==================== banco_registradores
Figure 1. Cell density map (banco_registradores).
The die is cut into 8 by 8 equal tiles; black is low, pale yellow is high, 0 to 100% covered.
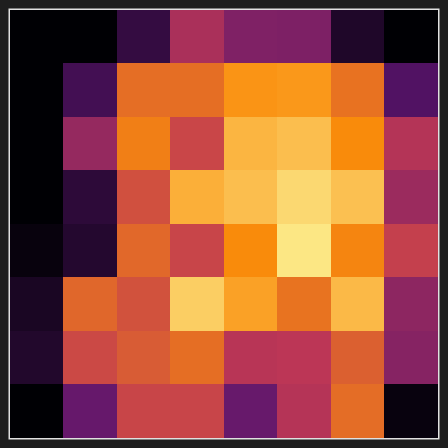

File: src/rtl/banco_registradores.sv
`timescale 1ns/1ps
// Purpose: register file with two combinational read ports, one write port, reg 0 tied to zero and a clear sweep.
// Latency: reads and write-through bypass are zero-latency; a write lands on the next Clock edge.
// Backpressure: none; while Ocupado is high, writes and new Limpar requests are silently dropped.
//
// Ports:
//   Clock, Reset                 rising-edge clock, asynchronous active-low reset
//   EndLeitura0/1, Leitura0/1    read addresses and read data
//   EndEscrita, DadoEscrita,
//   HabEscrita                   write address, data and enable
//   Limpar, Ocupado              clear request and sweep-in-progress flag
module banco_registradores #(
  parameter int LARGURA = 4,
  parameter int NREG    = 8,
  parameter int ENDW    = 3
) (
  input  logic               Clock,
  input  logic               Reset,
  input  logic [ENDW-1:0]    EndLeitura0,
  input  logic [ENDW-1:0]    EndLeitura1,
  input  logic [ENDW-1:0]    EndEscrita,
  input  logic [LARGURA-1:0] DadoEscrita,
  input  logic               HabEscrita,
  input  logic               Limpar,
  output logic [LARGURA-1:0] Leitura0,
  output logic [LARGURA-1:0] Leitura1,
  output logic               Ocupado
);

  typedef enum logic {OCIOSO = 1'b0, LIMPANDO = 1'b1} estado_t;

  localparam logic [ENDW-1:0] IDX_PRIMEIRO = ENDW'(1);
  localparam logic [ENDW-1:0] IDX_ULTIMO   = ENDW'(NREG - 1);

  estado_t            estado, prox_estado;
  logic [ENDW-1:0]    indice, prox_indice;
  logic [LARGURA-1:0] regs [NREG];

  // Write-through is visible whenever an idle-state write to a non-zero address is presented.
  logic bypass;
  // The actual store additionally loses to a same-cycle Limpar.
  logic escreve;

  assign bypass  = HabEscrita && (EndEscrita != '0) && (estado == OCIOSO);
  assign escreve = bypass && !Limpar;
  assign Ocupado = (estado == LIMPANDO);

  always_ff @(posedge Clock or negedge Reset) begin
    if (!Reset) begin
      estado <= OCIOSO;
      indice <= IDX_PRIMEIRO;
    end else begin
      estado <= prox_estado;
      indice <= prox_indice;
    end
  end

  always_comb begin
    prox_estado = estado;
    prox_indice = indice;
    case (estado)
      OCIOSO: begin
        if (Limpar) begin
          prox_estado = LIMPANDO;
          prox_indice = IDX_PRIMEIRO;
        end
      end
      LIMPANDO: begin
        if (indice == IDX_ULTIMO) begin
          prox_estado = OCIOSO;
          prox_indice = IDX_PRIMEIRO;
        end else begin
          prox_indice = indice + IDX_PRIMEIRO;
        end
      end
      default: begin
        prox_estado = OCIOSO;
        prox_indice = IDX_PRIMEIRO;
      end
    endcase
  end

  // Index never reaches 0 and escreve excludes address 0, so regs[0] stays zero.
  always_ff @(posedge Clock or negedge Reset) begin
    if (!Reset) begin
      for (int i = 0; i < NREG; i++) begin
        regs[i] <= '0;
      end
    end else if (estado == LIMPANDO) begin
      regs[indice] <= '0;
    end else if (escreve) begin
      regs[EndEscrita] <= DadoEscrita;
    end
  end

  always_comb begin
    Leitura0 = '0;
    if (Reset) begin
      if (bypass && (EndEscrita == EndLeitura0)) begin
        Leitura0 = DadoEscrita;
      end else if (EndLeitura0 != '0) begin
        Leitura0 = regs[EndLeitura0];
      end
    end
  end

  always_comb begin
    Leitura1 = '0;
    if (Reset) begin
      if (bypass && (EndEscrita == EndLeitura1)) begin
        Leitura1 = DadoEscrita;
      end else if (EndLeitura1 != '0) begin
        Leitura1 = regs[EndLeitura1];
      end
    end
  end

endmodule
File: config.mk
export PLATFORM = sky130hd
export DESIGN_NAME = banco_registradores
export DESIGN_NICKNAME = d
export VERILOG_FILES = /design/src/rtl/banco_registradores.sv
export SDC_FILE = /design/constraint.sdc
export NUM_CORES = 1
export LEC_CHECK = 0
export CAP_MARGIN = 20
export CORE_UTILIZATION = 37
export DETAILED_ROUTE_END_ITERATION = 7
export GPL_TIMING_DRIVEN = 0
export SYNTH_ARGS = -nofsm -noshare
export SYNTH_HDL_FRONTEND = slang
export SYNTH_SLANG_ARGS = --single-unit
File: constraint.sdc
create_clock -name Clock -period 2 [get_ports Clock]
set_input_delay 0.5 -clock Clock [delete_from_list [all_inputs] [get_ports Clock]]
set_output_delay 0.5 -clock Clock [all_outputs]
set_load 0.03 [all_outputs]
==================== uart_rx_oversampled
==> src/rtl/uart_pkg.sv <==
// Shared types and constants for the oversampled UART receiver.
package uart_pkg;

   typedef enum logic [2:0] {
      IDLE,
      START,
      DATA,
      STOP,
      BREAK_WAIT
   } uart_state_e;

   localparam int unsigned DEFAULT_DATA_BITS  = 8;
   localparam int unsigned DEFAULT_OVERSAMPLE = 16;
   localparam logic        IDLE_LEVEL         = 1'b1;

endpackage

==> src/rtl/uart_sync_ff.sv <==
// Flop-chain synchronizer for an asynchronous single-bit input; all stages reset to RESET_VALUE.
module uart_sync_ff
   import uart_pkg::*;
#(
   parameter int unsigned SYNC_STAGES = 2,
   parameter logic        RESET_VALUE = IDLE_LEVEL
) (
   input  logic clk,
   input  logic reset,
   input  logic d,
   output logic q
);

   logic [SYNC_STAGES-1:0] stages_q;

   always_ff @(posedge clk) begin
      if (reset) begin
         stages_q <= {SYNC_STAGES{RESET_VALUE}};
      end else begin
         stages_q <= {stages_q[SYNC_STAGES-2:0], d};
      end
   end

   assign q = stages_q[SYNC_STAGES-1];

endmodule

==> src/rtl/uart_rx_oversampled.sv <==
// 8N1-style UART receiver with mid-bit sampling, false-start rejection and break handling,
// paced by an OVERSAMPLE x baud sample_tick enable.
module uart_rx_oversampled
   import uart_pkg::*;
#(
   parameter int unsigned DATA_BITS   = DEFAULT_DATA_BITS,
   parameter int unsigned OVERSAMPLE  = DEFAULT_OVERSAMPLE,
   parameter int unsigned SYNC_STAGES = 2
) (
   input  logic                 clk,
   input  logic                 reset,
   input  logic                 sample_tick,
   input  logic                 rx_in,
   output logic [DATA_BITS-1:0] data_out,
   output logic                 data_valid,
   output logic                 framing_error,
   output logic                 busy
);

   localparam int unsigned TW = $clog2(OVERSAMPLE);
   localparam int unsigned BW = $clog2(DATA_BITS + 1);

   localparam logic [TW-1:0] TICK_HALF = TW'(OVERSAMPLE / 2 - 1);
   localparam logic [TW-1:0] TICK_LAST = TW'(OVERSAMPLE - 1);
   localparam logic [BW-1:0] BIT_LAST  = BW'(DATA_BITS - 1);
   localparam logic [BW-1:0] BIT_DONE  = BW'(DATA_BITS);

   logic                 rx_s;
   uart_state_e          state_q, state_d;
   logic [TW-1:0]        tick_cnt_q, tick_cnt_d;
   logic [BW-1:0]        bit_cnt_q, bit_cnt_d;
   logic [DATA_BITS-1:0] shift_q, shift_d;
   logic [DATA_BITS-1:0] data_out_q, data_out_d;
   logic                 data_valid_q, data_valid_d;
   logic                 framing_error_q, framing_error_d;

   uart_sync_ff #(
      .SYNC_STAGES(SYNC_STAGES),
      .RESET_VALUE(IDLE_LEVEL)
   ) u_sync (
      .clk  (clk),
      .reset(reset),
      .d    (rx_in),
      .q    (rx_s)
   );

   always_comb begin
      state_d         = state_q;
      tick_cnt_d      = tick_cnt_q;
      bit_cnt_d       = bit_cnt_q;
      shift_d         = shift_q;
      data_out_d      = data_out_q;
      data_valid_d    = 1'b0;
      framing_error_d = 1'b0;

      if (sample_tick) begin
         unique case (state_q)
            IDLE: begin
               if (rx_s != IDLE_LEVEL) begin
                  state_d    = START;
                  tick_cnt_d = '0;
               end
            end
            START: begin
               if (tick_cnt_q == TICK_HALF) begin
                  tick_cnt_d = '0;
                  bit_cnt_d  = '0;
                  // A start bit that is gone by its centre was a glitch.
                  state_d    = (rx_s != IDLE_LEVEL) ? DATA : IDLE;
               end else begin
                  tick_cnt_d = tick_cnt_q + 1'b1;
               end
            end
            DATA: begin
               if (tick_cnt_q == TICK_LAST) begin
                  shift_d    = {rx_s, shift_q[DATA_BITS-1:1]};
                  tick_cnt_d = '0;
                  if (bit_cnt_q == BIT_LAST) begin
                     bit_cnt_d = BIT_DONE;
                     state_d   = STOP;
                  end else begin
                     bit_cnt_d = bit_cnt_q + 1'b1;
                  end
               end else begin
                  tick_cnt_d = tick_cnt_q + 1'b1;
               end
            end
            STOP: begin
               if (tick_cnt_q == TICK_LAST) begin
                  tick_cnt_d = '0;
                  if (rx_s == IDLE_LEVEL) begin
                     data_out_d   = shift_q;
                     data_valid_d = 1'b1;
                     state_d      = IDLE;
                  end else begin
                     framing_error_d = 1'b1;
                     state_d         = BREAK_WAIT;
                  end
               end else begin
                  tick_cnt_d = tick_cnt_q + 1'b1;
               end
            end
            BREAK_WAIT: begin
               // Holding here turns a long break into a single framing error.
               if (rx_s == IDLE_LEVEL) begin
                  state_d = IDLE;
               end
            end
            default: state_d = IDLE;
         endcase
      end
   end

   always_ff @(posedge clk) begin
      if (reset) begin
         state_q         <= IDLE;
         tick_cnt_q      <= '0;
         bit_cnt_q       <= '0;
         shift_q         <= '0;
         data_out_q      <= '0;
         data_valid_q    <= 1'b0;
         framing_error_q <= 1'b0;
      end else begin
         state_q         <= state_d;
         tick_cnt_q      <= tick_cnt_d;
         bit_cnt_q       <= bit_cnt_d;
         shift_q         <= shift_d;
         data_out_q      <= data_out_d;
         data_valid_q    <= data_valid_d;
         framing_error_q <= framing_error_d;
      end
   end

   assign data_out      = data_out_q;
   assign data_valid    = data_valid_q;
   assign framing_error = framing_error_q;
   assign busy          = (state_q != IDLE);

endmodule

==> config.mk <==
export PLATFORM = sky130hd
export DESIGN_NAME = uart_rx_oversampled
export DESIGN_NICKNAME = d
export VERILOG_FILES = /design/src/rtl/uart_pkg.sv /design/src/rtl/uart_sync_ff.sv /design/src/rtl/uart_rx_oversampled.sv
export SDC_FILE = /design/constraint.sdc
export NUM_CORES = 1
export LEC_CHECK = 0
export CAP_MARGIN = 20
export CELL_PAD_IN_SITES_DETAIL_PLACEMENT = 2
export CELL_PAD_IN_SITES_GLOBAL_PLACEMENT = 2
export CORE_MARGIN = 2
export CORE_UTILIZATION = 31
export CTS_CLUSTER_SIZE = 24
export DETAILED_ROUTE_END_ITERATION = 10
export GPL_TIMING_DRIVEN = 0
export PLACE_DENSITY = 0.84
export SLEW_MARGIN = 10
export SYNTH_ARGS = -nofsm -noshare
export SYNTH_HDL_FRONTEND = slang
export SYNTH_SLANG_ARGS = --single-unit
export TNS_END_PERCENT = 20
==> constraint.sdc <==
create_clock -name clk -period 1.55 [get_ports clk]
set_input_delay 0.155 -clock clk [delete_from_list [all_inputs] [get_ports clk]]
set_output_delay 0.155 -clock clk [all_outputs]
set_load 0.02 [all_outputs]
==================== uart_receiver
$ cat config.mk
export PLATFORM = sky130hd
export DESIGN_NAME = uart_receiver
export DESIGN_NICKNAME = d
export VERILOG_FILES = /design/src/rtl/uart_pkg.sv /design/src/rtl/sync_2ff.sv /design/src/rtl/uart_receiver.sv
export SDC_FILE = /design/constraint.sdc
export NUM_CORES = 1
export LEC_CHECK = 0
export CORE_MARGIN = 2
export CORE_UTILIZATION = 40
export DETAILED_ROUTE_END_ITERATION = 10
export PLACE_DENSITY = 0.65
export SYNTH_ARGS = -nofsm -noshare
export SYNTH_HDL_FRONTEND = slang
export SYNTH_SLANG_ARGS = --single-unit
$ cat constraint.sdc
create_clock -name clk -period 1.69 [get_ports clk]
set_clock_uncertainty 0.1 [all_clocks]
set_input_delay 0.169 -clock clk [delete_from_list [all_inputs] [get_ports clk]]
set_output_delay 0.169 -clock clk [all_outputs]
set_load 0.05 [all_outputs]
$ cat src/rtl/uart_pkg.sv
`default_nettype none
// ============================================================================
//  Module      : uart_pkg
//  Description : Shared UART definitions: receiver FSM state encoding, frame
//                constants and the cycles-per-bit helper used by both the
//                receiver and the transmitter.
//  Ports       : none (package)
//  Revision    : 1.0 - initial release
// ============================================================================
package uart_pkg;

  // Frame format: 8 data bits, no parity, one stop bit
  localparam int DATA_BITS = 8;
  localparam int STOP_BITS = 1;

  // Receiver FSM states, explicit 2-bit encoding
  typedef enum logic [1:0] {
    ST_IDLE  = 2'd0,
    ST_START = 2'd1,
    ST_DATA  = 2'd2,
    ST_STOP  = 2'd3
  } uart_rx_state_t;

  // Number of system clock cycles that make up one bit on the line
  function automatic int cycles_per_bit(input int clock_freq, input int baud_rate);
    return clock_freq / baud_rate;
  endfunction

endpackage : uart_pkg
`default_nettype wire

$ cat src/rtl/sync_2ff.sv
`default_nettype none
// ============================================================================
//  Module      : sync_2ff
//  Description : Two-flop synchronizer for a single asynchronous bit.
//  Ports       : clk   - destination clock
//                rst_n - asynchronous active-low reset
//                d     - asynchronous input
//                q     - synchronized output (two clk cycles of latency)
//  Revision    : 1.0 - initial release
// ============================================================================
module sync_2ff #(
  parameter logic RESET_VAL = 1'b1
) (
  input  logic clk,
  input  logic rst_n,
  input  logic d,
  output logic q
);

  logic r_meta;
  logic r_sync;

  // Both stages reset to RESET_VAL so reset release never looks like an edge
  always_ff @(posedge clk or negedge rst_n) begin
    if (!rst_n) begin
      r_meta <= RESET_VAL;
      r_sync <= RESET_VAL;
    end else begin
      r_meta <= d;
      r_sync <= r_meta;
    end
  end

  assign q = r_sync;

endmodule : sync_2ff
`default_nettype wire

$ cat src/rtl/uart_receiver.sv
`default_nettype none
// ============================================================================
//  Module      : uart_receiver
//  Description : 8N1 UART receiver, LSB first. Received bytes are offered on a
//                ready/valid interface backed by a one-entry holding register.
//                Framing errors and overruns are one-cycle pulses.
//  Ports       : clk            - system clock, rising edge
//                rst_n          - asynchronous active-low reset
//                serial_in      - asynchronous serial line, idles high
//                data_out       - received byte, valid while data_out_valid
//                data_out_valid - holding register full
//                data_out_ready - consumer accepts (fire = valid & ready)
//                framing_error  - pulse: stop bit sampled low
//                overrun        - pulse: byte completed while holding reg full
//  Revision    : 1.0 - initial release
// ============================================================================
module uart_receiver
  import uart_pkg::*;
#(
  parameter int CLOCK_FREQ = 100_000_000,
  parameter int BAUD_RATE  = 115_200
) (
  input  logic       clk,
  input  logic       rst_n,
  input  logic       serial_in,
  output logic [7:0] data_out,
  output logic       data_out_valid,
  input  logic       data_out_ready,
  output logic       framing_error,
  output logic       overrun
);

  localparam int SYMBOL_EDGE_TIME = cycles_per_bit(CLOCK_FREQ, BAUD_RATE);
  localparam int SAMPLE_TIME      = SYMBOL_EDGE_TIME / 2;
  localparam int CNT_WIDTH        = $clog2(SYMBOL_EDGE_TIME) + 1;
  localparam int IDX_WIDTH        = $clog2(DATA_BITS);

  localparam logic [CNT_WIDTH-1:0] C_SAMPLE_LAST = CNT_WIDTH'(SAMPLE_TIME - 1);
  localparam logic [CNT_WIDTH-1:0] C_SYMBOL_LAST = CNT_WIDTH'(SYMBOL_EDGE_TIME - 1);
  localparam logic [IDX_WIDTH-1:0] C_IDX_LAST    = IDX_WIDTH'(DATA_BITS - 1);

  // The mid-bit sampling scheme needs at least a few cycles per bit
  if (SYMBOL_EDGE_TIME < 4) begin : g_rate_check
    $error("uart_receiver: CLOCK_FREQ/BAUD_RATE must be at least 4");
  end

  if (STOP_BITS != 1) begin : g_stop_check
    $error("uart_receiver: only a single stop bit is supported");
  end

  logic                 w_rx_s;
  logic                 w_fire;

  uart_rx_state_t       r_state;
  logic [CNT_WIDTH-1:0] r_cnt;
  logic [IDX_WIDTH-1:0] r_bit_idx;
  logic [DATA_BITS-1:0] r_shift;
  logic [7:0]           r_data;
  logic                 r_valid;
  logic                 r_framing_error;
  logic                 r_overrun;

  sync_2ff #(
    .RESET_VAL (1'b1)
  ) u_rx_sync (
    .clk   (clk),
    .rst_n (rst_n),
    .d     (serial_in),
    .q     (w_rx_s)
  );

  assign w_fire = r_valid & data_out_ready;

  always_ff @(posedge clk or negedge rst_n) begin
    if (!rst_n) begin
      r_state         <= ST_IDLE;
      r_cnt           <= '0;
      r_bit_idx       <= '0;
      r_shift         <= '0;
      r_data          <= 8'h00;
      r_valid         <= 1'b0;
      r_framing_error <= 1'b0;
      r_overrun       <= 1'b0;
    end else begin
      // Error outputs are single-cycle pulses
      r_framing_error <= 1'b0;
      r_overrun       <= 1'b0;

      // Consumer handshake; a load in ST_STOP below overrides this
      if (w_fire) begin
        r_valid <= 1'b0;
      end

      case (r_state)
        ST_IDLE: begin
          if (!w_rx_s) begin
            r_state <= ST_START;
            r_cnt   <= '0;
          end
        end

        ST_START: begin
          // Re-check the line half a bit in; a high level means a glitch
          if (r_cnt == C_SAMPLE_LAST) begin
            if (w_rx_s) begin
              r_state <= ST_IDLE;
            end else begin
              r_state   <= ST_DATA;
              r_cnt     <= '0;
              r_bit_idx <= '0;
            end
          end else begin
            r_cnt <= r_cnt + CNT_WIDTH'(1);
          end
        end

        ST_DATA: begin
          // Counter wraps one full bit later, i.e. at the middle of each bit
          if (r_cnt == C_SYMBOL_LAST) begin
            r_cnt     <= '0;
            r_shift   <= {w_rx_s, r_shift[DATA_BITS-1:1]};
            r_bit_idx <= r_bit_idx + IDX_WIDTH'(1);
            if (r_bit_idx == C_IDX_LAST) begin
              r_state <= ST_STOP;
            end
          end else begin
            r_cnt <= r_cnt + CNT_WIDTH'(1);
          end
        end

        ST_STOP: begin
          // Leave at mid-stop-bit so a back-to-back start edge is not missed
          if (r_cnt == C_SYMBOL_LAST) begin
            r_state <= ST_IDLE;
            r_cnt   <= '0;
            if (w_rx_s) begin
              if (!r_valid || w_fire) begin
                r_data  <= r_shift;
                r_valid <= 1'b1;
              end else begin
                r_overrun <= 1'b1;
              end
            end else begin
              r_framing_error <= 1'b1;
            end
          end else begin
            r_cnt <= r_cnt + CNT_WIDTH'(1);
          end
        end

        default: begin
          r_state <= ST_IDLE;
          r_cnt   <= '0;
        end
      endcase
    end
  end

  assign data_out       = r_data;
  assign data_out_valid = r_valid;
  assign framing_error  = r_framing_error;
  assign overrun        = r_overrun;

endmodule : uart_receiver
`default_nettype wire

==================== spi_cmd_receiver
File: config.mk
export PLATFORM = sky130hd
export DESIGN_NAME = spi_cmd_receiver
export DESIGN_NICKNAME = d
export VERILOG_FILES = /design/src/rtl/spi_cmd_receiver.sv
export SDC_FILE = /design/constraint.sdc
export NUM_CORES = 1
export LEC_CHECK = 0
export CORE_AREA = 8 8 128 118
export DETAILED_ROUTE_END_ITERATION = 8
export DIE_AREA = 0 0 136 126
export PLACE_DENSITY = 0.62
export SLEW_MARGIN = 20
export SYNTH_ARGS = -nofsm -noshare
export SYNTH_HDL_FRONTEND = slang
export SYNTH_SLANG_ARGS = --single-unit
File: constraint.sdc
create_clock -name clk -period 1.9 [get_ports clk]
set_clock_uncertainty 0.05 [all_clocks]
set_input_delay 0.38 -clock clk [delete_from_list [all_inputs] [get_ports clk]]
set_output_delay 0.38 -clock clk [all_outputs]
set_load 0.05 [all_outputs]
File: src/rtl/spi_cmd_receiver.sv
`default_nettype none
// ============================================================================
// Module      : spi_cmd_receiver
// Description : SPI mode-0 responder; receives MSB-first command words on a
//               single pixel clock and echoes the previous word back on sdo.
// Revision    : 1.0 - initial release
// ============================================================================
module spi_cmd_receiver #(
    parameter int WORD_BITS   = 32,
    parameter int SYNC_STAGES = 2
) (
    input  logic                 clk,
    input  logic                 reset,
    input  logic                 sck,
    input  logic                 sdi,
    input  logic                 cs_n,
    output logic                 sdo,
    output logic [WORD_BITS-1:0] cmd_data,
    output logic                 cmd_valid,
    input  logic                 cmd_ready,
    output logic                 overrun
);
    localparam int                CNT_W    = $clog2(WORD_BITS);
    localparam logic [CNT_W-1:0]  LAST_BIT = CNT_W'(WORD_BITS - 1);

    typedef enum logic [0:0] {
        ST_IDLE   = 1'b0,
        ST_ACTIVE = 1'b1
    } state_t;

    logic [SYNC_STAGES-1:0] sck_sync_q;
    logic [SYNC_STAGES-1:0] sdi_sync_q;
    logic [SYNC_STAGES-1:0] csn_sync_q;
    logic                   sck_prev_q;
    logic                   sck_rise_q;
    logic                   sck_fall_q;
    logic                   sdi_q;
    logic                   csn_q;

    state_t                 state_q;
    logic [CNT_W-1:0]       bit_cnt_q;
    logic [WORD_BITS-1:0]   shift_q;
    logic [WORD_BITS-1:0]   tx_q;
    logic [WORD_BITS-1:0]   echo_q;
    logic [WORD_BITS-1:0]   cmd_data_q;
    logic                   cmd_valid_q;
    logic                   overrun_q;
    logic                   sdo_q;

    logic [WORD_BITS-1:0]   word_d;
    logic                   word_done;

    // sdi and cs_n get the same extra stage as the edge pulses so all three stay aligned
    always_ff @(posedge clk) begin
        if (!reset) begin
            sck_sync_q <= '0;
            sdi_sync_q <= '0;
            csn_sync_q <= '1;
            sck_prev_q <= 1'b0;
            sck_rise_q <= 1'b0;
            sck_fall_q <= 1'b0;
            sdi_q      <= 1'b0;
            csn_q      <= 1'b1;
        end else begin
            sck_sync_q <= {sck_sync_q[SYNC_STAGES-2:0], sck};
            sdi_sync_q <= {sdi_sync_q[SYNC_STAGES-2:0], sdi};
            csn_sync_q <= {csn_sync_q[SYNC_STAGES-2:0], cs_n};
            sck_prev_q <= sck_sync_q[SYNC_STAGES-1];
            sck_rise_q <= sck_sync_q[SYNC_STAGES-1] & ~sck_prev_q;
            sck_fall_q <= ~sck_sync_q[SYNC_STAGES-1] & sck_prev_q;
            sdi_q      <= sdi_sync_q[SYNC_STAGES-1];
            csn_q      <= csn_sync_q[SYNC_STAGES-1];
        end
    end

    assign word_d    = {shift_q[WORD_BITS-2:0], sdi_q};
    assign word_done = (state_q == ST_ACTIVE) && !csn_q && sck_rise_q && (bit_cnt_q == LAST_BIT);

    always_ff @(posedge clk) begin
        if (!reset) begin
            state_q     <= ST_IDLE;
            bit_cnt_q   <= '0;
            shift_q     <= '0;
            tx_q        <= '0;
            sdo_q       <= 1'b0;
            echo_q      <= '0;
            cmd_data_q  <= '0;
            cmd_valid_q <= 1'b0;
            overrun_q   <= 1'b0;
        end else begin
            case (state_q)
                ST_IDLE: begin
                    bit_cnt_q <= '0;
                    sdo_q     <= 1'b0;
                    if (!csn_q) begin
                        state_q <= ST_ACTIVE;
                        tx_q    <= echo_q;
                        sdo_q   <= echo_q[WORD_BITS-1];
                    end
                end
                ST_ACTIVE: begin
                    if (csn_q) begin
                        state_q   <= ST_IDLE;
                        bit_cnt_q <= '0;
                        sdo_q     <= 1'b0;
                    end else if (sck_rise_q) begin
                        shift_q   <= word_d;
                        bit_cnt_q <= (bit_cnt_q == LAST_BIT) ? '0 : bit_cnt_q + CNT_W'(1);
                    end else if (sck_fall_q) begin
                        // A zero count on a falling edge marks a word boundary: start the new echo
                        if (bit_cnt_q == '0) begin
                            tx_q  <= echo_q;
                            sdo_q <= echo_q[WORD_BITS-1];
                        end else begin
                            tx_q  <= {tx_q[WORD_BITS-2:0], 1'b0};
                            sdo_q <= tx_q[WORD_BITS-2];
                        end
                    end
                end
                default: state_q <= ST_IDLE;
            endcase

            if (word_done) begin
                echo_q <= word_d;
                if (!cmd_valid_q || cmd_ready) begin
                    cmd_data_q  <= word_d;
                    cmd_valid_q <= 1'b1;
                end else begin
                    overrun_q <= 1'b1;
                end
            end else if (cmd_valid_q && cmd_ready) begin
                cmd_valid_q <= 1'b0;
            end
        end
    end

    assign sdo       = sdo_q;
    assign cmd_data  = cmd_data_q;
    assign cmd_valid = cmd_valid_q;
    assign overrun   = overrun_q;

endmodule
`default_nettype wire
==================== fetch_ctrl
$ cat src/rtl/fetch_ctrl.sv
// Fetch sequencer: owns the fetch PC, issues one imem request at a time and buffers the returned
// instruction until IF/ID consumes it. Define FETCH_PERF_EN to add saturating perf counters.
module fetch_ctrl #(
    parameter logic [31:0] RESET_PC = 32'h0000_0000
`ifdef FETCH_PERF_EN
    ,
    parameter int unsigned CNT_W = 16
`endif
) (
    input  logic        clk,
    input  logic        rst,
    input  logic        pred_taken,
    input  logic [31:0] pred_target,
    input  logic        redirect_ex,
    input  logic [31:0] redirect_pc,
    output logic        imem_req,
    output logic [31:0] imem_addr,
    input  logic        imem_ack,
    input  logic [31:0] imem_rdata,
    output logic [31:0] pc,
    output logic [31:0] inst,
    output logic [31:0] inst_pc,
    output logic        inst_valid,
    input  logic        inst_ready
`ifdef FETCH_PERF_EN
    ,
    output logic [CNT_W-1:0] perf_fetch_cnt,
    output logic [CNT_W-1:0] perf_redirect_cnt,
    output logic [CNT_W-1:0] perf_wait_cnt
`endif
);

    typedef enum logic [1:0] {
        IDLE  = 2'd0,
        FETCH = 2'd1,
        DRAIN = 2'd2,
        KILL  = 2'd3
    } state_t;

    state_t      state_q, state_d;
    logic [31:0] pc_q, pc_d;
    logic [31:0] addr_q, addr_d;
    logic [31:0] inst_q, inst_d;
    logic [31:0] instPc_q, instPc_d;
    logic        req_q, req_d;
    logic        instValid_q, instValid_d;

    logic [31:0] redirTarget;
    logic [31:0] seqPc;
    logic        consume;

    assign redirTarget = redirect_pc & 32'hFFFF_FFFC;
    assign seqPc       = pc_q + 32'd4;
    assign consume     = instValid_q & inst_ready;

    // A redirect always retargets pc and flushes the buffer; the state decides whether the
    // outstanding request must first be drained (KILL) before the new address goes out.
    always_comb begin
        state_d     = state_q;
        pc_d        = pc_q;
        addr_d      = addr_q;
        inst_d      = inst_q;
        instPc_d    = instPc_q;
        req_d       = req_q;
        instValid_d = instValid_q;

        if (redirect_ex) begin
            pc_d        = redirTarget;
            instValid_d = 1'b0;
        end

        unique case (state_q)
            IDLE: begin
                state_d = FETCH;
                req_d   = 1'b1;
                addr_d  = pc_d;
            end
            FETCH: begin
                if (redirect_ex) begin
                    if (imem_ack) begin
                        state_d = FETCH;
                        addr_d  = pc_d;
                    end else begin
                        state_d = KILL;
                    end
                end else if (imem_ack) begin
                    inst_d      = imem_rdata;
                    instPc_d    = pc_q;
                    instValid_d = 1'b1;
                    pc_d        = pred_taken ? pred_target : seqPc;
                    addr_d      = pc_d;
                    req_d       = 1'b0;
                    state_d     = DRAIN;
                end
            end
            DRAIN: begin
                if (redirect_ex || consume) begin
                    instValid_d = 1'b0;
                    req_d       = 1'b1;
                    addr_d      = pc_d;
                    state_d     = FETCH;
                end
            end
            KILL: begin
                // The killed request keeps its address on the bus until memory answers it.
                if (imem_ack) begin
                    addr_d  = pc_d;
                    state_d = FETCH;
                end
            end
            default: begin
                state_d = IDLE;
                req_d   = 1'b0;
            end
        endcase
    end

    always_ff @(posedge clk or posedge rst) begin
        if (rst) begin
            state_q     <= IDLE;
            pc_q        <= RESET_PC;
            addr_q      <= RESET_PC;
            inst_q      <= 32'h0;
            instPc_q    <= 32'h0;
            req_q       <= 1'b0;
            instValid_q <= 1'b0;
        end else begin
            state_q     <= state_d;
            pc_q        <= pc_d;
            addr_q      <= addr_d;
            inst_q      <= inst_d;
            instPc_q    <= instPc_d;
            req_q       <= req_d;
            instValid_q <= instValid_d;
        end
    end

    assign imem_req   = req_q;
    assign imem_addr  = addr_q;
    assign pc         = pc_q;
    assign inst       = inst_q;
    assign inst_pc    = instPc_q;
    assign inst_valid = instValid_q;

`ifdef FETCH_PERF_EN
    logic [CNT_W-1:0] perfFetch_q, perfRedirect_q, perfWait_q;
    logic             waiting;

    assign waiting = ((state_q == FETCH) || (state_q == KILL)) && !imem_ack;

    // All three counters stick at all-ones instead of wrapping.
    always_ff @(posedge clk or posedge rst) begin
        if (rst) begin
            perfFetch_q    <= '0;
            perfRedirect_q <= '0;
            perfWait_q     <= '0;
        end else begin
            if (consume && (perfFetch_q != '1)) begin
                perfFetch_q <= perfFetch_q + CNT_W'(1);
            end
            if (redirect_ex && (perfRedirect_q != '1)) begin
                perfRedirect_q <= perfRedirect_q + CNT_W'(1);
            end
            if (waiting && (perfWait_q != '1)) begin
                perfWait_q <= perfWait_q + CNT_W'(1);
            end
        end
    end

    assign perf_fetch_cnt    = perfFetch_q;
    assign perf_redirect_cnt = perfRedirect_q;
    assign perf_wait_cnt     = perfWait_q;
`endif

endmodule

$ cat config.mk
export PLATFORM = sky130hd
export DESIGN_NAME = fetch_ctrl
export DESIGN_NICKNAME = d
export VERILOG_FILES = /design/src/rtl/fetch_ctrl.sv
export SDC_FILE = /design/constraint.sdc
export NUM_CORES = 1
export LEC_CHECK = 0
export ABC_AREA = 1
export CAP_MARGIN = 20
export CORE_UTILIZATION = 48
export CTS_CLUSTER_DIAMETER = 80
export DETAILED_ROUTE_END_ITERATION = 7
export HOLD_SLACK_MARGIN = 0.12
export PLACE_DENSITY = 0.8
export SYNTH_ARGS = -nofsm -noshare
export SYNTH_HDL_FRONTEND = slang
export SYNTH_SLANG_ARGS = --single-unit
$ cat constraint.sdc
create_clock -name clk -period 5.6 [get_ports clk]
set_input_delay 1.12 -clock clk [delete_from_list [all_inputs] [get_ports clk]]
set_output_delay 1.12 -clock clk [all_outputs]
set_load 0.005 [all_outputs]

==> gallery <==
Cell classes on the final placement.
(a)
Bar = 50 um. Fill, decap, tap and diode cells in gray.
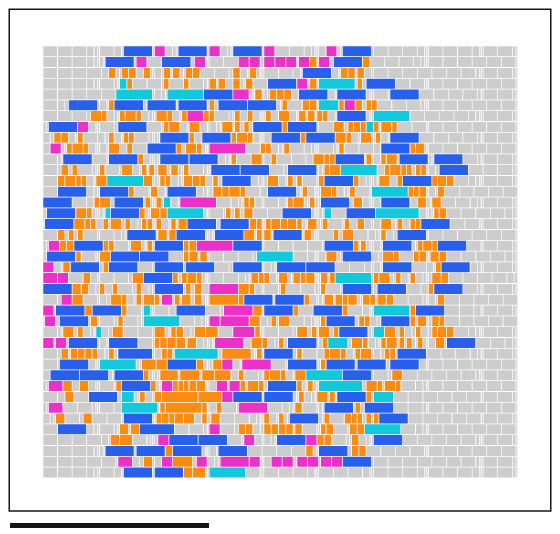
(b)
Bar = 20 um. Fill, decap, tap and diode cells in gray.
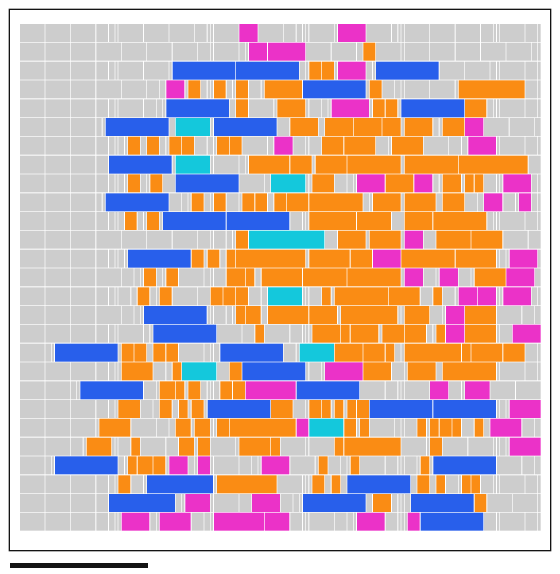
(c)
Bar = 50 um. Fill, decap, tap and diode cells in gray.
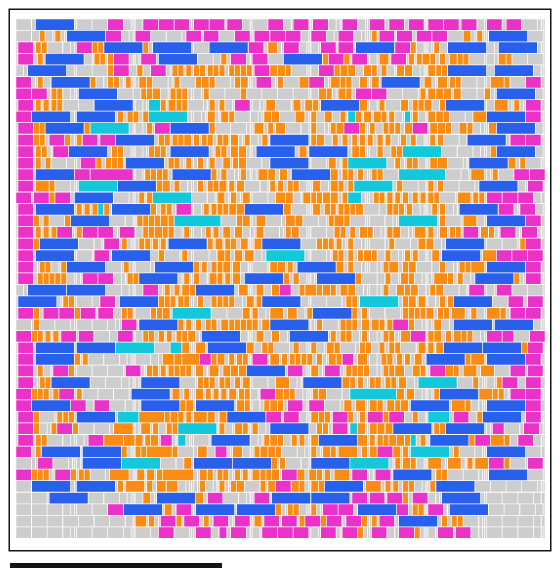
(d)
Bar = 20 um. Fill, decap, tap and diode cells in gray.
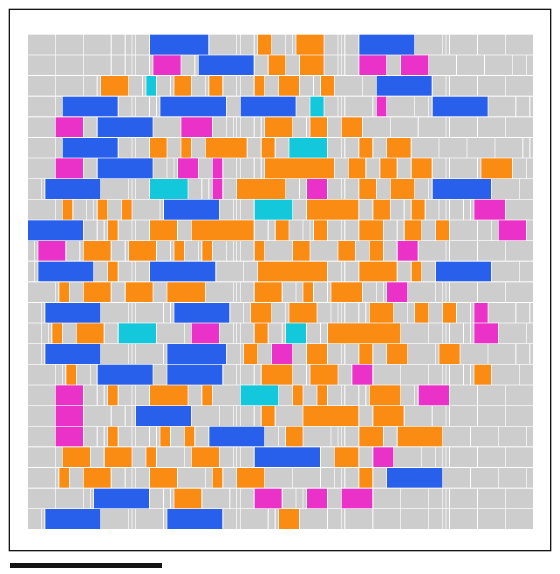
(e)
Bar = 20 um. Fill, decap, tap and diode cells in gray.
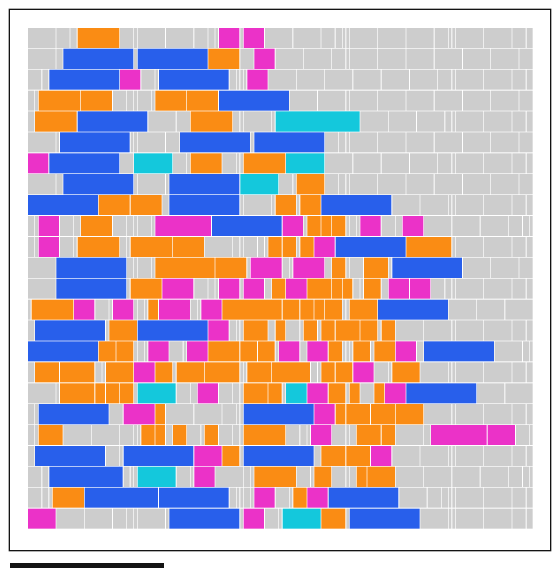
- (d) = uart_rx_oversampled
- (c) = fetch_ctrl
- (b) = banco_registradores
- (e) = uart_receiver
- (a) = spi_cmd_receiver
- highest utilization: (c)

Key to (d):
Key: other buffers and delay cells = magenta [cells 29, share of their area 14%]; flops = blue [cells 31, share of their area 35%]; clock drivers and dummy loads = cyan [cells 8, share of their area 4.7%]; combinational and other logic = orange [cells 106, share of their area 47%]

Figure 2. Routed metal, one color a layer (fetch_ctrl).
Bar = 50 um. Only two layers are drawn.
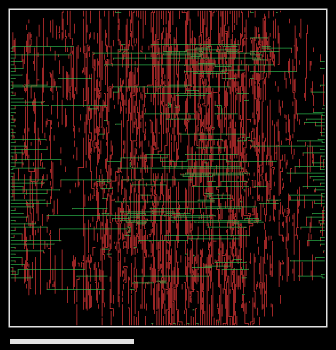
Key: metal 2 = red [wire length 10700 um]; metal 3 = green [wire length 2460 um]

==> metrics.yaml, fetch_ctrl <==
final_timing:
  finalSetupTns_ps: 0
  timing.fmax_ghz: 0.313
synthesis:
  yosysTopAreaCellShare_pct: 43.9
  synth.net_count: 1180
  synth_flops: 132
  aoi_share_pct: 12.3
  xor_share_pct: 0.233
route:
  wl_met3_um: 2460
  first_pass_iters: 5
  vias: 7879
  routed.top_layer: "met4"
  wl_per_cell_um: 16.1
power:
  internal-power_mw: 3.21
  clock_power_share_pct: 22.1
  p_sw_mw: 1.96
  p_leak_nw: 4.84
layout:
  fill_cells: 1337
  clkCellAreaFrac_pct: 5.67
  largest_class: "logic gates"
outcome:
  status: "finished clean"
die:
  fp_util_pct: 49.3
  die_area_sq_mm: 0.0162
critical_path:
  startpoint: "imem_ack"
  crit_family: "buffers and inverters"
  criticalPathCategory: "in -> reg"
  cp_slowest_cell: "clkdlybuf4s50_1"
clock_tree:
  tritoncts: "done"
job:
  cap_violations: 0
placement:
  io_buffers: 229
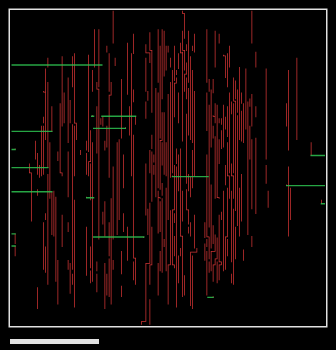
Figure 3: uart_rx_oversampled, routed metal, one color a layer.
Bar = 20 um. Only two layers are drawn.
Key: metal 2 = red [wire length 2430 um]; metal 3 = green [wire length 97.4 um]

==> metrics.yaml, uart_rx_oversampled <==
layout:
  bufAreaShareNonClock_pct: 13.2
  layout.cells.most_common: "dfxtp_1"
  seq_area_sq_um: 636
  inv_count: 0
  drive_gt1_share_pct: 27.6
global_route:
  grt_max_degree: 11
  grt_use_total_pct: 19.0
  antenna_found_initial: 0
route:
  drt-total-wl_um: 4420
  ant_nets: 0
critical_path:
  max_stage_delay_ps: 480
  cp_slowest_cell: "or4b_1"
  startpoint: "tick_cnt_q[0]$_SDFFE_PP0P_"
final_timing:
  timing_hold_violations_final: 0
  worst_slack_ps: -173
  setup_viol: 9
job:
  cap_violations: 0
synthesis:
  synth.net_count: 151
  syn_area_sq_mm: 0.00140
worst_hold_path:
  min_from: "u_sync.stages_q[0]$_SDFF_PP1_"
placement:
  place_hpwl_um: 2810
power:
  power-top-group: "registers"
  power.share.sequential_pct: 45.2
outcome:
  violations: "setup timing"
  status: "complete, but fails checks"
die:
  tap_cells: 52
  die_area_sq_mm: 0.00507
clock_tree:
  cts_setup_buffers: 6
  clkTransAtPathRegs_ps: 60
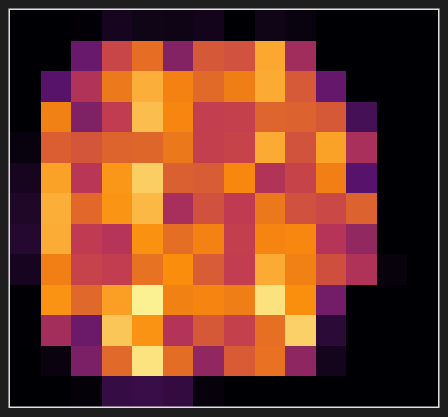
Figure 4: spi_cmd_receiver, cell density map.
The die is cut into 14 by 13 equal tiles; black is low, pale yellow is high, 0 to 100% covered.
The fullest tile reaches 97%. The densest ninth of the die: center. 29% of the tiles are nearly empty.

==> metrics.yaml, spi_cmd_receiver <==
route:
  drc_errors: 0
  wl_met2_um: 5780
global_route:
  grt_pass1_vias: 4183
  grt.busiest_layer: "met2"
synthesis:
  synth.yosys.seq_area_share_pct: 52.8
  synth.net_count: 675
die:
  tap_cells: 168
layout:
  fin_nets: 703
  seq_cells: 146
  finish.instance_area_sq_mm: 0.00679
outcome:
  status: "finished clean"
worst_hold_path:
  min_path_cells: 2
  holdPathEnd: "csn_sync_q[1]$_SDFF_PN1_"
placement:
  finalWeightedCongestion: 0.762
power:
  pwr.group.clock_mw: 3.40
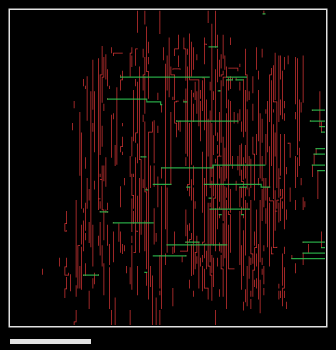
Figure 5: banco_registradores, routed metal, one color a layer.
Bar = 20 um. Only two layers are drawn.
Key: metal 3 = green [wire length 203 um]; metal 2 = red [wire length 2900 um]

Figure 6. Routing congestion map (banco_registradores).
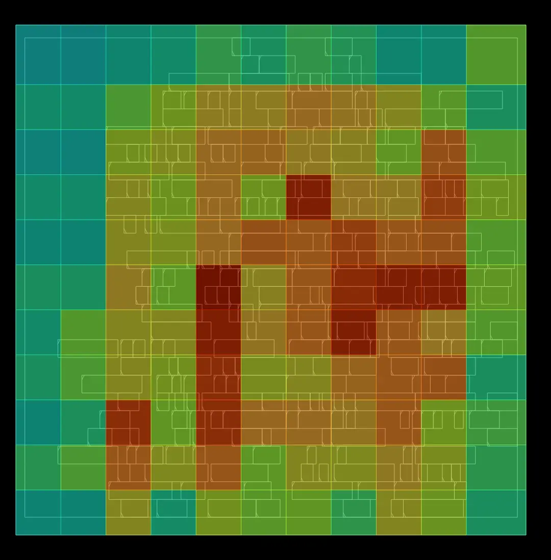
M1 GR Usage: 28.1%
wire per inst: 18.5 um

## Picture notes: Figure 1
The fullest tile reaches 95%. The densest ninth of the die: center. The mean over all tiles is 47%. The emptiest ninth of the die: upper left. 19% of the tiles are over 75% full. 11% of the tiles are nearly empty.

==> metrics.yaml, banco_registradores <==
outcome:
  status: "complete, but fails checks"
  violations: "setup timing"
power:
  seq_cell_power_uw: 974
route:
  via_per_inst: 5.78
  first_pass_iters: 4
critical_path:
  r2r_cells: 6
  r2r-start: "Ocupado$_DFF_PN0_"
  startpoint: "EndLeitura1[1]"
  critPathCaptureType: "output port"
final_timing:
  fin_hold_ws_ps: 82.5
  setup_viol: 8
  worst_slack_ps: -158
placement:
  io_buffers: 16
global_route:
  grt_pass1_wl_um: 9590
  grt_pass1_vias: 1817
layout:
  finish.instance_area_sq_mm: 0.00298
  fin_nets: 276
clock_tree:
  clkTransAtPathRegs_ps: 70
job:
  cap_violations: 0
Figure 7. Routed metal, one color a layer (uart_receiver).
Bar = 20 um. Only two layers are drawn.
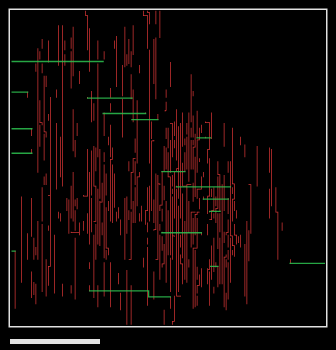
Key: metal 2 = red [wire length 2010 um]; metal 3 = green [wire length 123 um]

Figure 8. Routing congestion map (uart_receiver).
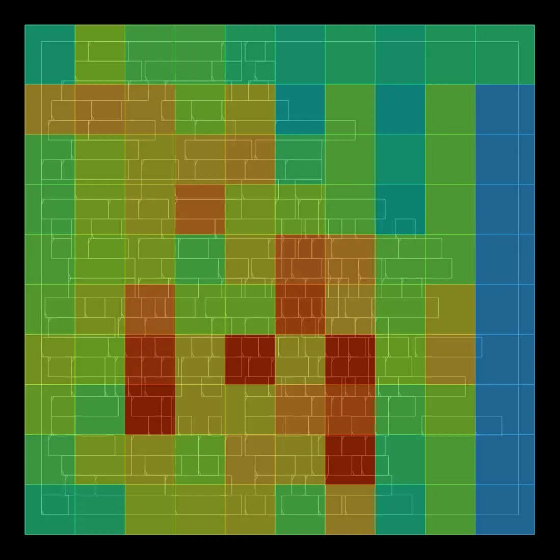
Post-Route Utilization: 55.9%
wire per inst: 15.6 um

==> metrics.yaml, uart_receiver <==
global_route:
  grtUsageMet2_pct: 28.9
route:
  wl_met2_um: 2010
  drc_errors: 0
  wl_met1_um: 1660
final_timing:
  worst_slack_ps: -155
  setup_viol: 25
power:
  p_comb_uw: 32.0
  power_mw: 1.72
outcome:
  status: "complete, but fails checks"
  violations: "setup timing"
layout:
  drive_gt1_share_pct: 45.4
  area_growth_pct: 36.5
  seq_share_pct: 38.7
synthesis:
  yosysTopAreaCellShare_pct: 49.9
critical_path:
  crit_end: "r_bit_idx[0]$_DFFE_PN0P_"
job:
  cap_violations: 0
clock_tree:
  cts_hold_buf: 0

==================== bcd_to_bin_seq_flat
Figure 9. Routed metal, one color a layer (bcd_to_bin_seq_flat).
Bar = 20 um. Only two layers are drawn.
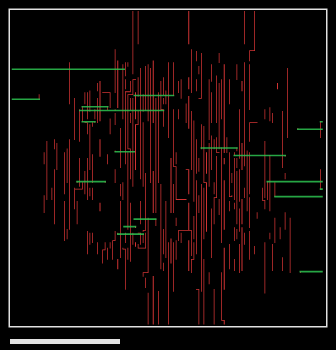

<file path="config.mk">
export PLATFORM = sky130hd
export DESIGN_NAME = bcd_to_bin_seq_flat
export DESIGN_NICKNAME = d
export VERILOG_FILES = /design/src/rtl/bcd_to_bin_seq_if.sv /design/src/rtl/bcd_to_bin_seq.sv /design/src/flat_wrapper.sv
export SDC_FILE = /design/constraint.sdc
export NUM_CORES = 1
export LEC_CHECK = 0
export CAP_MARGIN = 10
export CORE_MARGIN = 4
export CORE_UTILIZATION = 51
export DETAILED_ROUTE_END_ITERATION = 8
export GPL_TIMING_DRIVEN = 1
export PLACE_DENSITY = 0.81
export SLEW_MARGIN = 30
export SYNTH_ARGS = -nofsm -noshare
export SYNTH_HDL_FRONTEND = slang
export SYNTH_SLANG_ARGS = --single-unit
</file>
<file path="constraint.sdc">
create_clock -name clk_i -period 1.5 [get_ports clk_i]
set_input_delay 0.15 -clock clk_i [delete_from_list [all_inputs] [get_ports clk_i]]
set_output_delay 0.15 -clock clk_i [all_outputs]
set_load 0.03 [all_outputs]
</file>
<file path="src/rtl/bcd_to_bin_seq_if.sv">
// ---------------------------------------------------------------------------
// bcd_to_bin_seq_if
// Bundle of request/response signals for the sequential BCD-to-binary
// converter. Clock and reset are not part of the bundle.
//
// Parameters:
//   DIGITS  number of packed BCD digits on d
//   BW      width of the binary result
//
// Signals:
//   start  request a conversion, d is captured on the same edge
//   d      packed BCD input, digit 0 in d[3:0]
//   busy   conversion in progress
//   done   one-cycle pulse, bin/err valid
//   bin    binary result, held until the next completion
//   err    invalid-digit flag
//
// Modports:
//   master  drives start/d, observes the results (requester side)
//   slave   the converter itself
// ---------------------------------------------------------------------------
interface bcd_to_bin_seq_if #(
    parameter int DIGITS = 2,
    parameter int BW     = 7
);
    logic                  start;
    logic [4*DIGITS-1:0]   d;
    logic                  busy;
    logic                  done;
    logic [BW-1:0]         bin;
    logic                  err;

    modport master (
        output start,
        output d,
        input  busy,
        input  done,
        input  bin,
        input  err
    );

    modport slave (
        input  start,
        input  d,
        output busy,
        output done,
        output bin,
        output err
    );
endinterface

</file>
<file path="src/rtl/bcd_to_bin_seq.sv">
// ---------------------------------------------------------------------------
// bcd_to_bin_seq
// Sequential packed-BCD to binary converter using reverse double-dabble,
// one bit per clock. A DIGITS-digit word takes N = 4*DIGITS shift cycles;
// DONE pulses for one cycle after the N-th shift.
//
// Parameters:
//   DIGITS  number of BCD digits (default 2)
//   BW      binary result width, 2**BW > 10**DIGITS - 1 (default 7)
//
// Ports:
//   clk_i   clock, all state changes on the rising edge
//   rst_i   synchronous active-high reset, overrides start
//   bus     bcd_to_bin_seq_if.slave: start, d in; busy, done, bin, err out
//
// Optional feature (macro BCD_CHECK_EN):
//   when defined, a start whose input contains a digit above 9 skips the
//   shift phase, returns bin=0 with err=1 one cycle later; a valid start
//   clears err. When undefined, err is tied to 0 and no digit check is made.
// ---------------------------------------------------------------------------
module bcd_to_bin_seq #(
    parameter int DIGITS = 2,
    parameter int BW     = 7
) (
    input  logic              clk_i,
    input  logic              rst_i,
    bcd_to_bin_seq_if.slave   bus
);

    localparam int N  = 4 * DIGITS;
    localparam int CW = $clog2(N + 1);

    typedef enum logic [1:0] {
        IDLE  = 2'd0,
        SHIFT = 2'd1,
        FIN   = 2'd2
    } state_t;

    state_t          state_q, state_d;
    logic [N-1:0]    bcd_q, bcd_d;
    logic [N-1:0]    binReg_q, binReg_d;
    logic [CW-1:0]   cnt_q, cnt_d;
    logic [BW-1:0]   binOut_q, binOut_d;

    logic [2*N-1:0]  shiftAll;
    logic [N-1:0]    shiftBcd;
    logic [N-1:0]    shiftBin;

`ifdef BCD_CHECK_EN
    logic            err_q, err_d;

    function automatic logic hasBadDigit(input logic [N-1:0] word);
        logic bad;
        bad = 1'b0;
        for (int i = 0; i < DIGITS; i++) begin
            if (word[4*i +: 4] > 4'd9) begin
                bad = 1'b1;
            end
        end
        return bad;
    endfunction
`endif

    // One reverse double-dabble step: shift the concatenated register right,
    // then pull every digit that now reads 8 or more back down by 3. This
    // undoes the halving of the tens weight that the shift applied to it.
    always_comb begin
        shiftAll = {bcd_q, binReg_q} >> 1;
        shiftBcd = shiftAll[2*N-1:N];
        shiftBin = shiftAll[N-1:0];
        for (int i = 0; i < DIGITS; i++) begin
            if (shiftBcd[4*i +: 4] >= 4'd8) begin
                shiftBcd[4*i +: 4] = shiftBcd[4*i +: 4] - 4'd3;
            end
        end
    end

    // Next-state and datapath updates. IDLE and FIN both accept a start so
    // that results can be produced back to back; starts seen during SHIFT
    // are dropped. The visible result is only updated when the last shift
    // lands, so bin stays stable across a following conversion.
    always_comb begin
        state_d  = state_q;
        bcd_d    = bcd_q;
        binReg_d = binReg_q;
        cnt_d    = cnt_q;
        binOut_d = binOut_q;
`ifdef BCD_CHECK_EN
        err_d    = err_q;
`endif

        case (state_q)
            IDLE, FIN: begin
                if (bus.start) begin
`ifdef BCD_CHECK_EN
                    if (hasBadDigit(bus.d)) begin
                        state_d  = FIN;
                        binOut_d = '0;
                        err_d    = 1'b1;
                    end else begin
                        state_d  = SHIFT;
                        bcd_d    = bus.d;
                        binReg_d = '0;
                        cnt_d    = '0;
                        err_d    = 1'b0;
                    end
`else
                    state_d  = SHIFT;
                    bcd_d    = bus.d;
                    binReg_d = '0;
                    cnt_d    = '0;
`endif
                end else if (state_q == FIN) begin
                    state_d = IDLE;
                end
            end

            SHIFT: begin
                bcd_d    = shiftBcd;
                binReg_d = shiftBin;
                cnt_d    = cnt_q + 1'b1;
                if (cnt_q == CW'(N - 1)) begin
                    state_d  = FIN;
                    binOut_d = shiftBin[BW-1:0];
                end
            end

            default: begin
                state_d = IDLE;
            end
        endcase
    end

    // State and datapath registers with synchronous reset; reset during a
    // conversion simply discards it, so no done is ever produced for it.
    always_ff @(posedge clk_i) begin
        if (rst_i) begin
            state_q  <= IDLE;
            bcd_q    <= '0;
            binReg_q <= '0;
            cnt_q    <= '0;
            binOut_q <= '0;
`ifdef BCD_CHECK_EN
            err_q    <= 1'b0;
`endif
        end else begin
            state_q  <= state_d;
            bcd_q    <= bcd_d;
            binReg_q <= binReg_d;
            cnt_q    <= cnt_d;
            binOut_q <= binOut_d;
`ifdef BCD_CHECK_EN
            err_q    <= err_d;
`endif
        end
    end

    assign bus.busy = (state_q == SHIFT);
    assign bus.done = (state_q == FIN);
    assign bus.bin  = binOut_q;
`ifdef BCD_CHECK_EN
    assign bus.err  = err_q;
`else
    assign bus.err  = 1'b0;
`endif

endmodule
</file>
<file path="src/flat_wrapper.sv">
// flat-port wrapper written by rule: the top's interface ports become plain ports
module bcd_to_bin_seq_flat 
#(
    parameter int DIGITS = 2,
    parameter int BW     = 7
)
  (clk_i, rst_i, bus_start, bus_d, bus_busy, bus_done, bus_bin, bus_err);
  bcd_to_bin_seq_if #(.DIGITS(DIGITS), .BW(BW)) bus_i ();
  input  logic clk_i;
  input  logic rst_i;
  input wire logic [$bits(bus_i.start)-1:0] bus_start;
  input wire logic [$bits(bus_i.d)-1:0] bus_d;
  output wire logic [$bits(bus_i.busy)-1:0] bus_busy;
  output wire logic [$bits(bus_i.done)-1:0] bus_done;
  output wire logic [$bits(bus_i.bin)-1:0] bus_bin;
  output wire logic [$bits(bus_i.err)-1:0] bus_err;
  assign bus_i.start = bus_start;
  assign bus_i.d = bus_d;
  assign bus_busy = bus_i.busy;
  assign bus_done = bus_i.done;
  assign bus_bin = bus_i.bin;
  assign bus_err = bus_i.err;
  bcd_to_bin_seq #(.DIGITS(DIGITS), .BW(BW)) u_core (.clk_i(clk_i), .rst_i(rst_i), .bus(bus_i));
endmodule
</file>
==================== div_share_ctrl
`config.mk`:
```
export PLATFORM = sky130hd
export DESIGN_NAME = div_share_ctrl
export DESIGN_NICKNAME = d
export VERILOG_FILES = /design/src/rtl/div_share_pkg.sv /design/src/rtl/div_share_ctrl_rr_arbiter.sv /design/src/rtl/div_share_ctrl.sv
export SDC_FILE = /design/constraint.sdc
export NUM_CORES = 1
export LEC_CHECK = 0
export CORE_MARGIN = 4
export CORE_UTILIZATION = 38
export DETAILED_ROUTE_END_ITERATION = 10
export HOLD_SLACK_MARGIN = 0.12
export PLACE_DENSITY_LB_ADDON = 0.15
export SLEW_MARGIN = 20
export SYNTH_ARGS = -nofsm -noshare
export SYNTH_HDL_FRONTEND = slang
export SYNTH_SLANG_ARGS = --single-unit
```
`constraint.sdc`:
```
create_clock -name clk -period 4.4 [get_ports clk]
set_clock_uncertainty 0.05 [all_clocks]
set_input_delay 1.32 -clock clk [delete_from_list [all_inputs] [get_ports clk]]
set_output_delay 1.32 -clock clk [all_outputs]
set_load 0.01 [all_outputs]
```
`src/rtl/div_share_pkg.sv`:
```
// Shared types, width defaults and helpers for the divider-sharing controller.
package div_share_pkg;

    localparam int DVD_W_DEF = 10;
    localparam int DVS_W_DEF = 5;

    typedef enum logic [1:0] {
        IDLE  = 2'd0,
        ISSUE = 2'd1,
        WAIT  = 2'd2,
        RESP  = 2'd3
    } state_t;

    // Requester index width; a single requester still needs one bit.
    function automatic int id_w(input int n);
        return (n > 1) ? $clog2(n) : 1;
    endfunction

endpackage

```
`src/rtl/div_share_ctrl_rr_arbiter.sv`:
```
// Combinational round-robin arbiter: first set request at or after ptr, cyclically.
// Returns the winner both one-hot and as an index, plus a found flag.
module rr_arbiter #(
    parameter int N_REQ = 4,
    parameter int ID_W  = 2
) (
    input  logic [N_REQ-1:0] req,
    input  logic [ID_W-1:0]  ptr,
    output logic [N_REQ-1:0] grant,
    output logic [ID_W-1:0]  idx,
    output logic             found
);

    always_comb begin
        grant = '0;
        idx   = '0;
        found = 1'b0;
        for (int k = 0; k < N_REQ; k++) begin
            if (!found && req[(int'(ptr) + k) % N_REQ]) begin
                grant[(int'(ptr) + k) % N_REQ] = 1'b1;
                idx   = ID_W'((int'(ptr) + k) % N_REQ);
                found = 1'b1;
            end
        end
    end

endmodule

```
`src/rtl/div_share_ctrl.sv`:
```
// Shares one sequential restoring divider among N_REQ requesters in round-robin order.
// Optional macro DIV_OVF_CHECK_EN rejects operands whose quotient cannot fit, without starting the divider.
module div_share_ctrl
    import div_share_pkg::*;
#(
    parameter int  N_REQ   = 4,
    parameter int  DVD_W   = DVD_W_DEF,
    parameter int  DVS_W   = DVS_W_DEF,
    parameter int  TIMEOUT = 64,
    localparam int ID_W    = id_w(N_REQ)
) (
    input  logic                   clk,
    input  logic                   rst,
    input  logic [N_REQ-1:0]       req,
    input  logic [N_REQ*DVD_W-1:0] req_dvd,
    input  logic [N_REQ*DVS_W-1:0] req_dvs,
    output logic                   rsp_valid,
    output logic [ID_W-1:0]        rsp_id,
    output logic [DVS_W-1:0]       rsp_q,
    output logic [DVS_W-1:0]       rsp_r,
    output logic                   rsp_err,
    output logic                   busy,
    output logic                   div_start,
    output logic [DVD_W-1:0]       div_dvd,
    output logic [DVS_W-1:0]       div_dvs,
    input  logic [DVS_W-1:0]       div_q,
    input  logic [DVS_W-1:0]       div_r,
    input  logic                   div_ready,
    output state_t                 dbg_state
);

    // Handshake: req is a level held by the client until it sees rsp_valid with its id;
    // rsp_valid is a one-cycle strobe without back-pressure and rsp_id/q/r/err hold until
    // the next response. div_start is a one-cycle pulse; div_ready is trusted only from
    // the second WAIT cycle so an idle-high ready left over from before the start is ignored.

    localparam int              CNT_W    = $clog2(TIMEOUT + 1);
    localparam logic [CNT_W-1:0] CNT_LAST = CNT_W'(TIMEOUT - 1);
    localparam logic [ID_W-1:0]  ID_LAST  = ID_W'(N_REQ - 1);

    state_t             state;
    logic [ID_W-1:0]    rr_ptr;
    logic [ID_W-1:0]    cur_id;
    logic [CNT_W-1:0]   wait_cnt;

    logic [N_REQ-1:0]   grant_oh;
    logic [ID_W-1:0]    grant_idx;
    logic               grant_any;
    logic [DVD_W-1:0]   win_dvd;
    logic [DVS_W-1:0]   win_dvs;

    function automatic logic [ID_W-1:0] next_id(input logic [ID_W-1:0] id);
        return (id == ID_LAST) ? '0 : id + 1'b1;
    endfunction

    rr_arbiter #(
        .N_REQ (N_REQ),
        .ID_W  (ID_W)
    ) u_arb (
        .req   (req),
        .ptr   (rr_ptr),
        .grant (grant_oh),
        .idx   (grant_idx),
        .found (grant_any)
    );

    // One-hot operand mux driven by the arbiter grant.
    always_comb begin
        win_dvd = '0;
        win_dvs = '0;
        for (int i = 0; i < N_REQ; i++) begin
            if (grant_oh[i]) begin
                win_dvd = win_dvd | req_dvd[i*DVD_W +: DVD_W];
                win_dvs = win_dvs | req_dvs[i*DVS_W +: DVS_W];
            end
        end
    end

`ifdef DIV_OVF_CHECK_EN
    logic win_ovf;
    // Quotient would need more than DVS_W bits; also true for a zero divisor.
    assign win_ovf = (win_dvd[DVD_W-1:DVS_W] >= win_dvs);
`endif

    assign busy      = (state != IDLE);
    assign dbg_state = state;

    always_ff @(posedge clk) begin
        if (rst) begin
            state     <= IDLE;
            rr_ptr    <= '0;
            cur_id    <= '0;
            wait_cnt  <= '0;
            div_start <= 1'b0;
            div_dvd   <= '0;
            div_dvs   <= '0;
            rsp_valid <= 1'b0;
            rsp_id    <= '0;
            rsp_q     <= '0;
            rsp_r     <= '0;
            rsp_err   <= 1'b0;
        end else begin
            div_start <= 1'b0;
            rsp_valid <= 1'b0;
            case (state)
                IDLE: begin
                    if (grant_any) begin
                        div_dvd  <= win_dvd;
                        div_dvs  <= win_dvs;
                        cur_id   <= grant_idx;
                        wait_cnt <= '0;
`ifdef DIV_OVF_CHECK_EN
                        if (win_ovf) begin
                            rr_ptr    <= next_id(grant_idx);
                            rsp_valid <= 1'b1;
                            rsp_id    <= grant_idx;
                            rsp_q     <= '0;
                            rsp_r     <= '0;
                            rsp_err   <= 1'b1;
                            state     <= RESP;
                        end else begin
                            div_start <= 1'b1;
                            state     <= ISSUE;
                        end
`else
                        div_start <= 1'b1;
                        state     <= ISSUE;
`endif
                    end
                end
                ISSUE: begin
                    rr_ptr   <= next_id(cur_id);
                    wait_cnt <= '0;
                    state    <= WAIT;
                end
                WAIT: begin
                    if (wait_cnt != '0 && div_ready) begin
                        rsp_valid <= 1'b1;
                        rsp_id    <= cur_id;
                        rsp_q     <= div_q;
                        rsp_r     <= div_r;
                        rsp_err   <= 1'b0;
                        wait_cnt  <= '0;
                        state     <= RESP;
                    end else if (wait_cnt == CNT_LAST) begin
                        rsp_valid <= 1'b1;
                        rsp_id    <= cur_id;
                        rsp_q     <= '0;
                        rsp_r     <= '0;
                        rsp_err   <= 1'b1;
                        wait_cnt  <= '0;
                        state     <= RESP;
                    end else begin
                        wait_cnt <= wait_cnt + 1'b1;
                    end
                end
                RESP: begin
                    state <= IDLE;
                end
                default: begin
                    state <= IDLE;
                end
            endcase
        end
    end

endmodule

```
==================== mul_div_iter
## config.mk

```make
export PLATFORM = sky130hd
export DESIGN_NAME = mul_div_iter
export DESIGN_NICKNAME = d
export VERILOG_FILES = /design/src/rtl/mdu_pkg.sv /design/src/rtl/mdu_div_step.sv /design/src/rtl/mul_div_iter.sv
export SDC_FILE = /design/constraint.sdc
export NUM_CORES = 1
export LEC_CHECK = 0
export ABC_CLOCK_PERIOD_IN_PS = 7500
export CAP_MARGIN = 20
export CORE_MARGIN = 2
export CORE_UTILIZATION = 30
export DETAILED_ROUTE_END_ITERATION = 10
export PLACE_DENSITY_LB_ADDON = 0.3
export SYNTH_ARGS = -nofsm -noshare
export SYNTH_HDL_FRONTEND = slang
export SYNTH_SLANG_ARGS = --single-unit
```

## constraint.sdc

```tcl
create_clock -name clk -period 7.5 [get_ports clk]
set_clock_uncertainty 0.15 [all_clocks]
set_input_delay 0.75 -clock clk [delete_from_list [all_inputs] [get_ports clk]]
set_output_delay 0.75 -clock clk [all_outputs]
set_load 0.02 [all_outputs]
```

## src/rtl/mdu_pkg.sv

```systemverilog
// Op and state encodings for the iterative multiply/divide unit.
// The EX stage and its issue logic share these encodings.
package mdu_pkg;

    typedef enum logic [1:0] {
        MDU_MULT  = 2'b00,
        MDU_MULTU = 2'b01,
        MDU_DIV   = 2'b10,
        MDU_DIVU  = 2'b11
    } mdu_op_e;

    typedef enum logic [2:0] {
        ST_IDLE = 3'd0,
        ST_MUL  = 3'd1,
        ST_DIV  = 3'd2,
        ST_FIX  = 3'd3,
        ST_DONE = 3'd4
    } mdu_state_e;

    function automatic logic op_is_signed(input logic [1:0] op);
        return (op == MDU_MULT) || (op == MDU_DIV);
    endfunction

    function automatic logic op_is_div(input logic [1:0] op);
        return (op == MDU_DIV) || (op == MDU_DIVU);
    endfunction

endpackage

```

## src/rtl/mdu_div_step.sv

```systemverilog
// One restoring-division step: trial-subtract the divisor from the shifted
// partial remainder and keep the difference only when it does not go negative.
module mdu_div_step #(
    parameter int WIDTH = 32
) (
    input  logic [WIDTH:0]   rem_i,
    input  logic [WIDTH-1:0] div_i,
    output logic [WIDTH-1:0] rem_o,
    output logic             q_o
);

    // The kept remainder is always below the divisor, so WIDTH bits hold it.
    always_comb begin
        q_o   = (rem_i >= {1'b0, div_i});
        rem_o = q_o ? (rem_i[WIDTH-1:0] - div_i) : rem_i[WIDTH-1:0];
    end

endmodule

```

## src/rtl/mul_div_iter.sv

```systemverilog
// Iterative MULT/MULTU/DIV/DIVU unit: sign-magnitude operands, one result bit
// per cycle, sign fix-up in FIX, result-valid pulse the cycle after DONE.
module mul_div_iter
    import mdu_pkg::*;
#(
    parameter int WIDTH = 32,
    parameter int CNT_W = $clog2(WIDTH) + 1
) (
    input  logic             clk,
    input  logic             rst,
    input  logic             start,
    input  logic [1:0]       op,
    input  logic [WIDTH-1:0] rs_data,
    input  logic [WIDTH-1:0] rt_data,
    input  logic             cancel,
    output logic             busy,
    output logic             done,
    output logic [WIDTH-1:0] hi,
    output logic [WIDTH-1:0] lo,
    output logic             div_zero
);

    localparam logic [CNT_W-1:0] CNT_LAST = CNT_W'(WIDTH - 1);

    mdu_state_e          state_q, state_d;
    logic [2*WIDTH-1:0]  acc_q, acc_d;
    logic [WIDTH-1:0]    opnd_q, opnd_d;
    logic [CNT_W-1:0]    cnt_q, cnt_d;
    logic                is_div_q, is_div_d;
    logic                neg_res_q, neg_res_d;
    logic                neg_rem_q, neg_rem_d;
    logic [WIDTH-1:0]    hi_q, hi_d, lo_q, lo_d;
    logic                div_zero_q, div_zero_d;
    logic                done_q, done_d;

    logic                accept, rs_neg, rt_neg, by_zero;
    logic [WIDTH-1:0]    rs_mag, rt_mag, mul_addend, step_rem;
    logic [WIDTH:0]      mul_sum;
    logic                step_q;
    logic [2*WIDTH-1:0]  prod_fix;
    logic [WIDTH-1:0]    quo_fix, rem_fix;

    assign accept  = start && !cancel;
    assign rs_neg  = op_is_signed(op) && rs_data[WIDTH-1];
    assign rt_neg  = op_is_signed(op) && rt_data[WIDTH-1];
    assign rs_mag  = rs_neg ? -rs_data : rs_data;
    assign rt_mag  = rt_neg ? -rt_data : rt_data;
    assign by_zero = op_is_div(op) && (rt_data == '0);

    mdu_div_step #(.WIDTH(WIDTH)) u_div_step (
        .rem_i ({acc_q[2*WIDTH-1:WIDTH], acc_q[WIDTH-1]}),
        .div_i (opnd_q),
        .rem_o (step_rem),
        .q_o   (step_q)
    );

    // NOTE: sequential blocks use non-blocking assignments only, so every
    // flop samples the pre-edge value of every other flop.
    always_ff @(posedge clk or negedge rst) begin
        if (!rst) state_q <= ST_IDLE;
        else      state_q <= state_d;
    end

    // NOTE: each always_comb assigns a default to every output first, so no
    // path through the case leaves a variable unassigned (no latches).
    always_comb begin
        state_d = state_q;
        case (state_q)
            ST_IDLE: if (accept) state_d = by_zero ? ST_DONE : (op_is_div(op) ? ST_DIV : ST_MUL);
            ST_MUL,
            ST_DIV:  if (cancel) state_d = ST_IDLE;
                     else if (cnt_q == CNT_LAST) state_d = ST_FIX;
            ST_FIX:  state_d = cancel ? ST_IDLE : ST_DONE;
            ST_DONE: state_d = ST_IDLE;
            default: state_d = ST_IDLE;
        endcase
    end

    always_comb begin
        busy   = (state_q == ST_MUL) || (state_q == ST_DIV) || (state_q == ST_FIX);
        done_d = (state_q == ST_DONE);
    end

    always_comb begin
        acc_d      = acc_q;
        opnd_d     = opnd_q;
        cnt_d      = cnt_q;
        is_div_d   = is_div_q;
        neg_res_d  = neg_res_q;
        neg_rem_d  = neg_rem_q;
        hi_d       = hi_q;
        lo_d       = lo_q;
        div_zero_d = div_zero_q;
        mul_addend = acc_q[0] ? opnd_q : '0;
        mul_sum    = {1'b0, acc_q[2*WIDTH-1:WIDTH]} + {1'b0, mul_addend};
        prod_fix   = neg_res_q ? -acc_q : acc_q;
        quo_fix    = neg_res_q ? -acc_q[WIDTH-1:0] : acc_q[WIDTH-1:0];
        rem_fix    = neg_rem_q ? -acc_q[2*WIDTH-1:WIDTH] : acc_q[2*WIDTH-1:WIDTH];
        case (state_q)
            ST_IDLE: if (accept) begin
                // Multiplier / dividend sits in the low half and shifts out LSB / MSB first.
                is_div_d   = op_is_div(op);
                opnd_d     = op_is_div(op) ? rt_mag : rs_mag;
                acc_d      = {{WIDTH{1'b0}}, op_is_div(op) ? rs_mag : rt_mag};
                cnt_d      = '0;
                neg_res_d  = rs_neg ^ rt_neg;
                neg_rem_d  = rs_neg;
                div_zero_d = by_zero;
                if (by_zero) begin
                    lo_d = '1;
                    hi_d = rs_data;
                end
            end
            ST_MUL: if (!cancel) begin
                acc_d = {mul_sum, acc_q[WIDTH-1:1]};
                cnt_d = cnt_q + CNT_W'(1);
            end
            ST_DIV: if (!cancel) begin
                acc_d = {step_rem, acc_q[WIDTH-2:0], step_q};
                cnt_d = cnt_q + CNT_W'(1);
            end
            ST_FIX: if (!cancel) begin
                if (is_div_q) begin
                    lo_d = quo_fix;
                    hi_d = rem_fix;
                end else begin
                    {hi_d, lo_d} = prod_fix;
                end
            end
            default: ;
        endcase
    end

    always_ff @(posedge clk or negedge rst) begin
        if (!rst) begin
            acc_q      <= '0;
            opnd_q     <= '0;
            cnt_q      <= '0;
            is_div_q   <= 1'b0;
            neg_res_q  <= 1'b0;
            neg_rem_q  <= 1'b0;
            hi_q       <= '0;
            lo_q       <= '0;
            div_zero_q <= 1'b0;
            done_q     <= 1'b0;
        end else begin
            acc_q      <= acc_d;
            opnd_q     <= opnd_d;
            cnt_q      <= cnt_d;
            is_div_q   <= is_div_d;
            neg_res_q  <= neg_res_d;
            neg_rem_q  <= neg_rem_d;
            hi_q       <= hi_d;
            lo_q       <= lo_d;
            div_zero_q <= div_zero_d;
            done_q     <= done_d;
        end
    end

    assign done     = done_q;
    assign hi       = hi_q;
    assign lo       = lo_q;
    assign div_zero = div_zero_q;

endmodule

```

==================== pal_cfg_loader
<file path="src/rtl/pal_pkg.sv">
// Shared definitions for the PAL fabric and its configuration loader:
// default fabric dimensions, configuration length and loader states.
package pal_pkg;

  localparam int PAL_N = 8;
  localparam int PAL_M = 4;
  localparam int PAL_P = 15;

  typedef enum logic [1:0] {
    IDLE      = 2'd0,
    WAIT_BYTE = 2'd1,
    SHIFT     = 2'd2
  } loader_state_e;

  // AND plane (true and complement of every input per term) plus OR plane.
  function automatic int cfg_bits(input int n, input int p, input int m);
    return 2 * n * p + p * m;
  endfunction

endpackage

</file>
<file path="src/rtl/pal_cfg_loader.sv">
// Byte-wide configuration loader: accepts bytes on a valid/ready handshake and
// serialises them MSB-first into the PAL, raising APPLY once the length is met.
module pal_cfg_loader
  import pal_pkg::*;
#(
  parameter int N = PAL_N,
  parameter int M = PAL_M,
  parameter int P = PAL_P
) (
  input  logic       CLK,
  input  logic       RES,
  input  logic       START,
  input  logic [7:0] DIN,
  input  logic       DIN_VALID,
  output logic       DIN_READY,
  output logic       CFG_BIT,
  output logic       CFG_EN,
  output logic       APPLY,
  output logic       BUSY
);

  localparam int CFG_BITS = cfg_bits(N, P, M);
  localparam int CNT_W    = $clog2(CFG_BITS + 1);
  localparam logic [CNT_W-1:0] CNT_LAST = CNT_W'(CFG_BITS);

  loader_state_e    state_r, state_s;
  logic [CNT_W-1:0] count_r, count_s, remain_s;
  logic [3:0]       left_r, left_s;
  logic [7:0]       shreg_r, shreg_s;
  logic             apply_r, apply_s;
  logic             din_ready_r, cfg_en_r, cfg_bit_r, busy_r;

  // Next-state, counter and shifter logic; START overrides everything else.
  always_comb begin
    state_s  = state_r;
    count_s  = count_r;
    left_s   = left_r;
    shreg_s  = shreg_r;
    apply_s  = apply_r;
    remain_s = CNT_LAST - count_r;
    if (START) begin
      state_s = WAIT_BYTE;
      count_s = {CNT_W{1'b0}};
      left_s  = 4'd0;
      shreg_s = 8'd0;
      apply_s = 1'b0;
    end else begin
      case (state_r)
        IDLE: begin
          state_s = IDLE;
        end
        WAIT_BYTE: begin
          if (DIN_VALID) begin
            shreg_s = DIN;
            // The final byte only contributes the bits still missing.
            left_s  = (remain_s >= CNT_W'(4'd8)) ? 4'd8 : remain_s[3:0];
            state_s = SHIFT;
          end else begin
            state_s = WAIT_BYTE;
          end
        end
        SHIFT: begin
          shreg_s = {shreg_r[6:0], 1'b0};
          count_s = count_r + CNT_W'(1'b1);
          left_s  = left_r - 4'd1;
          if (left_r == 4'd1) begin
            if (count_s == CNT_LAST) begin
              state_s = IDLE;
              apply_s = 1'b1;
            end else begin
              state_s = WAIT_BYTE;
            end
          end else begin
            state_s = SHIFT;
          end
        end
        default: begin
          state_s = IDLE;
          apply_s = 1'b0;
        end
      endcase
    end
  end

  // State, counter and shift register storage.
  always_ff @(posedge CLK or posedge RES) begin
    if (RES) begin
      state_r <= IDLE;
      count_r <= {CNT_W{1'b0}};
      left_r  <= 4'd0;
      shreg_r <= 8'd0;
      apply_r <= 1'b0;
    end else begin
      state_r <= state_s;
      count_r <= count_s;
      left_r  <= left_s;
      shreg_r <= shreg_s;
      apply_r <= apply_s;
    end
  end

  // Outputs registered from next-state values so they line up with the state.
  always_ff @(posedge CLK or posedge RES) begin
    if (RES) begin
      din_ready_r <= 1'b0;
      cfg_en_r    <= 1'b0;
      cfg_bit_r   <= 1'b0;
      busy_r      <= 1'b0;
    end else begin
      din_ready_r <= (state_s == WAIT_BYTE);
      cfg_en_r    <= (state_s == SHIFT);
      cfg_bit_r   <= (state_s == SHIFT) & shreg_s[7];
      busy_r      <= (state_s != IDLE);
    end
  end

  assign DIN_READY = din_ready_r;
  assign CFG_EN    = cfg_en_r;
  assign CFG_BIT   = cfg_bit_r;
  assign APPLY     = apply_r;
  assign BUSY      = busy_r;

endmodule

</file>
<file path="config.mk">
export PLATFORM = sky130hd
export DESIGN_NAME = pal_cfg_loader
export DESIGN_NICKNAME = d
export VERILOG_FILES = /design/src/rtl/pal_pkg.sv /design/src/rtl/pal_cfg_loader.sv
export SDC_FILE = /design/constraint.sdc
export NUM_CORES = 1
export LEC_CHECK = 0
export CELL_PAD_IN_SITES_DETAIL_PLACEMENT = 1
export CELL_PAD_IN_SITES_GLOBAL_PLACEMENT = 2
export CORE_MARGIN = 3
export CORE_UTILIZATION = 38
export CTS_CLUSTER_DIAMETER = 40
export DETAILED_ROUTE_END_ITERATION = 7
export HOLD_SLACK_MARGIN = 0.1
export PLACE_DENSITY_LB_ADDON = 0.1
export SLEW_MARGIN = 30
export SYNTH_ARGS = -nofsm -noshare
export SYNTH_HDL_FRONTEND = slang
export SYNTH_SLANG_ARGS = --single-unit
</file>
<file path="constraint.sdc">
create_clock -name CLK -period 2.64 [get_ports CLK]
set_input_delay 0.66 -clock CLK [delete_from_list [all_inputs] [get_ports CLK]]
set_output_delay 0.66 -clock CLK [all_outputs]
set_load 0.005 [all_outputs]
</file>

==> gallery <==
Routing congestion map.
panel A
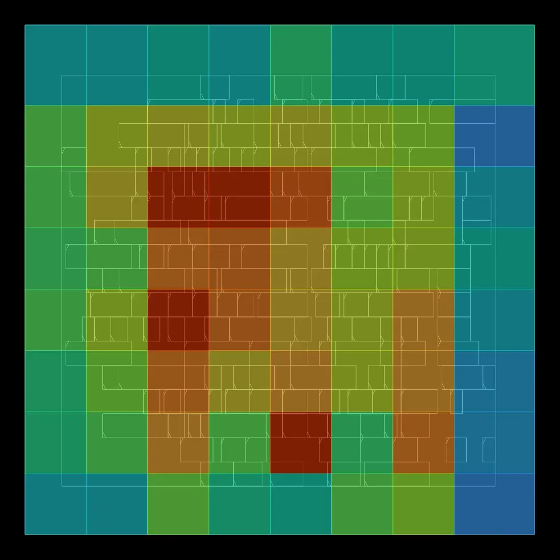
panel B
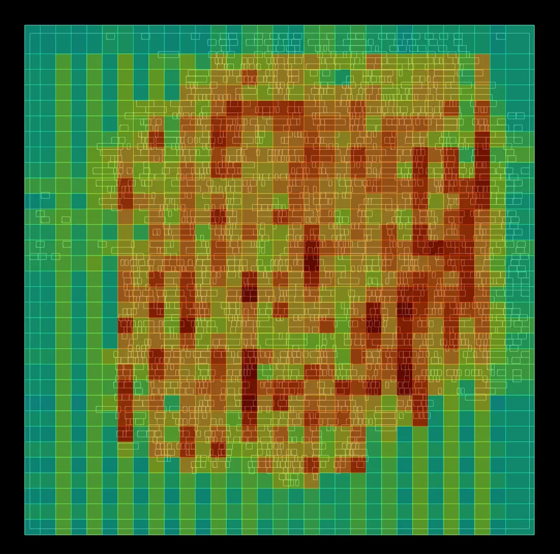
panel C
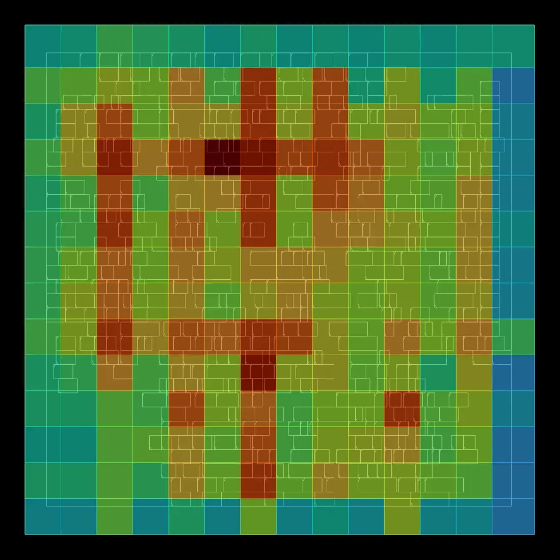
panel D
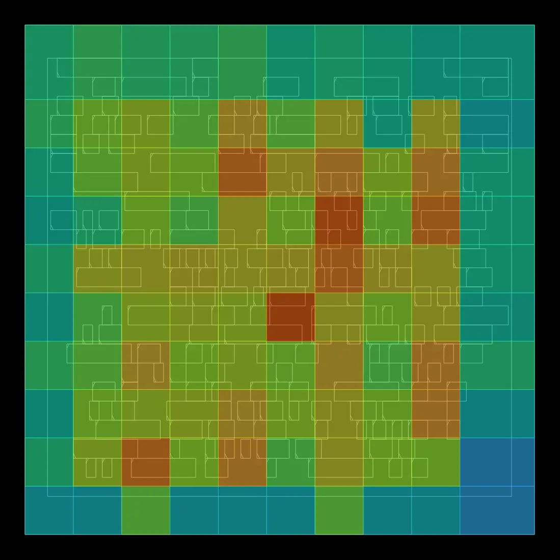
bcd_to_bin_seq_flat -> panel A
pal_cfg_loader -> panel D
mul_div_iter -> panel B
div_share_ctrl -> panel C
Of these, lowest utilization: panel B
Of these, most wire per cell: panel B

Figure 10. Where the registers sit (mul_div_iter).
Bar = 50 um.
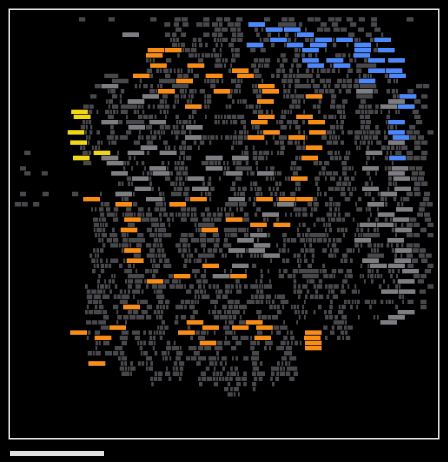
Key: lo = blue [flops 32, where upper right]; cnt_q = yellow [flops 6]; acc_q = orange [flops 64]

==> metrics.yaml, mul_div_iter <==
final_timing:
  post-route-min-period_ps: 4880
  timing.fmax_ghz: 0.205
  slew_violations: 0
power:
  p_sw_share_pct: 51.4
  p_comb_mw: 5.78
  power.share.sequential_pct: 23.2
  seq_cell_power_mw: 2.03
synthesis:
  top_cells_by_area: "dfrtp_1 (29%), nor2_1 (6.4%), ha_1 (5.8%)"
  ys_cells: 1939
  logic_family: "AND-OR/OR-AND gates"
  top_area_cell: "dfrtp_1"
  synth_cell_types: 73
clock_tree:
  numCtsBuffers: 17
  root_buffer: "clkbuf_16"
  cts_resized: 0
  clkTransAtPathRegs_ps: 70
critical_path:
  cp.required_ps: 7720
  crit_cells: 12
  r2r-end: "acc_q[63]$_DFFE_PN0P_"
route:
  wl_per_cell_um: 21.3
  drt-total-wl_um: 56700
layout:
  finish.instance_area_sq_mm: 0.0174
  n_clock_buffer: 18
  post-route-util_pct: 35.5
  inv_count: 66
  drive_gt1_share_pct: 4.91
global_route:
  antenna_found_initial: 2
  grt_max_degree: 107
outcome:
  status: "finished clean"
placement:
  place_hpwl_um: 44000
Figure 11. Where the registers sit (div_share_ctrl).
Bar = 20 um.
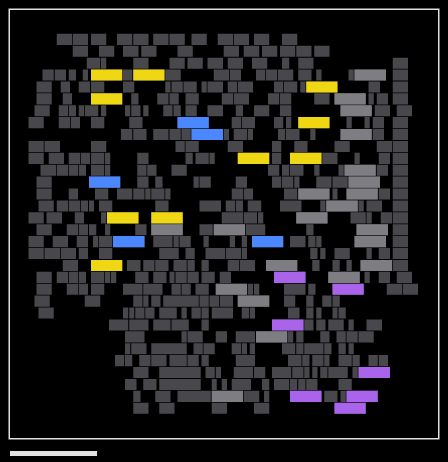
Key: div_dvs = blue [flops 5, where center]; div_dvd = yellow [flops 10]; wait_cnt = purple [flops 7, where lower right]
Another 21 sequential cells are not colored.

==> metrics.yaml, div_share_ctrl <==
power:
  p_sw_mw: 1.11
  p_comb_mw: 1.54
synthesis:
  xor_share_pct: 0.857
  syn_avg_cell_area_sq_um: 8.20
outcome:
  status: "finished clean"
placement:
  place_hpwl_um: 7180
  preCtsSetupSlack_ps: 494
  placed_area_sq_mm: 0.00417
layout:
  post-route-util_pct: 54.8
  n_all_buffers: 114
  mostFrequentLayoutCells: "clkdlybuf4s50_1 (109), dfxtp_1 (43), nor2_1 (41)"
  bufAreaShareNonClock_pct: 26.5
  nMultiInputCombCells: 290
  clkCellAreaFrac_pct: 2.17
clock_tree:
  cts_resized: 0
route:
  drt-total-wl_um: 10100
  vias: 3330
die:
  die_x_um: 97.8
final_timing:
  slew_violations: 0
  timing_hold_violations_final: 0
worst_hold_path:
  holdPathEnd: "rsp_id[0]$_SDFFE_PP0P_"
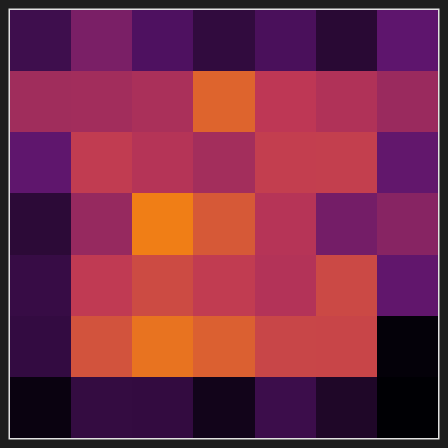
Figure 12: pal_cfg_loader, cell density map.
The die is cut into 7 by 7 equal tiles; black is low, pale yellow is high, 0 to 100% covered.
The mean over all tiles is 36%. The densest ninth of the die: center. 4.1% of the tiles are nearly empty. The fullest tile reaches 71%. The emptiest ninth of the die: lower right.

==> metrics.yaml, pal_cfg_loader <==
outcome:
  status: "finished clean"
layout:
  comb_share_pct: 46.0
  seq_cells: 28
  post-route-util_pct: 47.1
  inv_count: 8
global_route:
  grt_use_total_pct: 15.8
  grt_max_degree: 29
  grtUsageMet2_pct: 27.2
worst_hold_path:
  min_path_type: "reg -> reg"
final_timing:
  fin_hold_ws_ps: 527
synthesis:
  edf_count: 0
  top_area_cell: "dfrtp_1"
  synth-warning-count: 0
  common_cells: "dfrtp_1 (28), nor2_1 (20)"
  syn_area_sq_mm: 0.00169
power:
  clock_power_share_pct: 37.5
  power-top-group: "registers"
critical_path:
  criticalPathCategory: "in -> reg"
  critPathBufInv: 1
  cp_common_cell: "nand2_1"
  r2r_cells: 6
clock_tree:
  clkTransAtPathRegs_ps: 100
  cts_setup_buffers: 0
route:
  wl_per_cell_um: 15.9
  wl_met3_um: 78
Figure 13. Where the registers sit (bcd_to_bin_seq_flat).
Bar = 20 um.
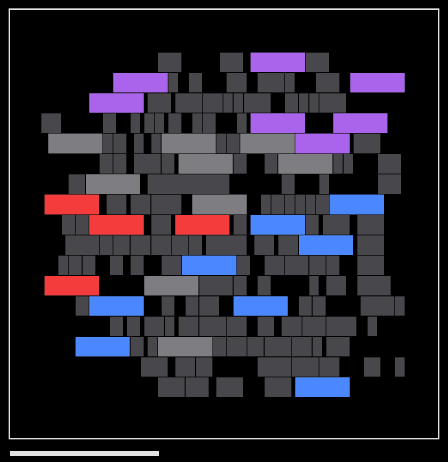
Key: u_core.bcd_q = blue [flops 8]; u_core.cnt_q = red [flops 4, where middle left]; u_core.bus.bin = purple [flops 7]

Notes on Figure 9 above:
Key: metal 2 = red [wire length 1370 um]; metal 3 = green [wire length 116 um]

==> metrics.yaml, bcd_to_bin_seq_flat <==
outcome:
  status: "finished clean"
clock_tree:
  cts_setup_buffers: 1
critical_path:
  r2r-start: "u_core.cnt_q[0]$_SDFFE_PP0P_"
  crit_arrival_ps: 1720
  crit_cells: 4
  cp_slowest_cell: "dfxtp_1"
layout:
  drive_gt1_share_pct: 12.3
placement:
  placed_area_sq_mm: 0.00146
  dp.cells: 186
synthesis:
  syn_avg_cell_area_sq_um: 8.74
  ys_cells: 142
die:
  core_sq_mm: 0.00225
  fp-row-count: 17
job:
  warning_count: 28
final_timing:
  timing_hold_violations_final: 0
power:
  pwr.group.clock_uw: 511

==================== pwm_cfg_arbiter
Figure 14. Routed metal, one color a layer (pwm_cfg_arbiter).
Bar = 20 um. Only two layers are drawn.
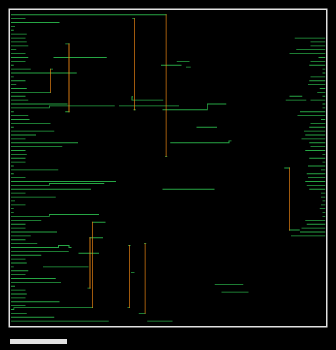

`src/rtl/pwm_cfg_arbiter.sv`:
```
// pwm_cfg_arbiter
// Round-robin Wishbone master sharing the pwm_timer register port between
// NUM_REQ local requesters. Each grant runs one single-word classic Wishbone
// cycle, returns read data or an ack-timeout error, and is followed by one
// idle (GAP) cycle so a registered ack from the slave is never credited to
// the next transaction.

module pwm_cfg_arbiter #(
   parameter int NUM_REQ = 4,
   parameter int TIMEOUT = 15
) (
   input  logic                    i_clk,
   input  logic                    i_rst_n,
   input  logic [NUM_REQ-1:0]      i_req,
   input  logic [NUM_REQ-1:0]      i_we,
   input  logic [16*NUM_REQ-1:0]   i_adr,
   input  logic [16*NUM_REQ-1:0]   i_wdata,
   output logic [NUM_REQ-1:0]      o_gnt,
   output logic [NUM_REQ-1:0]      o_done,
   output logic [15:0]             o_rdata,
   output logic                    o_err,
   output logic                    o_busy,
   output logic                    o_wb_cyc,
   output logic                    o_wb_stb,
   output logic                    o_wb_we,
   output logic [15:0]             o_wb_adr,
   output logic [15:0]             o_wb_data,
   input  logic                    i_wb_ack,
   input  logic [15:0]             i_wb_data
);

   localparam int                 IDX_W       = $clog2(NUM_REQ);
   localparam int                 CNT_W       = 8;
   localparam logic [CNT_W-1:0]   TIMEOUT_CNT = CNT_W'(TIMEOUT);
   localparam logic [IDX_W-1:0]   LAST_IDX    = IDX_W'(NUM_REQ - 1);

   typedef enum logic [1:0] {
      ST_IDLE = 2'd0,
      ST_BUS  = 2'd1,
      ST_GAP  = 2'd2
   } state_t;

   state_t               state, state_nxt;
   logic [IDX_W-1:0]     ptr, ptr_nxt;
   logic [IDX_W-1:0]     win_q, win_q_nxt;
   logic [IDX_W-1:0]     win;
   logic [CNT_W-1:0]     cnt, cnt_nxt;
   logic                 any_req;
   logic                 can_grant;
   logic                 timed_out;

   logic [NUM_REQ-1:0]   gnt_nxt, done_nxt;
   logic [15:0]          rdata_nxt, wb_adr_nxt, wb_data_nxt;
   logic                 err_nxt, busy_nxt, cyc_nxt, stb_nxt, we_nxt;

   assign any_req   = |i_req;
   // GAP doubles as an arbitration slot so back-to-back grants land every 3 cycles.
   assign can_grant = any_req && ((state == ST_IDLE) || (state == ST_GAP));
   assign timed_out = (cnt == TIMEOUT_CNT);

   // Round-robin scan starting at ptr; the first asserted request wins.
   always_comb begin
      logic             found;
      int               idx;
      logic [IDX_W-1:0] idx_l;
      // NOTE: every variable gets a value before any branch so no latch is inferred.
      win   = ptr;
      found = 1'b0;
      idx   = 0;
      idx_l = '0;
      for (int k = 0; k < NUM_REQ; k++) begin
         idx = int'(ptr) + k;
         if (idx >= NUM_REQ) idx = idx - NUM_REQ;
         idx_l = IDX_W'(idx);
         if (!found && i_req[idx_l]) begin
            win   = idx_l;
            found = 1'b1;
         end
      end
   end

   // State register plus all registered outputs and datapath state.
   // NOTE: sequential state uses non-blocking assignments so every flop samples pre-edge values.
   always_ff @(posedge i_clk or negedge i_rst_n) begin
      if (!i_rst_n) begin
         state     <= ST_IDLE;
         ptr       <= '0;
         win_q     <= '0;
         cnt       <= '0;
         o_gnt     <= '0;
         o_done    <= '0;
         o_rdata   <= '0;
         o_err     <= 1'b0;
         o_busy    <= 1'b0;
         o_wb_cyc  <= 1'b0;
         o_wb_stb  <= 1'b0;
         o_wb_we   <= 1'b0;
         o_wb_adr  <= '0;
         o_wb_data <= '0;
      end else begin
         state     <= state_nxt;
         ptr       <= ptr_nxt;
         win_q     <= win_q_nxt;
         cnt       <= cnt_nxt;
         o_gnt     <= gnt_nxt;
         o_done    <= done_nxt;
         o_rdata   <= rdata_nxt;
         o_err     <= err_nxt;
         o_busy    <= busy_nxt;
         o_wb_cyc  <= cyc_nxt;
         o_wb_stb  <= stb_nxt;
         o_wb_we   <= we_nxt;
         o_wb_adr  <= wb_adr_nxt;
         o_wb_data <= wb_data_nxt;
      end
   end

   // Next-state logic; ack wins over a simultaneous timeout, and ack is ignored outside BUS.
   always_comb begin
      state_nxt = state;
      case (state)
         ST_IDLE: if (any_req) state_nxt = ST_BUS;
         ST_BUS:  if (i_wb_ack || timed_out) state_nxt = ST_GAP;
         ST_GAP:  state_nxt = any_req ? ST_BUS : ST_IDLE;
         default: state_nxt = ST_IDLE;
      endcase
   end

   // Next values for outputs, pointer, winner and timeout counter.
   always_comb begin
      gnt_nxt     = '0;
      done_nxt    = '0;
      err_nxt     = 1'b0;
      rdata_nxt   = o_rdata;
      cyc_nxt     = o_wb_cyc;
      stb_nxt     = o_wb_stb;
      we_nxt      = o_wb_we;
      wb_adr_nxt  = o_wb_adr;
      wb_data_nxt = o_wb_data;
      ptr_nxt     = ptr;
      win_q_nxt   = win_q;
      cnt_nxt     = cnt;
      busy_nxt    = (state_nxt != ST_IDLE);

      if (can_grant) begin
         gnt_nxt[win] = 1'b1;
         win_q_nxt    = win;
         ptr_nxt      = (win == LAST_IDX) ? '0 : win + 1'b1;
         cyc_nxt      = 1'b1;
         stb_nxt      = 1'b1;
         we_nxt       = i_we[win];
         wb_adr_nxt   = i_adr[16*win +: 16];
         wb_data_nxt  = i_wdata[16*win +: 16];
         cnt_nxt      = '0;
      end else if (state == ST_BUS) begin
         if (i_wb_ack) begin
            cyc_nxt         = 1'b0;
            stb_nxt         = 1'b0;
            rdata_nxt       = i_wb_data;
            done_nxt[win_q] = 1'b1;
            err_nxt         = 1'b0;
         end else if (timed_out) begin
            cyc_nxt         = 1'b0;
            stb_nxt         = 1'b0;
            rdata_nxt       = '0;
            done_nxt[win_q] = 1'b1;
            err_nxt         = 1'b1;
         end else begin
            cnt_nxt = cnt + 1'b1;
         end
      end
   end

endmodule

```
`config.mk`:
```
export PLATFORM = sky130hd
export DESIGN_NAME = pwm_cfg_arbiter
export DESIGN_NICKNAME = d
export VERILOG_FILES = /design/src/rtl/pwm_cfg_arbiter.sv
export SDC_FILE = /design/constraint.sdc
export NUM_CORES = 1
export LEC_CHECK = 0
export ABC_AREA = 1
export CAP_MARGIN = 20
export CORE_MARGIN = 5
export CORE_UTILIZATION = 46
export CTS_BUF_LIST = sky130_fd_sc_hd__clkbuf_2
export CTS_CLUSTER_DIAMETER = 60
export DETAILED_ROUTE_END_ITERATION = 10
export HOLD_SLACK_MARGIN = 0.08
export PLACE_DENSITY = 0.88
export SLEW_MARGIN = 40
export SYNTH_ARGS = -nofsm -noshare
export SYNTH_HDL_FRONTEND = slang
export SYNTH_SLANG_ARGS = --single-unit
```
`constraint.sdc`:
```
create_clock -name i_clk -period 3.05 [get_ports i_clk]
set_input_delay 0.61 -clock i_clk [delete_from_list [all_inputs] [get_ports i_clk]]
set_output_delay 0.61 -clock i_clk [all_outputs]
set_load 0.02 [all_outputs]
```
==================== uart_rx_8n1
===== src/rtl/uart_rx_8n1.sv =====
// 16x-oversampled 8N1 UART receiver feeding the stopwatch command FSM.
// Define UART_RX_PARITY_EN to add one even-parity bit between the data and stop bits.
module uart_rx_8n1 #(
  parameter int CLK_FREQ = 100_000_000,
  parameter int BAUD     = 9600,
  parameter int OVS      = 16
) (
  input  logic       clk,
  input  logic       reset,
  input  logic       rx,
  output logic [7:0] o_rx_data,
  output logic       o_rx_done,
  output logic       o_rx_busy,
  output logic       o_frame_err,
  output logic       o_parity_err
);

  localparam int DIV = CLK_FREQ / (BAUD * OVS);
  localparam int DW  = (DIV > 1) ? $clog2(DIV) : 1;
  localparam int TW  = $clog2(OVS);

`ifdef UART_RX_PARITY_EN
  typedef enum logic [2:0] {S_IDLE, S_START, S_DATA, S_PARITY, S_STOP, S_WAIT_HIGH} state_t;
`else
  typedef enum logic [2:0] {S_IDLE, S_START, S_DATA, S_STOP, S_WAIT_HIGH} state_t;
`endif

  logic [1:0]    r_sync;
  logic [DW-1:0] r_div;
  state_t        r_state, w_nstate;
  logic [TW-1:0] r_tcnt, w_ntcnt;
  logic [2:0]    r_idx, w_nidx;
  logic [7:0]    r_shift, w_nshift;
  logic [7:0]    r_data, w_ndata;
  logic          r_done, w_ndone;
  logic          r_ferr, w_nferr;
`ifdef UART_RX_PARITY_EN
  logic          r_perr, w_nperr;
  logic          r_par_bad, w_npar_bad;
`endif

  logic w_rxs, w_tick, w_mid, w_bit_end;

  assign w_rxs     = r_sync[1];
  assign w_tick    = (r_div == DW'(DIV - 1));
  assign w_mid     = w_tick && (r_tcnt == TW'(OVS / 2 - 1));
  assign w_bit_end = w_tick && (r_tcnt == TW'(OVS - 1));

  // Synchronizer presets to 1 so reset release never looks like a start edge.
  always_ff @(posedge clk or negedge reset) begin
    if (!reset) begin
      r_sync <= 2'b11;
      r_div  <= '0;
    end else begin
      r_sync <= {r_sync[0], rx};
      r_div  <= w_tick ? '0 : r_div + DW'(1);
    end
  end

  always_ff @(posedge clk or negedge reset) begin
    if (!reset) begin
      r_state   <= S_IDLE;
      r_tcnt    <= '0;
      r_idx     <= '0;
      r_shift   <= '0;
      r_data    <= '0;
      r_done    <= 1'b0;
      r_ferr    <= 1'b0;
`ifdef UART_RX_PARITY_EN
      r_perr    <= 1'b0;
      r_par_bad <= 1'b0;
`endif
    end else begin
      r_state   <= w_nstate;
      r_tcnt    <= w_ntcnt;
      r_idx     <= w_nidx;
      r_shift   <= w_nshift;
      r_data    <= w_ndata;
      r_done    <= w_ndone;
      r_ferr    <= w_nferr;
`ifdef UART_RX_PARITY_EN
      r_perr    <= w_nperr;
      r_par_bad <= w_npar_bad;
`endif
    end
  end

  always_comb begin
    w_nstate = r_state;
    w_ntcnt  = r_tcnt;
    w_nidx   = r_idx;
    w_nshift = r_shift;
    w_ndata  = r_data;
    w_ndone  = 1'b0;
    w_nferr  = 1'b0;
`ifdef UART_RX_PARITY_EN
    w_nperr    = 1'b0;
    w_npar_bad = r_par_bad;
`endif
    case (r_state)
      S_IDLE: begin
        if (!w_rxs) begin
          w_nstate = S_START;
          w_ntcnt  = '0;
        end
      end
      S_START: begin
        if (w_mid) begin
          if (w_rxs) begin
            w_nstate = S_IDLE;
          end else begin
            w_nstate = S_DATA;
            w_ntcnt  = '0;
            w_nidx   = '0;
          end
        end else if (w_tick) begin
          w_ntcnt = r_tcnt + TW'(1);
        end
      end
      S_DATA: begin
        if (w_bit_end) begin
          w_nshift[r_idx] = w_rxs;
          w_ntcnt         = '0;
          w_nidx          = r_idx + 3'd1;
          if (r_idx == 3'd7) begin
`ifdef UART_RX_PARITY_EN
            w_nstate = S_PARITY;
`else
            w_nstate = S_STOP;
`endif
          end
        end else if (w_tick) begin
          w_ntcnt = r_tcnt + TW'(1);
        end
      end
`ifdef UART_RX_PARITY_EN
      S_PARITY: begin
        if (w_bit_end) begin
          w_npar_bad = w_rxs ^ (^r_shift);
          w_ntcnt    = '0;
          w_nstate   = S_STOP;
        end else if (w_tick) begin
          w_ntcnt = r_tcnt + TW'(1);
        end
      end
`endif
      S_STOP: begin
        if (w_bit_end) begin
          w_ntcnt = '0;
          if (w_rxs) begin
            w_nstate = S_IDLE;
`ifdef UART_RX_PARITY_EN
            // Parity error is held back to the stop sample so a bad stop bit wins.
            if (r_par_bad) begin
              w_nperr = 1'b1;
            end else begin
              w_ndone = 1'b1;
              w_ndata = r_shift;
            end
`else
            w_ndone = 1'b1;
            w_ndata = r_shift;
`endif
          end else begin
            w_nferr  = 1'b1;
            w_nstate = S_WAIT_HIGH;
          end
        end else if (w_tick) begin
          w_ntcnt = r_tcnt + TW'(1);
        end
      end
      S_WAIT_HIGH: begin
        if (w_rxs) w_nstate = S_IDLE;
      end
      default: w_nstate = S_IDLE;
    endcase
  end

  assign o_rx_data   = r_data;
  assign o_rx_done   = r_done;
  assign o_rx_busy   = (r_state != S_IDLE);
  assign o_frame_err = r_ferr;
`ifdef UART_RX_PARITY_EN
  assign o_parity_err = r_perr;
`else
  assign o_parity_err = 1'b0;
`endif

endmodule

===== config.mk =====
export PLATFORM = sky130hd
export DESIGN_NAME = uart_rx_8n1
export DESIGN_NICKNAME = d
export VERILOG_FILES = /design/src/rtl/uart_rx_8n1.sv
export SDC_FILE = /design/constraint.sdc
export NUM_CORES = 1
export LEC_CHECK = 0
export CORE_ASPECT_RATIO = 1.4
export CORE_UTILIZATION = 55
export CTS_CLUSTER_SIZE = 12
export DETAILED_ROUTE_END_ITERATION = 7
export HOLD_SLACK_MARGIN = 0.02
export MAX_ROUTING_LAYER = met4
export PLACE_DENSITY = 0.78
export RECOVER_POWER = 25
export SYNTH_ARGS = -nofsm -noshare
export SYNTH_HDL_FRONTEND = slang
export SYNTH_SLANG_ARGS = --single-unit

===== constraint.sdc =====
create_clock -name clk -period 2.75 [get_ports clk]
set_clock_uncertainty 0.15 [all_clocks]
set_input_delay 0.55 -clock clk [delete_from_list [all_inputs] [get_ports clk]]
set_output_delay 0.55 -clock clk [all_outputs]
set_load 0.01 [all_outputs]

==================== i2c_target_regif
$ cat src/rtl/i2c_target_regif.sv
// I2C target that converts bus transfers into single-cycle register-file strobes.
// SCL/SDA are synchronized and glitch-filtered; SDA is only ever pulled low.
module i2c_target_regif #(
    parameter logic [6:0]  DEV_ADDR = 7'h50,
    parameter int unsigned FILT_LEN = 3
) (
    input  logic       CLK,
    input  logic       RST,
    input  logic       I2C_SCL_IN,
    input  logic       I2C_SDA_IN,
    output logic       I2C_SDA_OE,
    output logic       REG_WE,
    output logic       REG_RE,
    output logic [7:0] REG_ADDR,
    output logic [7:0] REG_WDATA,
    input  logic [7:0] REG_RDATA,
    output logic       BUSY
);
    localparam logic [3:0] FILT_MAX = 4'(FILT_LEN - 1);

    typedef enum logic [3:0] {
        IDLE, ADDR, ADDR_ACK, PTR, PTR_ACK, WDATA, WDATA_ACK, RDATA, RDATA_ACK, IGNORE
    } state_t;

    logic [1:0] scl_sync_q, sda_sync_q;
    logic [3:0] scl_cnt_q, sda_cnt_q;
    logic       scl_f_q, sda_f_q, scl_fd_q, sda_fd_q;

    state_t     state_q, state_d;
    logic [7:0] shift_q, shift_d;
    logic [3:0] bitcnt_q, bitcnt_d;
    logic       rw_q, rw_d;
    logic       oe_q, oe_d;
    logic       we_q, we_d;
    logic       re_q, re_d;
    logic [7:0] addr_q, addr_d;
    logic [7:0] wdata_q, wdata_d;
    logic       busy_q, busy_d;
    logic [1:0] load_q, load_d;

    logic       scl_rise, scl_fall, start_det, stop_det;
    logic [7:0] byte_in;

    // A filtered level flips only after FILT_LEN consecutive differing samples.
    always_ff @(posedge CLK or posedge RST) begin
        if (RST) begin
            scl_sync_q <= 2'b11;
            sda_sync_q <= 2'b11;
            scl_cnt_q  <= '0;
            sda_cnt_q  <= '0;
            scl_f_q    <= 1'b1;
            sda_f_q    <= 1'b1;
            scl_fd_q   <= 1'b1;
            sda_fd_q   <= 1'b1;
        end else begin
            scl_sync_q <= {scl_sync_q[0], I2C_SCL_IN};
            sda_sync_q <= {sda_sync_q[0], I2C_SDA_IN};
            scl_fd_q   <= scl_f_q;
            sda_fd_q   <= sda_f_q;
            if (scl_sync_q[1] == scl_f_q) begin
                scl_cnt_q <= '0;
            end else if (scl_cnt_q == FILT_MAX) begin
                scl_f_q   <= scl_sync_q[1];
                scl_cnt_q <= '0;
            end else begin
                scl_cnt_q <= scl_cnt_q + 4'd1;
            end
            if (sda_sync_q[1] == sda_f_q) begin
                sda_cnt_q <= '0;
            end else if (sda_cnt_q == FILT_MAX) begin
                sda_f_q   <= sda_sync_q[1];
                sda_cnt_q <= '0;
            end else begin
                sda_cnt_q <= sda_cnt_q + 4'd1;
            end
        end
    end

    assign scl_rise  = scl_f_q & ~scl_fd_q;
    assign scl_fall  = ~scl_f_q & scl_fd_q;
    assign start_det = scl_f_q & scl_fd_q & sda_fd_q & ~sda_f_q;
    assign stop_det  = scl_f_q & scl_fd_q & ~sda_fd_q & sda_f_q;
    assign byte_in   = {shift_q[6:0], sda_f_q};

    always_comb begin
        state_d  = state_q;
        shift_d  = shift_q;
        bitcnt_d = bitcnt_q;
        rw_d     = rw_q;
        oe_d     = oe_q;
        we_d     = 1'b0;
        re_d     = 1'b0;
        addr_d   = addr_q;
        wdata_d  = wdata_q;
        busy_d   = busy_q;
        load_d   = {load_q[0], 1'b0};
        // Read data arrives two CLKs after the strobe; its MSB goes out at once.
        if (load_q[1]) begin
            shift_d = REG_RDATA;
            oe_d    = ~REG_RDATA[7];
        end
        if (stop_det) begin
            state_d  = IDLE;
            busy_d   = 1'b0;
            oe_d     = 1'b0;
            bitcnt_d = '0;
            load_d   = '0;
        end else if (start_det) begin
            state_d  = ADDR;
            oe_d     = 1'b0;
            bitcnt_d = '0;
            load_d   = '0;
        end else begin
            case (state_q)
                ADDR, PTR, WDATA: begin
                    if (scl_rise && bitcnt_q != 4'd8) begin
                        shift_d  = byte_in;
                        bitcnt_d = bitcnt_q + 4'd1;
                        if (bitcnt_q == 4'd7) begin
                            if (state_q == ADDR) begin
                                if (byte_in[7:1] == DEV_ADDR) begin
                                    busy_d = 1'b1;
                                    rw_d   = byte_in[0];
                                end else begin
                                    state_d = IGNORE;
                                end
                            end else if (state_q == PTR) begin
                                addr_d = byte_in;
                            end else begin
                                wdata_d = byte_in;
                                we_d    = 1'b1;
                            end
                        end
                    end else if (scl_fall && bitcnt_q == 4'd8) begin
                        oe_d     = 1'b1;
                        bitcnt_d = '0;
                        if (state_q == ADDR)     state_d = ADDR_ACK;
                        else if (state_q == PTR) state_d = PTR_ACK;
                        else                     state_d = WDATA_ACK;
                    end
                end
                ADDR_ACK: begin
                    if (scl_fall) begin
                        oe_d = 1'b0;
                        if (rw_q) begin
                            re_d    = 1'b1;
                            load_d  = 2'b01;
                            state_d = RDATA;
                        end else begin
                            state_d = PTR;
                        end
                    end
                end
                PTR_ACK: begin
                    if (scl_fall) begin
                        oe_d    = 1'b0;
                        state_d = WDATA;
                    end
                end
                WDATA_ACK: begin
                    if (scl_fall) begin
                        oe_d    = 1'b0;
                        addr_d  = addr_q + 8'd1;
                        state_d = WDATA;
                    end
                end
                RDATA: begin
                    if (scl_rise) begin
                        bitcnt_d = bitcnt_q + 4'd1;
                    end else if (scl_fall && bitcnt_q == 4'd8) begin
                        oe_d     = 1'b0;
                        bitcnt_d = '0;
                        state_d  = RDATA_ACK;
                    end else if (scl_fall && bitcnt_q != 4'd0) begin
                        shift_d = {shift_q[6:0], 1'b0};
                        oe_d    = ~shift_q[6];
                    end
                end
                RDATA_ACK: begin
                    // bitcnt doubles as the "controller acknowledged" flag here.
                    if (scl_rise) begin
                        if (!sda_f_q) begin
                            addr_d   = addr_q + 8'd1;
                            bitcnt_d = 4'd1;
                        end else begin
                            state_d = IGNORE;
                        end
                    end else if (scl_fall && bitcnt_q == 4'd1) begin
                        re_d     = 1'b1;
                        load_d   = 2'b01;
                        bitcnt_d = '0;
                        state_d  = RDATA;
                    end
                end
                IGNORE:  oe_d = 1'b0;
                default: state_d = IDLE;
            endcase
        end
    end

    always_ff @(posedge CLK or posedge RST) begin
        if (RST) begin
            state_q  <= IDLE;
            shift_q  <= '0;
            bitcnt_q <= '0;
            rw_q     <= 1'b0;
            oe_q     <= 1'b0;
            we_q     <= 1'b0;
            re_q     <= 1'b0;
            addr_q   <= '0;
            wdata_q  <= '0;
            busy_q   <= 1'b0;
            load_q   <= '0;
        end else begin
            state_q  <= state_d;
            shift_q  <= shift_d;
            bitcnt_q <= bitcnt_d;
            rw_q     <= rw_d;
            oe_q     <= oe_d;
            we_q     <= we_d;
            re_q     <= re_d;
            addr_q   <= addr_d;
            wdata_q  <= wdata_d;
            busy_q   <= busy_d;
            load_q   <= load_d;
        end
    end

    assign I2C_SDA_OE = oe_q;
    assign REG_WE     = we_q;
    assign REG_RE     = re_q;
    assign REG_ADDR   = addr_q;
    assign REG_WDATA  = wdata_q;
    assign BUSY       = busy_q;

endmodule
$ cat config.mk
export PLATFORM = sky130hd
export DESIGN_NAME = i2c_target_regif
export DESIGN_NICKNAME = d
export VERILOG_FILES = /design/src/rtl/i2c_target_regif.sv
export SDC_FILE = /design/constraint.sdc
export NUM_CORES = 1
export LEC_CHECK = 0
export CORE_ASPECT_RATIO = 1.75
export CORE_MARGIN = 2
export CORE_UTILIZATION = 50
export CTS_CLUSTER_SIZE = 14
export DETAILED_ROUTE_END_ITERATION = 12
export GPL_TIMING_DRIVEN = 0
export PLACE_DENSITY = 0.76
export SYNTH_ARGS = -nofsm -noshare
export SYNTH_HDL_FRONTEND = slang
export SYNTH_SLANG_ARGS = --single-unit
$ cat constraint.sdc
create_clock -name CLK -period 1.9 [get_ports CLK]
set_input_delay 0.38 -clock CLK [delete_from_list [all_inputs] [get_ports CLK]]
set_output_delay 0.38 -clock CLK [all_outputs]
set_load 0.02 [all_outputs]
Figure 15. Cell density map (i2c_target_regif).
The die is cut into 6 by 11 equal tiles; black is low, pale yellow is high, 0 to 100% covered.
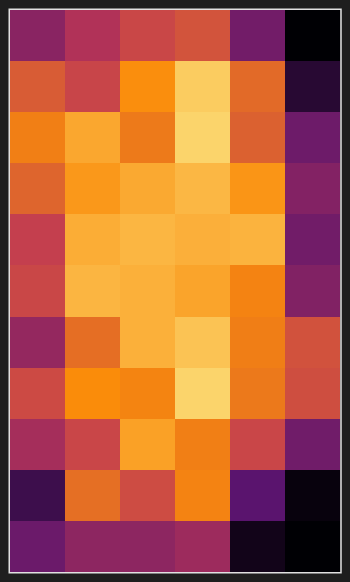
The mean over all tiles is 57%. The densest ninth of the die: center. The fullest tile reaches 91%. The emptiest ninth of the die: lower right. 3.0% of the tiles are nearly empty.

==> metrics.yaml, i2c_target_regif <==
final_timing:
  worst_slack_ps: -53.2
  post-route-min-period_ps: 1950
  setup_viol: 4
placement:
  placed_area_sq_mm: 0.00345
power:
  seq_cell_power_mw: 1.85
  p_sw_share_pct: 42.6
  clock_power_share_pct: 14.3
layout:
  finish.instance_area_sq_mm: 0.00394
  comb_share_pct: 44.9
  clkCellAreaFrac_pct: 3.05
  layout.cells.non_filler: 441
synthesis:
  post-synth-top-count-cell: "dfrtp_1"
  synthFlopType: "dfrtp_1"
  top_area_cell: "dfrtp_1"
outcome:
  status: "complete, but fails checks"
  violations: "setup timing"
critical_path:
  crit_end: "state_q[1]$_DFFE_PP0P_"
global_route:
  grtUsageMet1_pct: 27.9
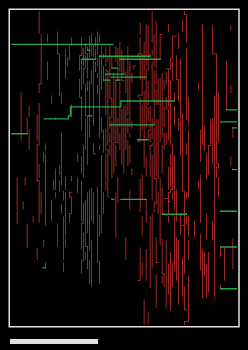
Figure 16: uart_rx_8n1, routed metal, one color a layer.
Bar = 20 um. Only two layers are drawn.
Key: metal 3 = green [wire length 143 um]; metal 2 = red [wire length 1970 um]

==> metrics.yaml, uart_rx_8n1 <==
outcome:
  status: "complete, but fails checks"
  violations: "capacitance limit, slew limit"
synthesis:
  synth-warning-count: 0
  xor_share_pct: 3.63
  syn_avg_cell_area_sq_um: 11.8
route:
  first_pass_iters: 4
  drtIter0Drc: 30
  via_per_inst: 6.23
  drc_errors: 0
critical_path:
  r2r_cells: 6
  r2r-end: "r_shift[1]$_DFFE_PN0P_"
  critPathCaptureType: "output port"
final_timing:
  tightest_slew_ps: 2010
  fin_hold_ws_ps: 208
  slew_violations: 41
job:
  warning_count: 27
  cap_violations: 1
worst_hold_path:
  min_path_cells: 0
global_route:
  antenna_found_initial: 0
layout:
  post-route-util_pct: 65.3
placement:
  placed_area_sq_mm: 0.00208
clock_tree:
  clockBufferDepth: 2
power:
  p_per_area_mw_per_mm2: 528
  power.share.sequential_pct: 51.0
Figure 17. Where the registers sit (pwm_cfg_arbiter).
Bar = 20 um.
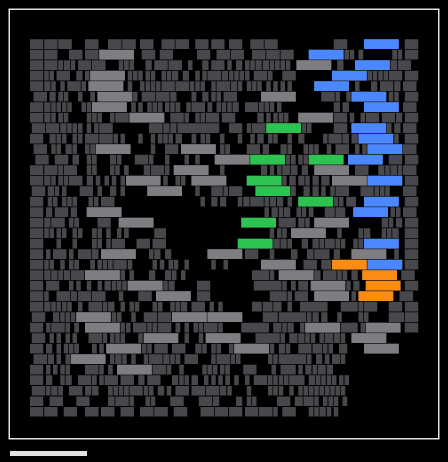
Key: o_done = orange [flops 4]; o_rdata = blue [flops 16]; cnt = green [flops 8, where center]

Notes on Figure 14 above:
Key: metal 4 = orange [wire length 229 um]; metal 3 = green [wire length 1280 um]

==> metrics.yaml, pwm_cfg_arbiter <==
outcome:
  status: "finished clean"
layout:
  inv_count: 30
  diodes: 0
  area_growth_pct: 49.2
  clkCellAreaFrac_pct: 1.65
final_timing:
  setup_viol: 0
  finalSetupTns_ps: 0
  worst_slack_ps: 641
global_route:
  grt.overflow.total: 0
  grt_use_met3_pct: 7.31
synthesis:
  fa_ha_area_share_pct: 1.34
worst_hold_path:
  min_path_type: "in -> async"
power:
  power-top-group: "combinational logic"
critical_path:
  crit_path_start_kind: "register"
  critPathBufInv: 3


==> notes/layouts.md <==
Pictures saved along the way, in no particular order.

Routing congestion map.
Plate I
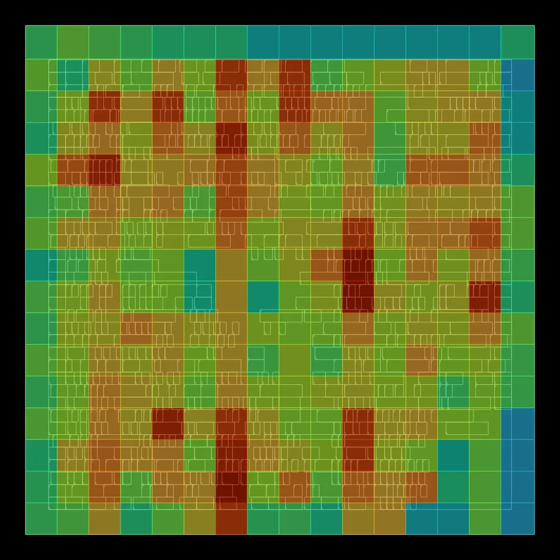
Plate II
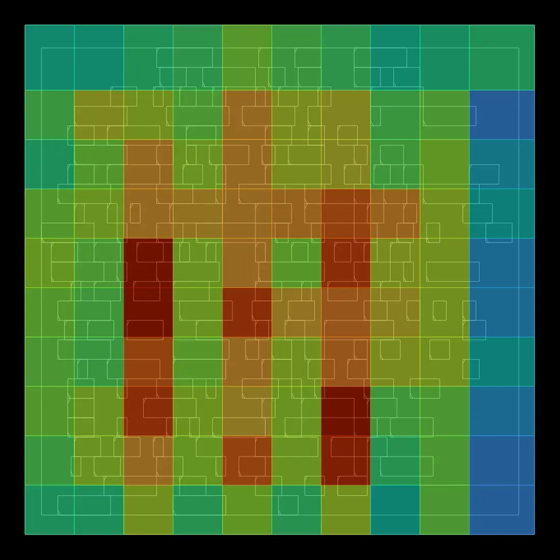
Plate III
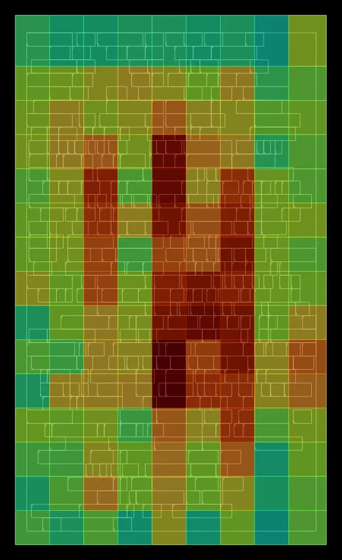
Plate IV
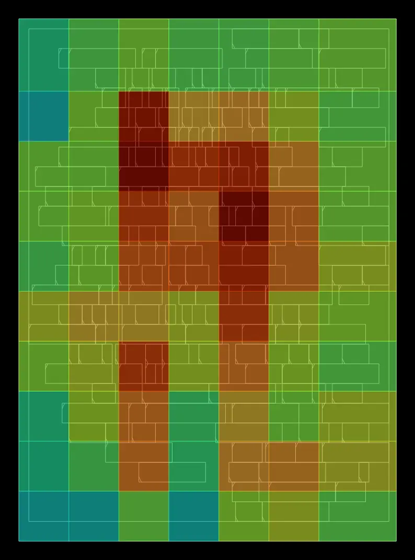
Plate V
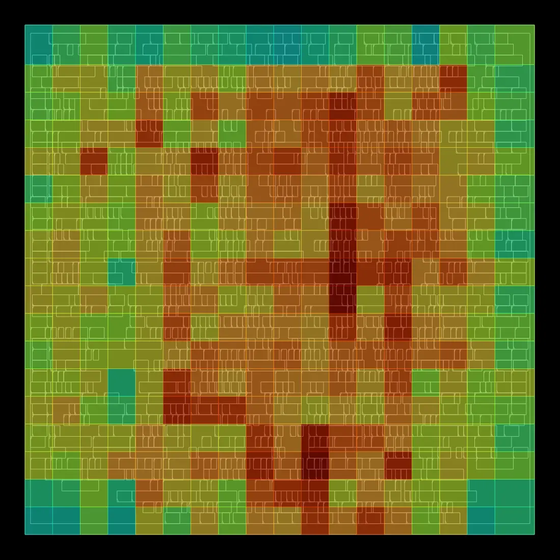
The one with the highest track usage is Plate V.
The one with the lowest utilization is Plate II.
Plate V -> fetch_ctrl
Plate IV -> uart_rx_8n1
Plate III -> i2c_target_regif
Plate I -> pwm_cfg_arbiter
Plate II -> uart_rx_oversampled


## Gallery

Routed metal, one color a layer.
picture 1
Bar = 20 um. Only two layers are drawn.
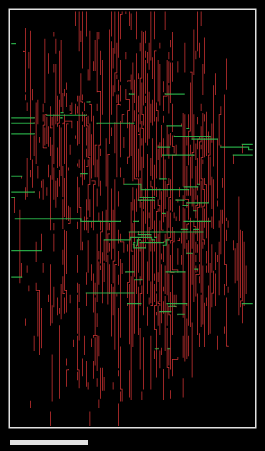
picture 2
Bar = 50 um. Only two layers are drawn.
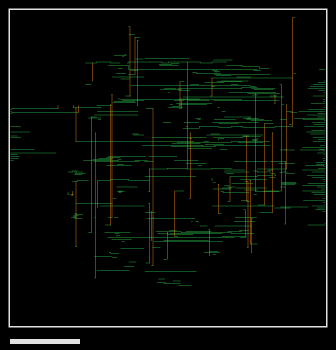
picture 3
Bar = 50 um. Only two layers are drawn.
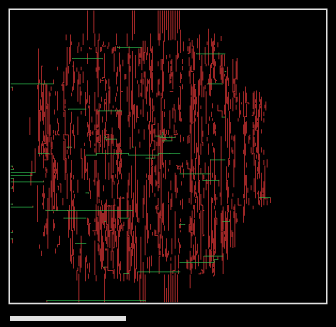
picture 4
Bar = 20 um. Only two layers are drawn.
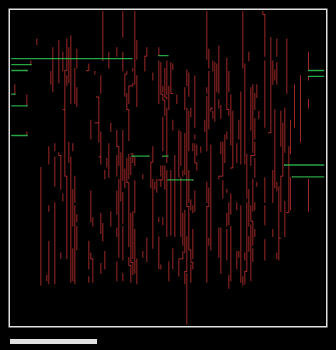
picture 5
Bar = 20 um. Only two layers are drawn.
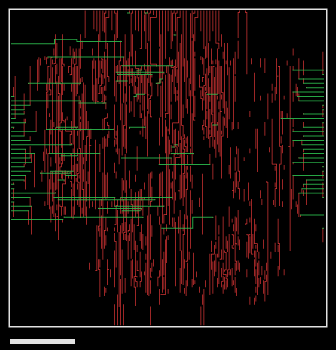
picture 1: i2c_target_regif
picture 3: spi_cmd_receiver
picture 5: div_share_ctrl
picture 2: mul_div_iter
picture 4: pal_cfg_loader
The one with the least wire is picture 4.

Key to picture 5:
Key: metal 3 = green [wire length 750 um]; metal 2 = red [wire length 4900 um]

Power figures rest on the tool's default switching activity, not on a simulated workload.
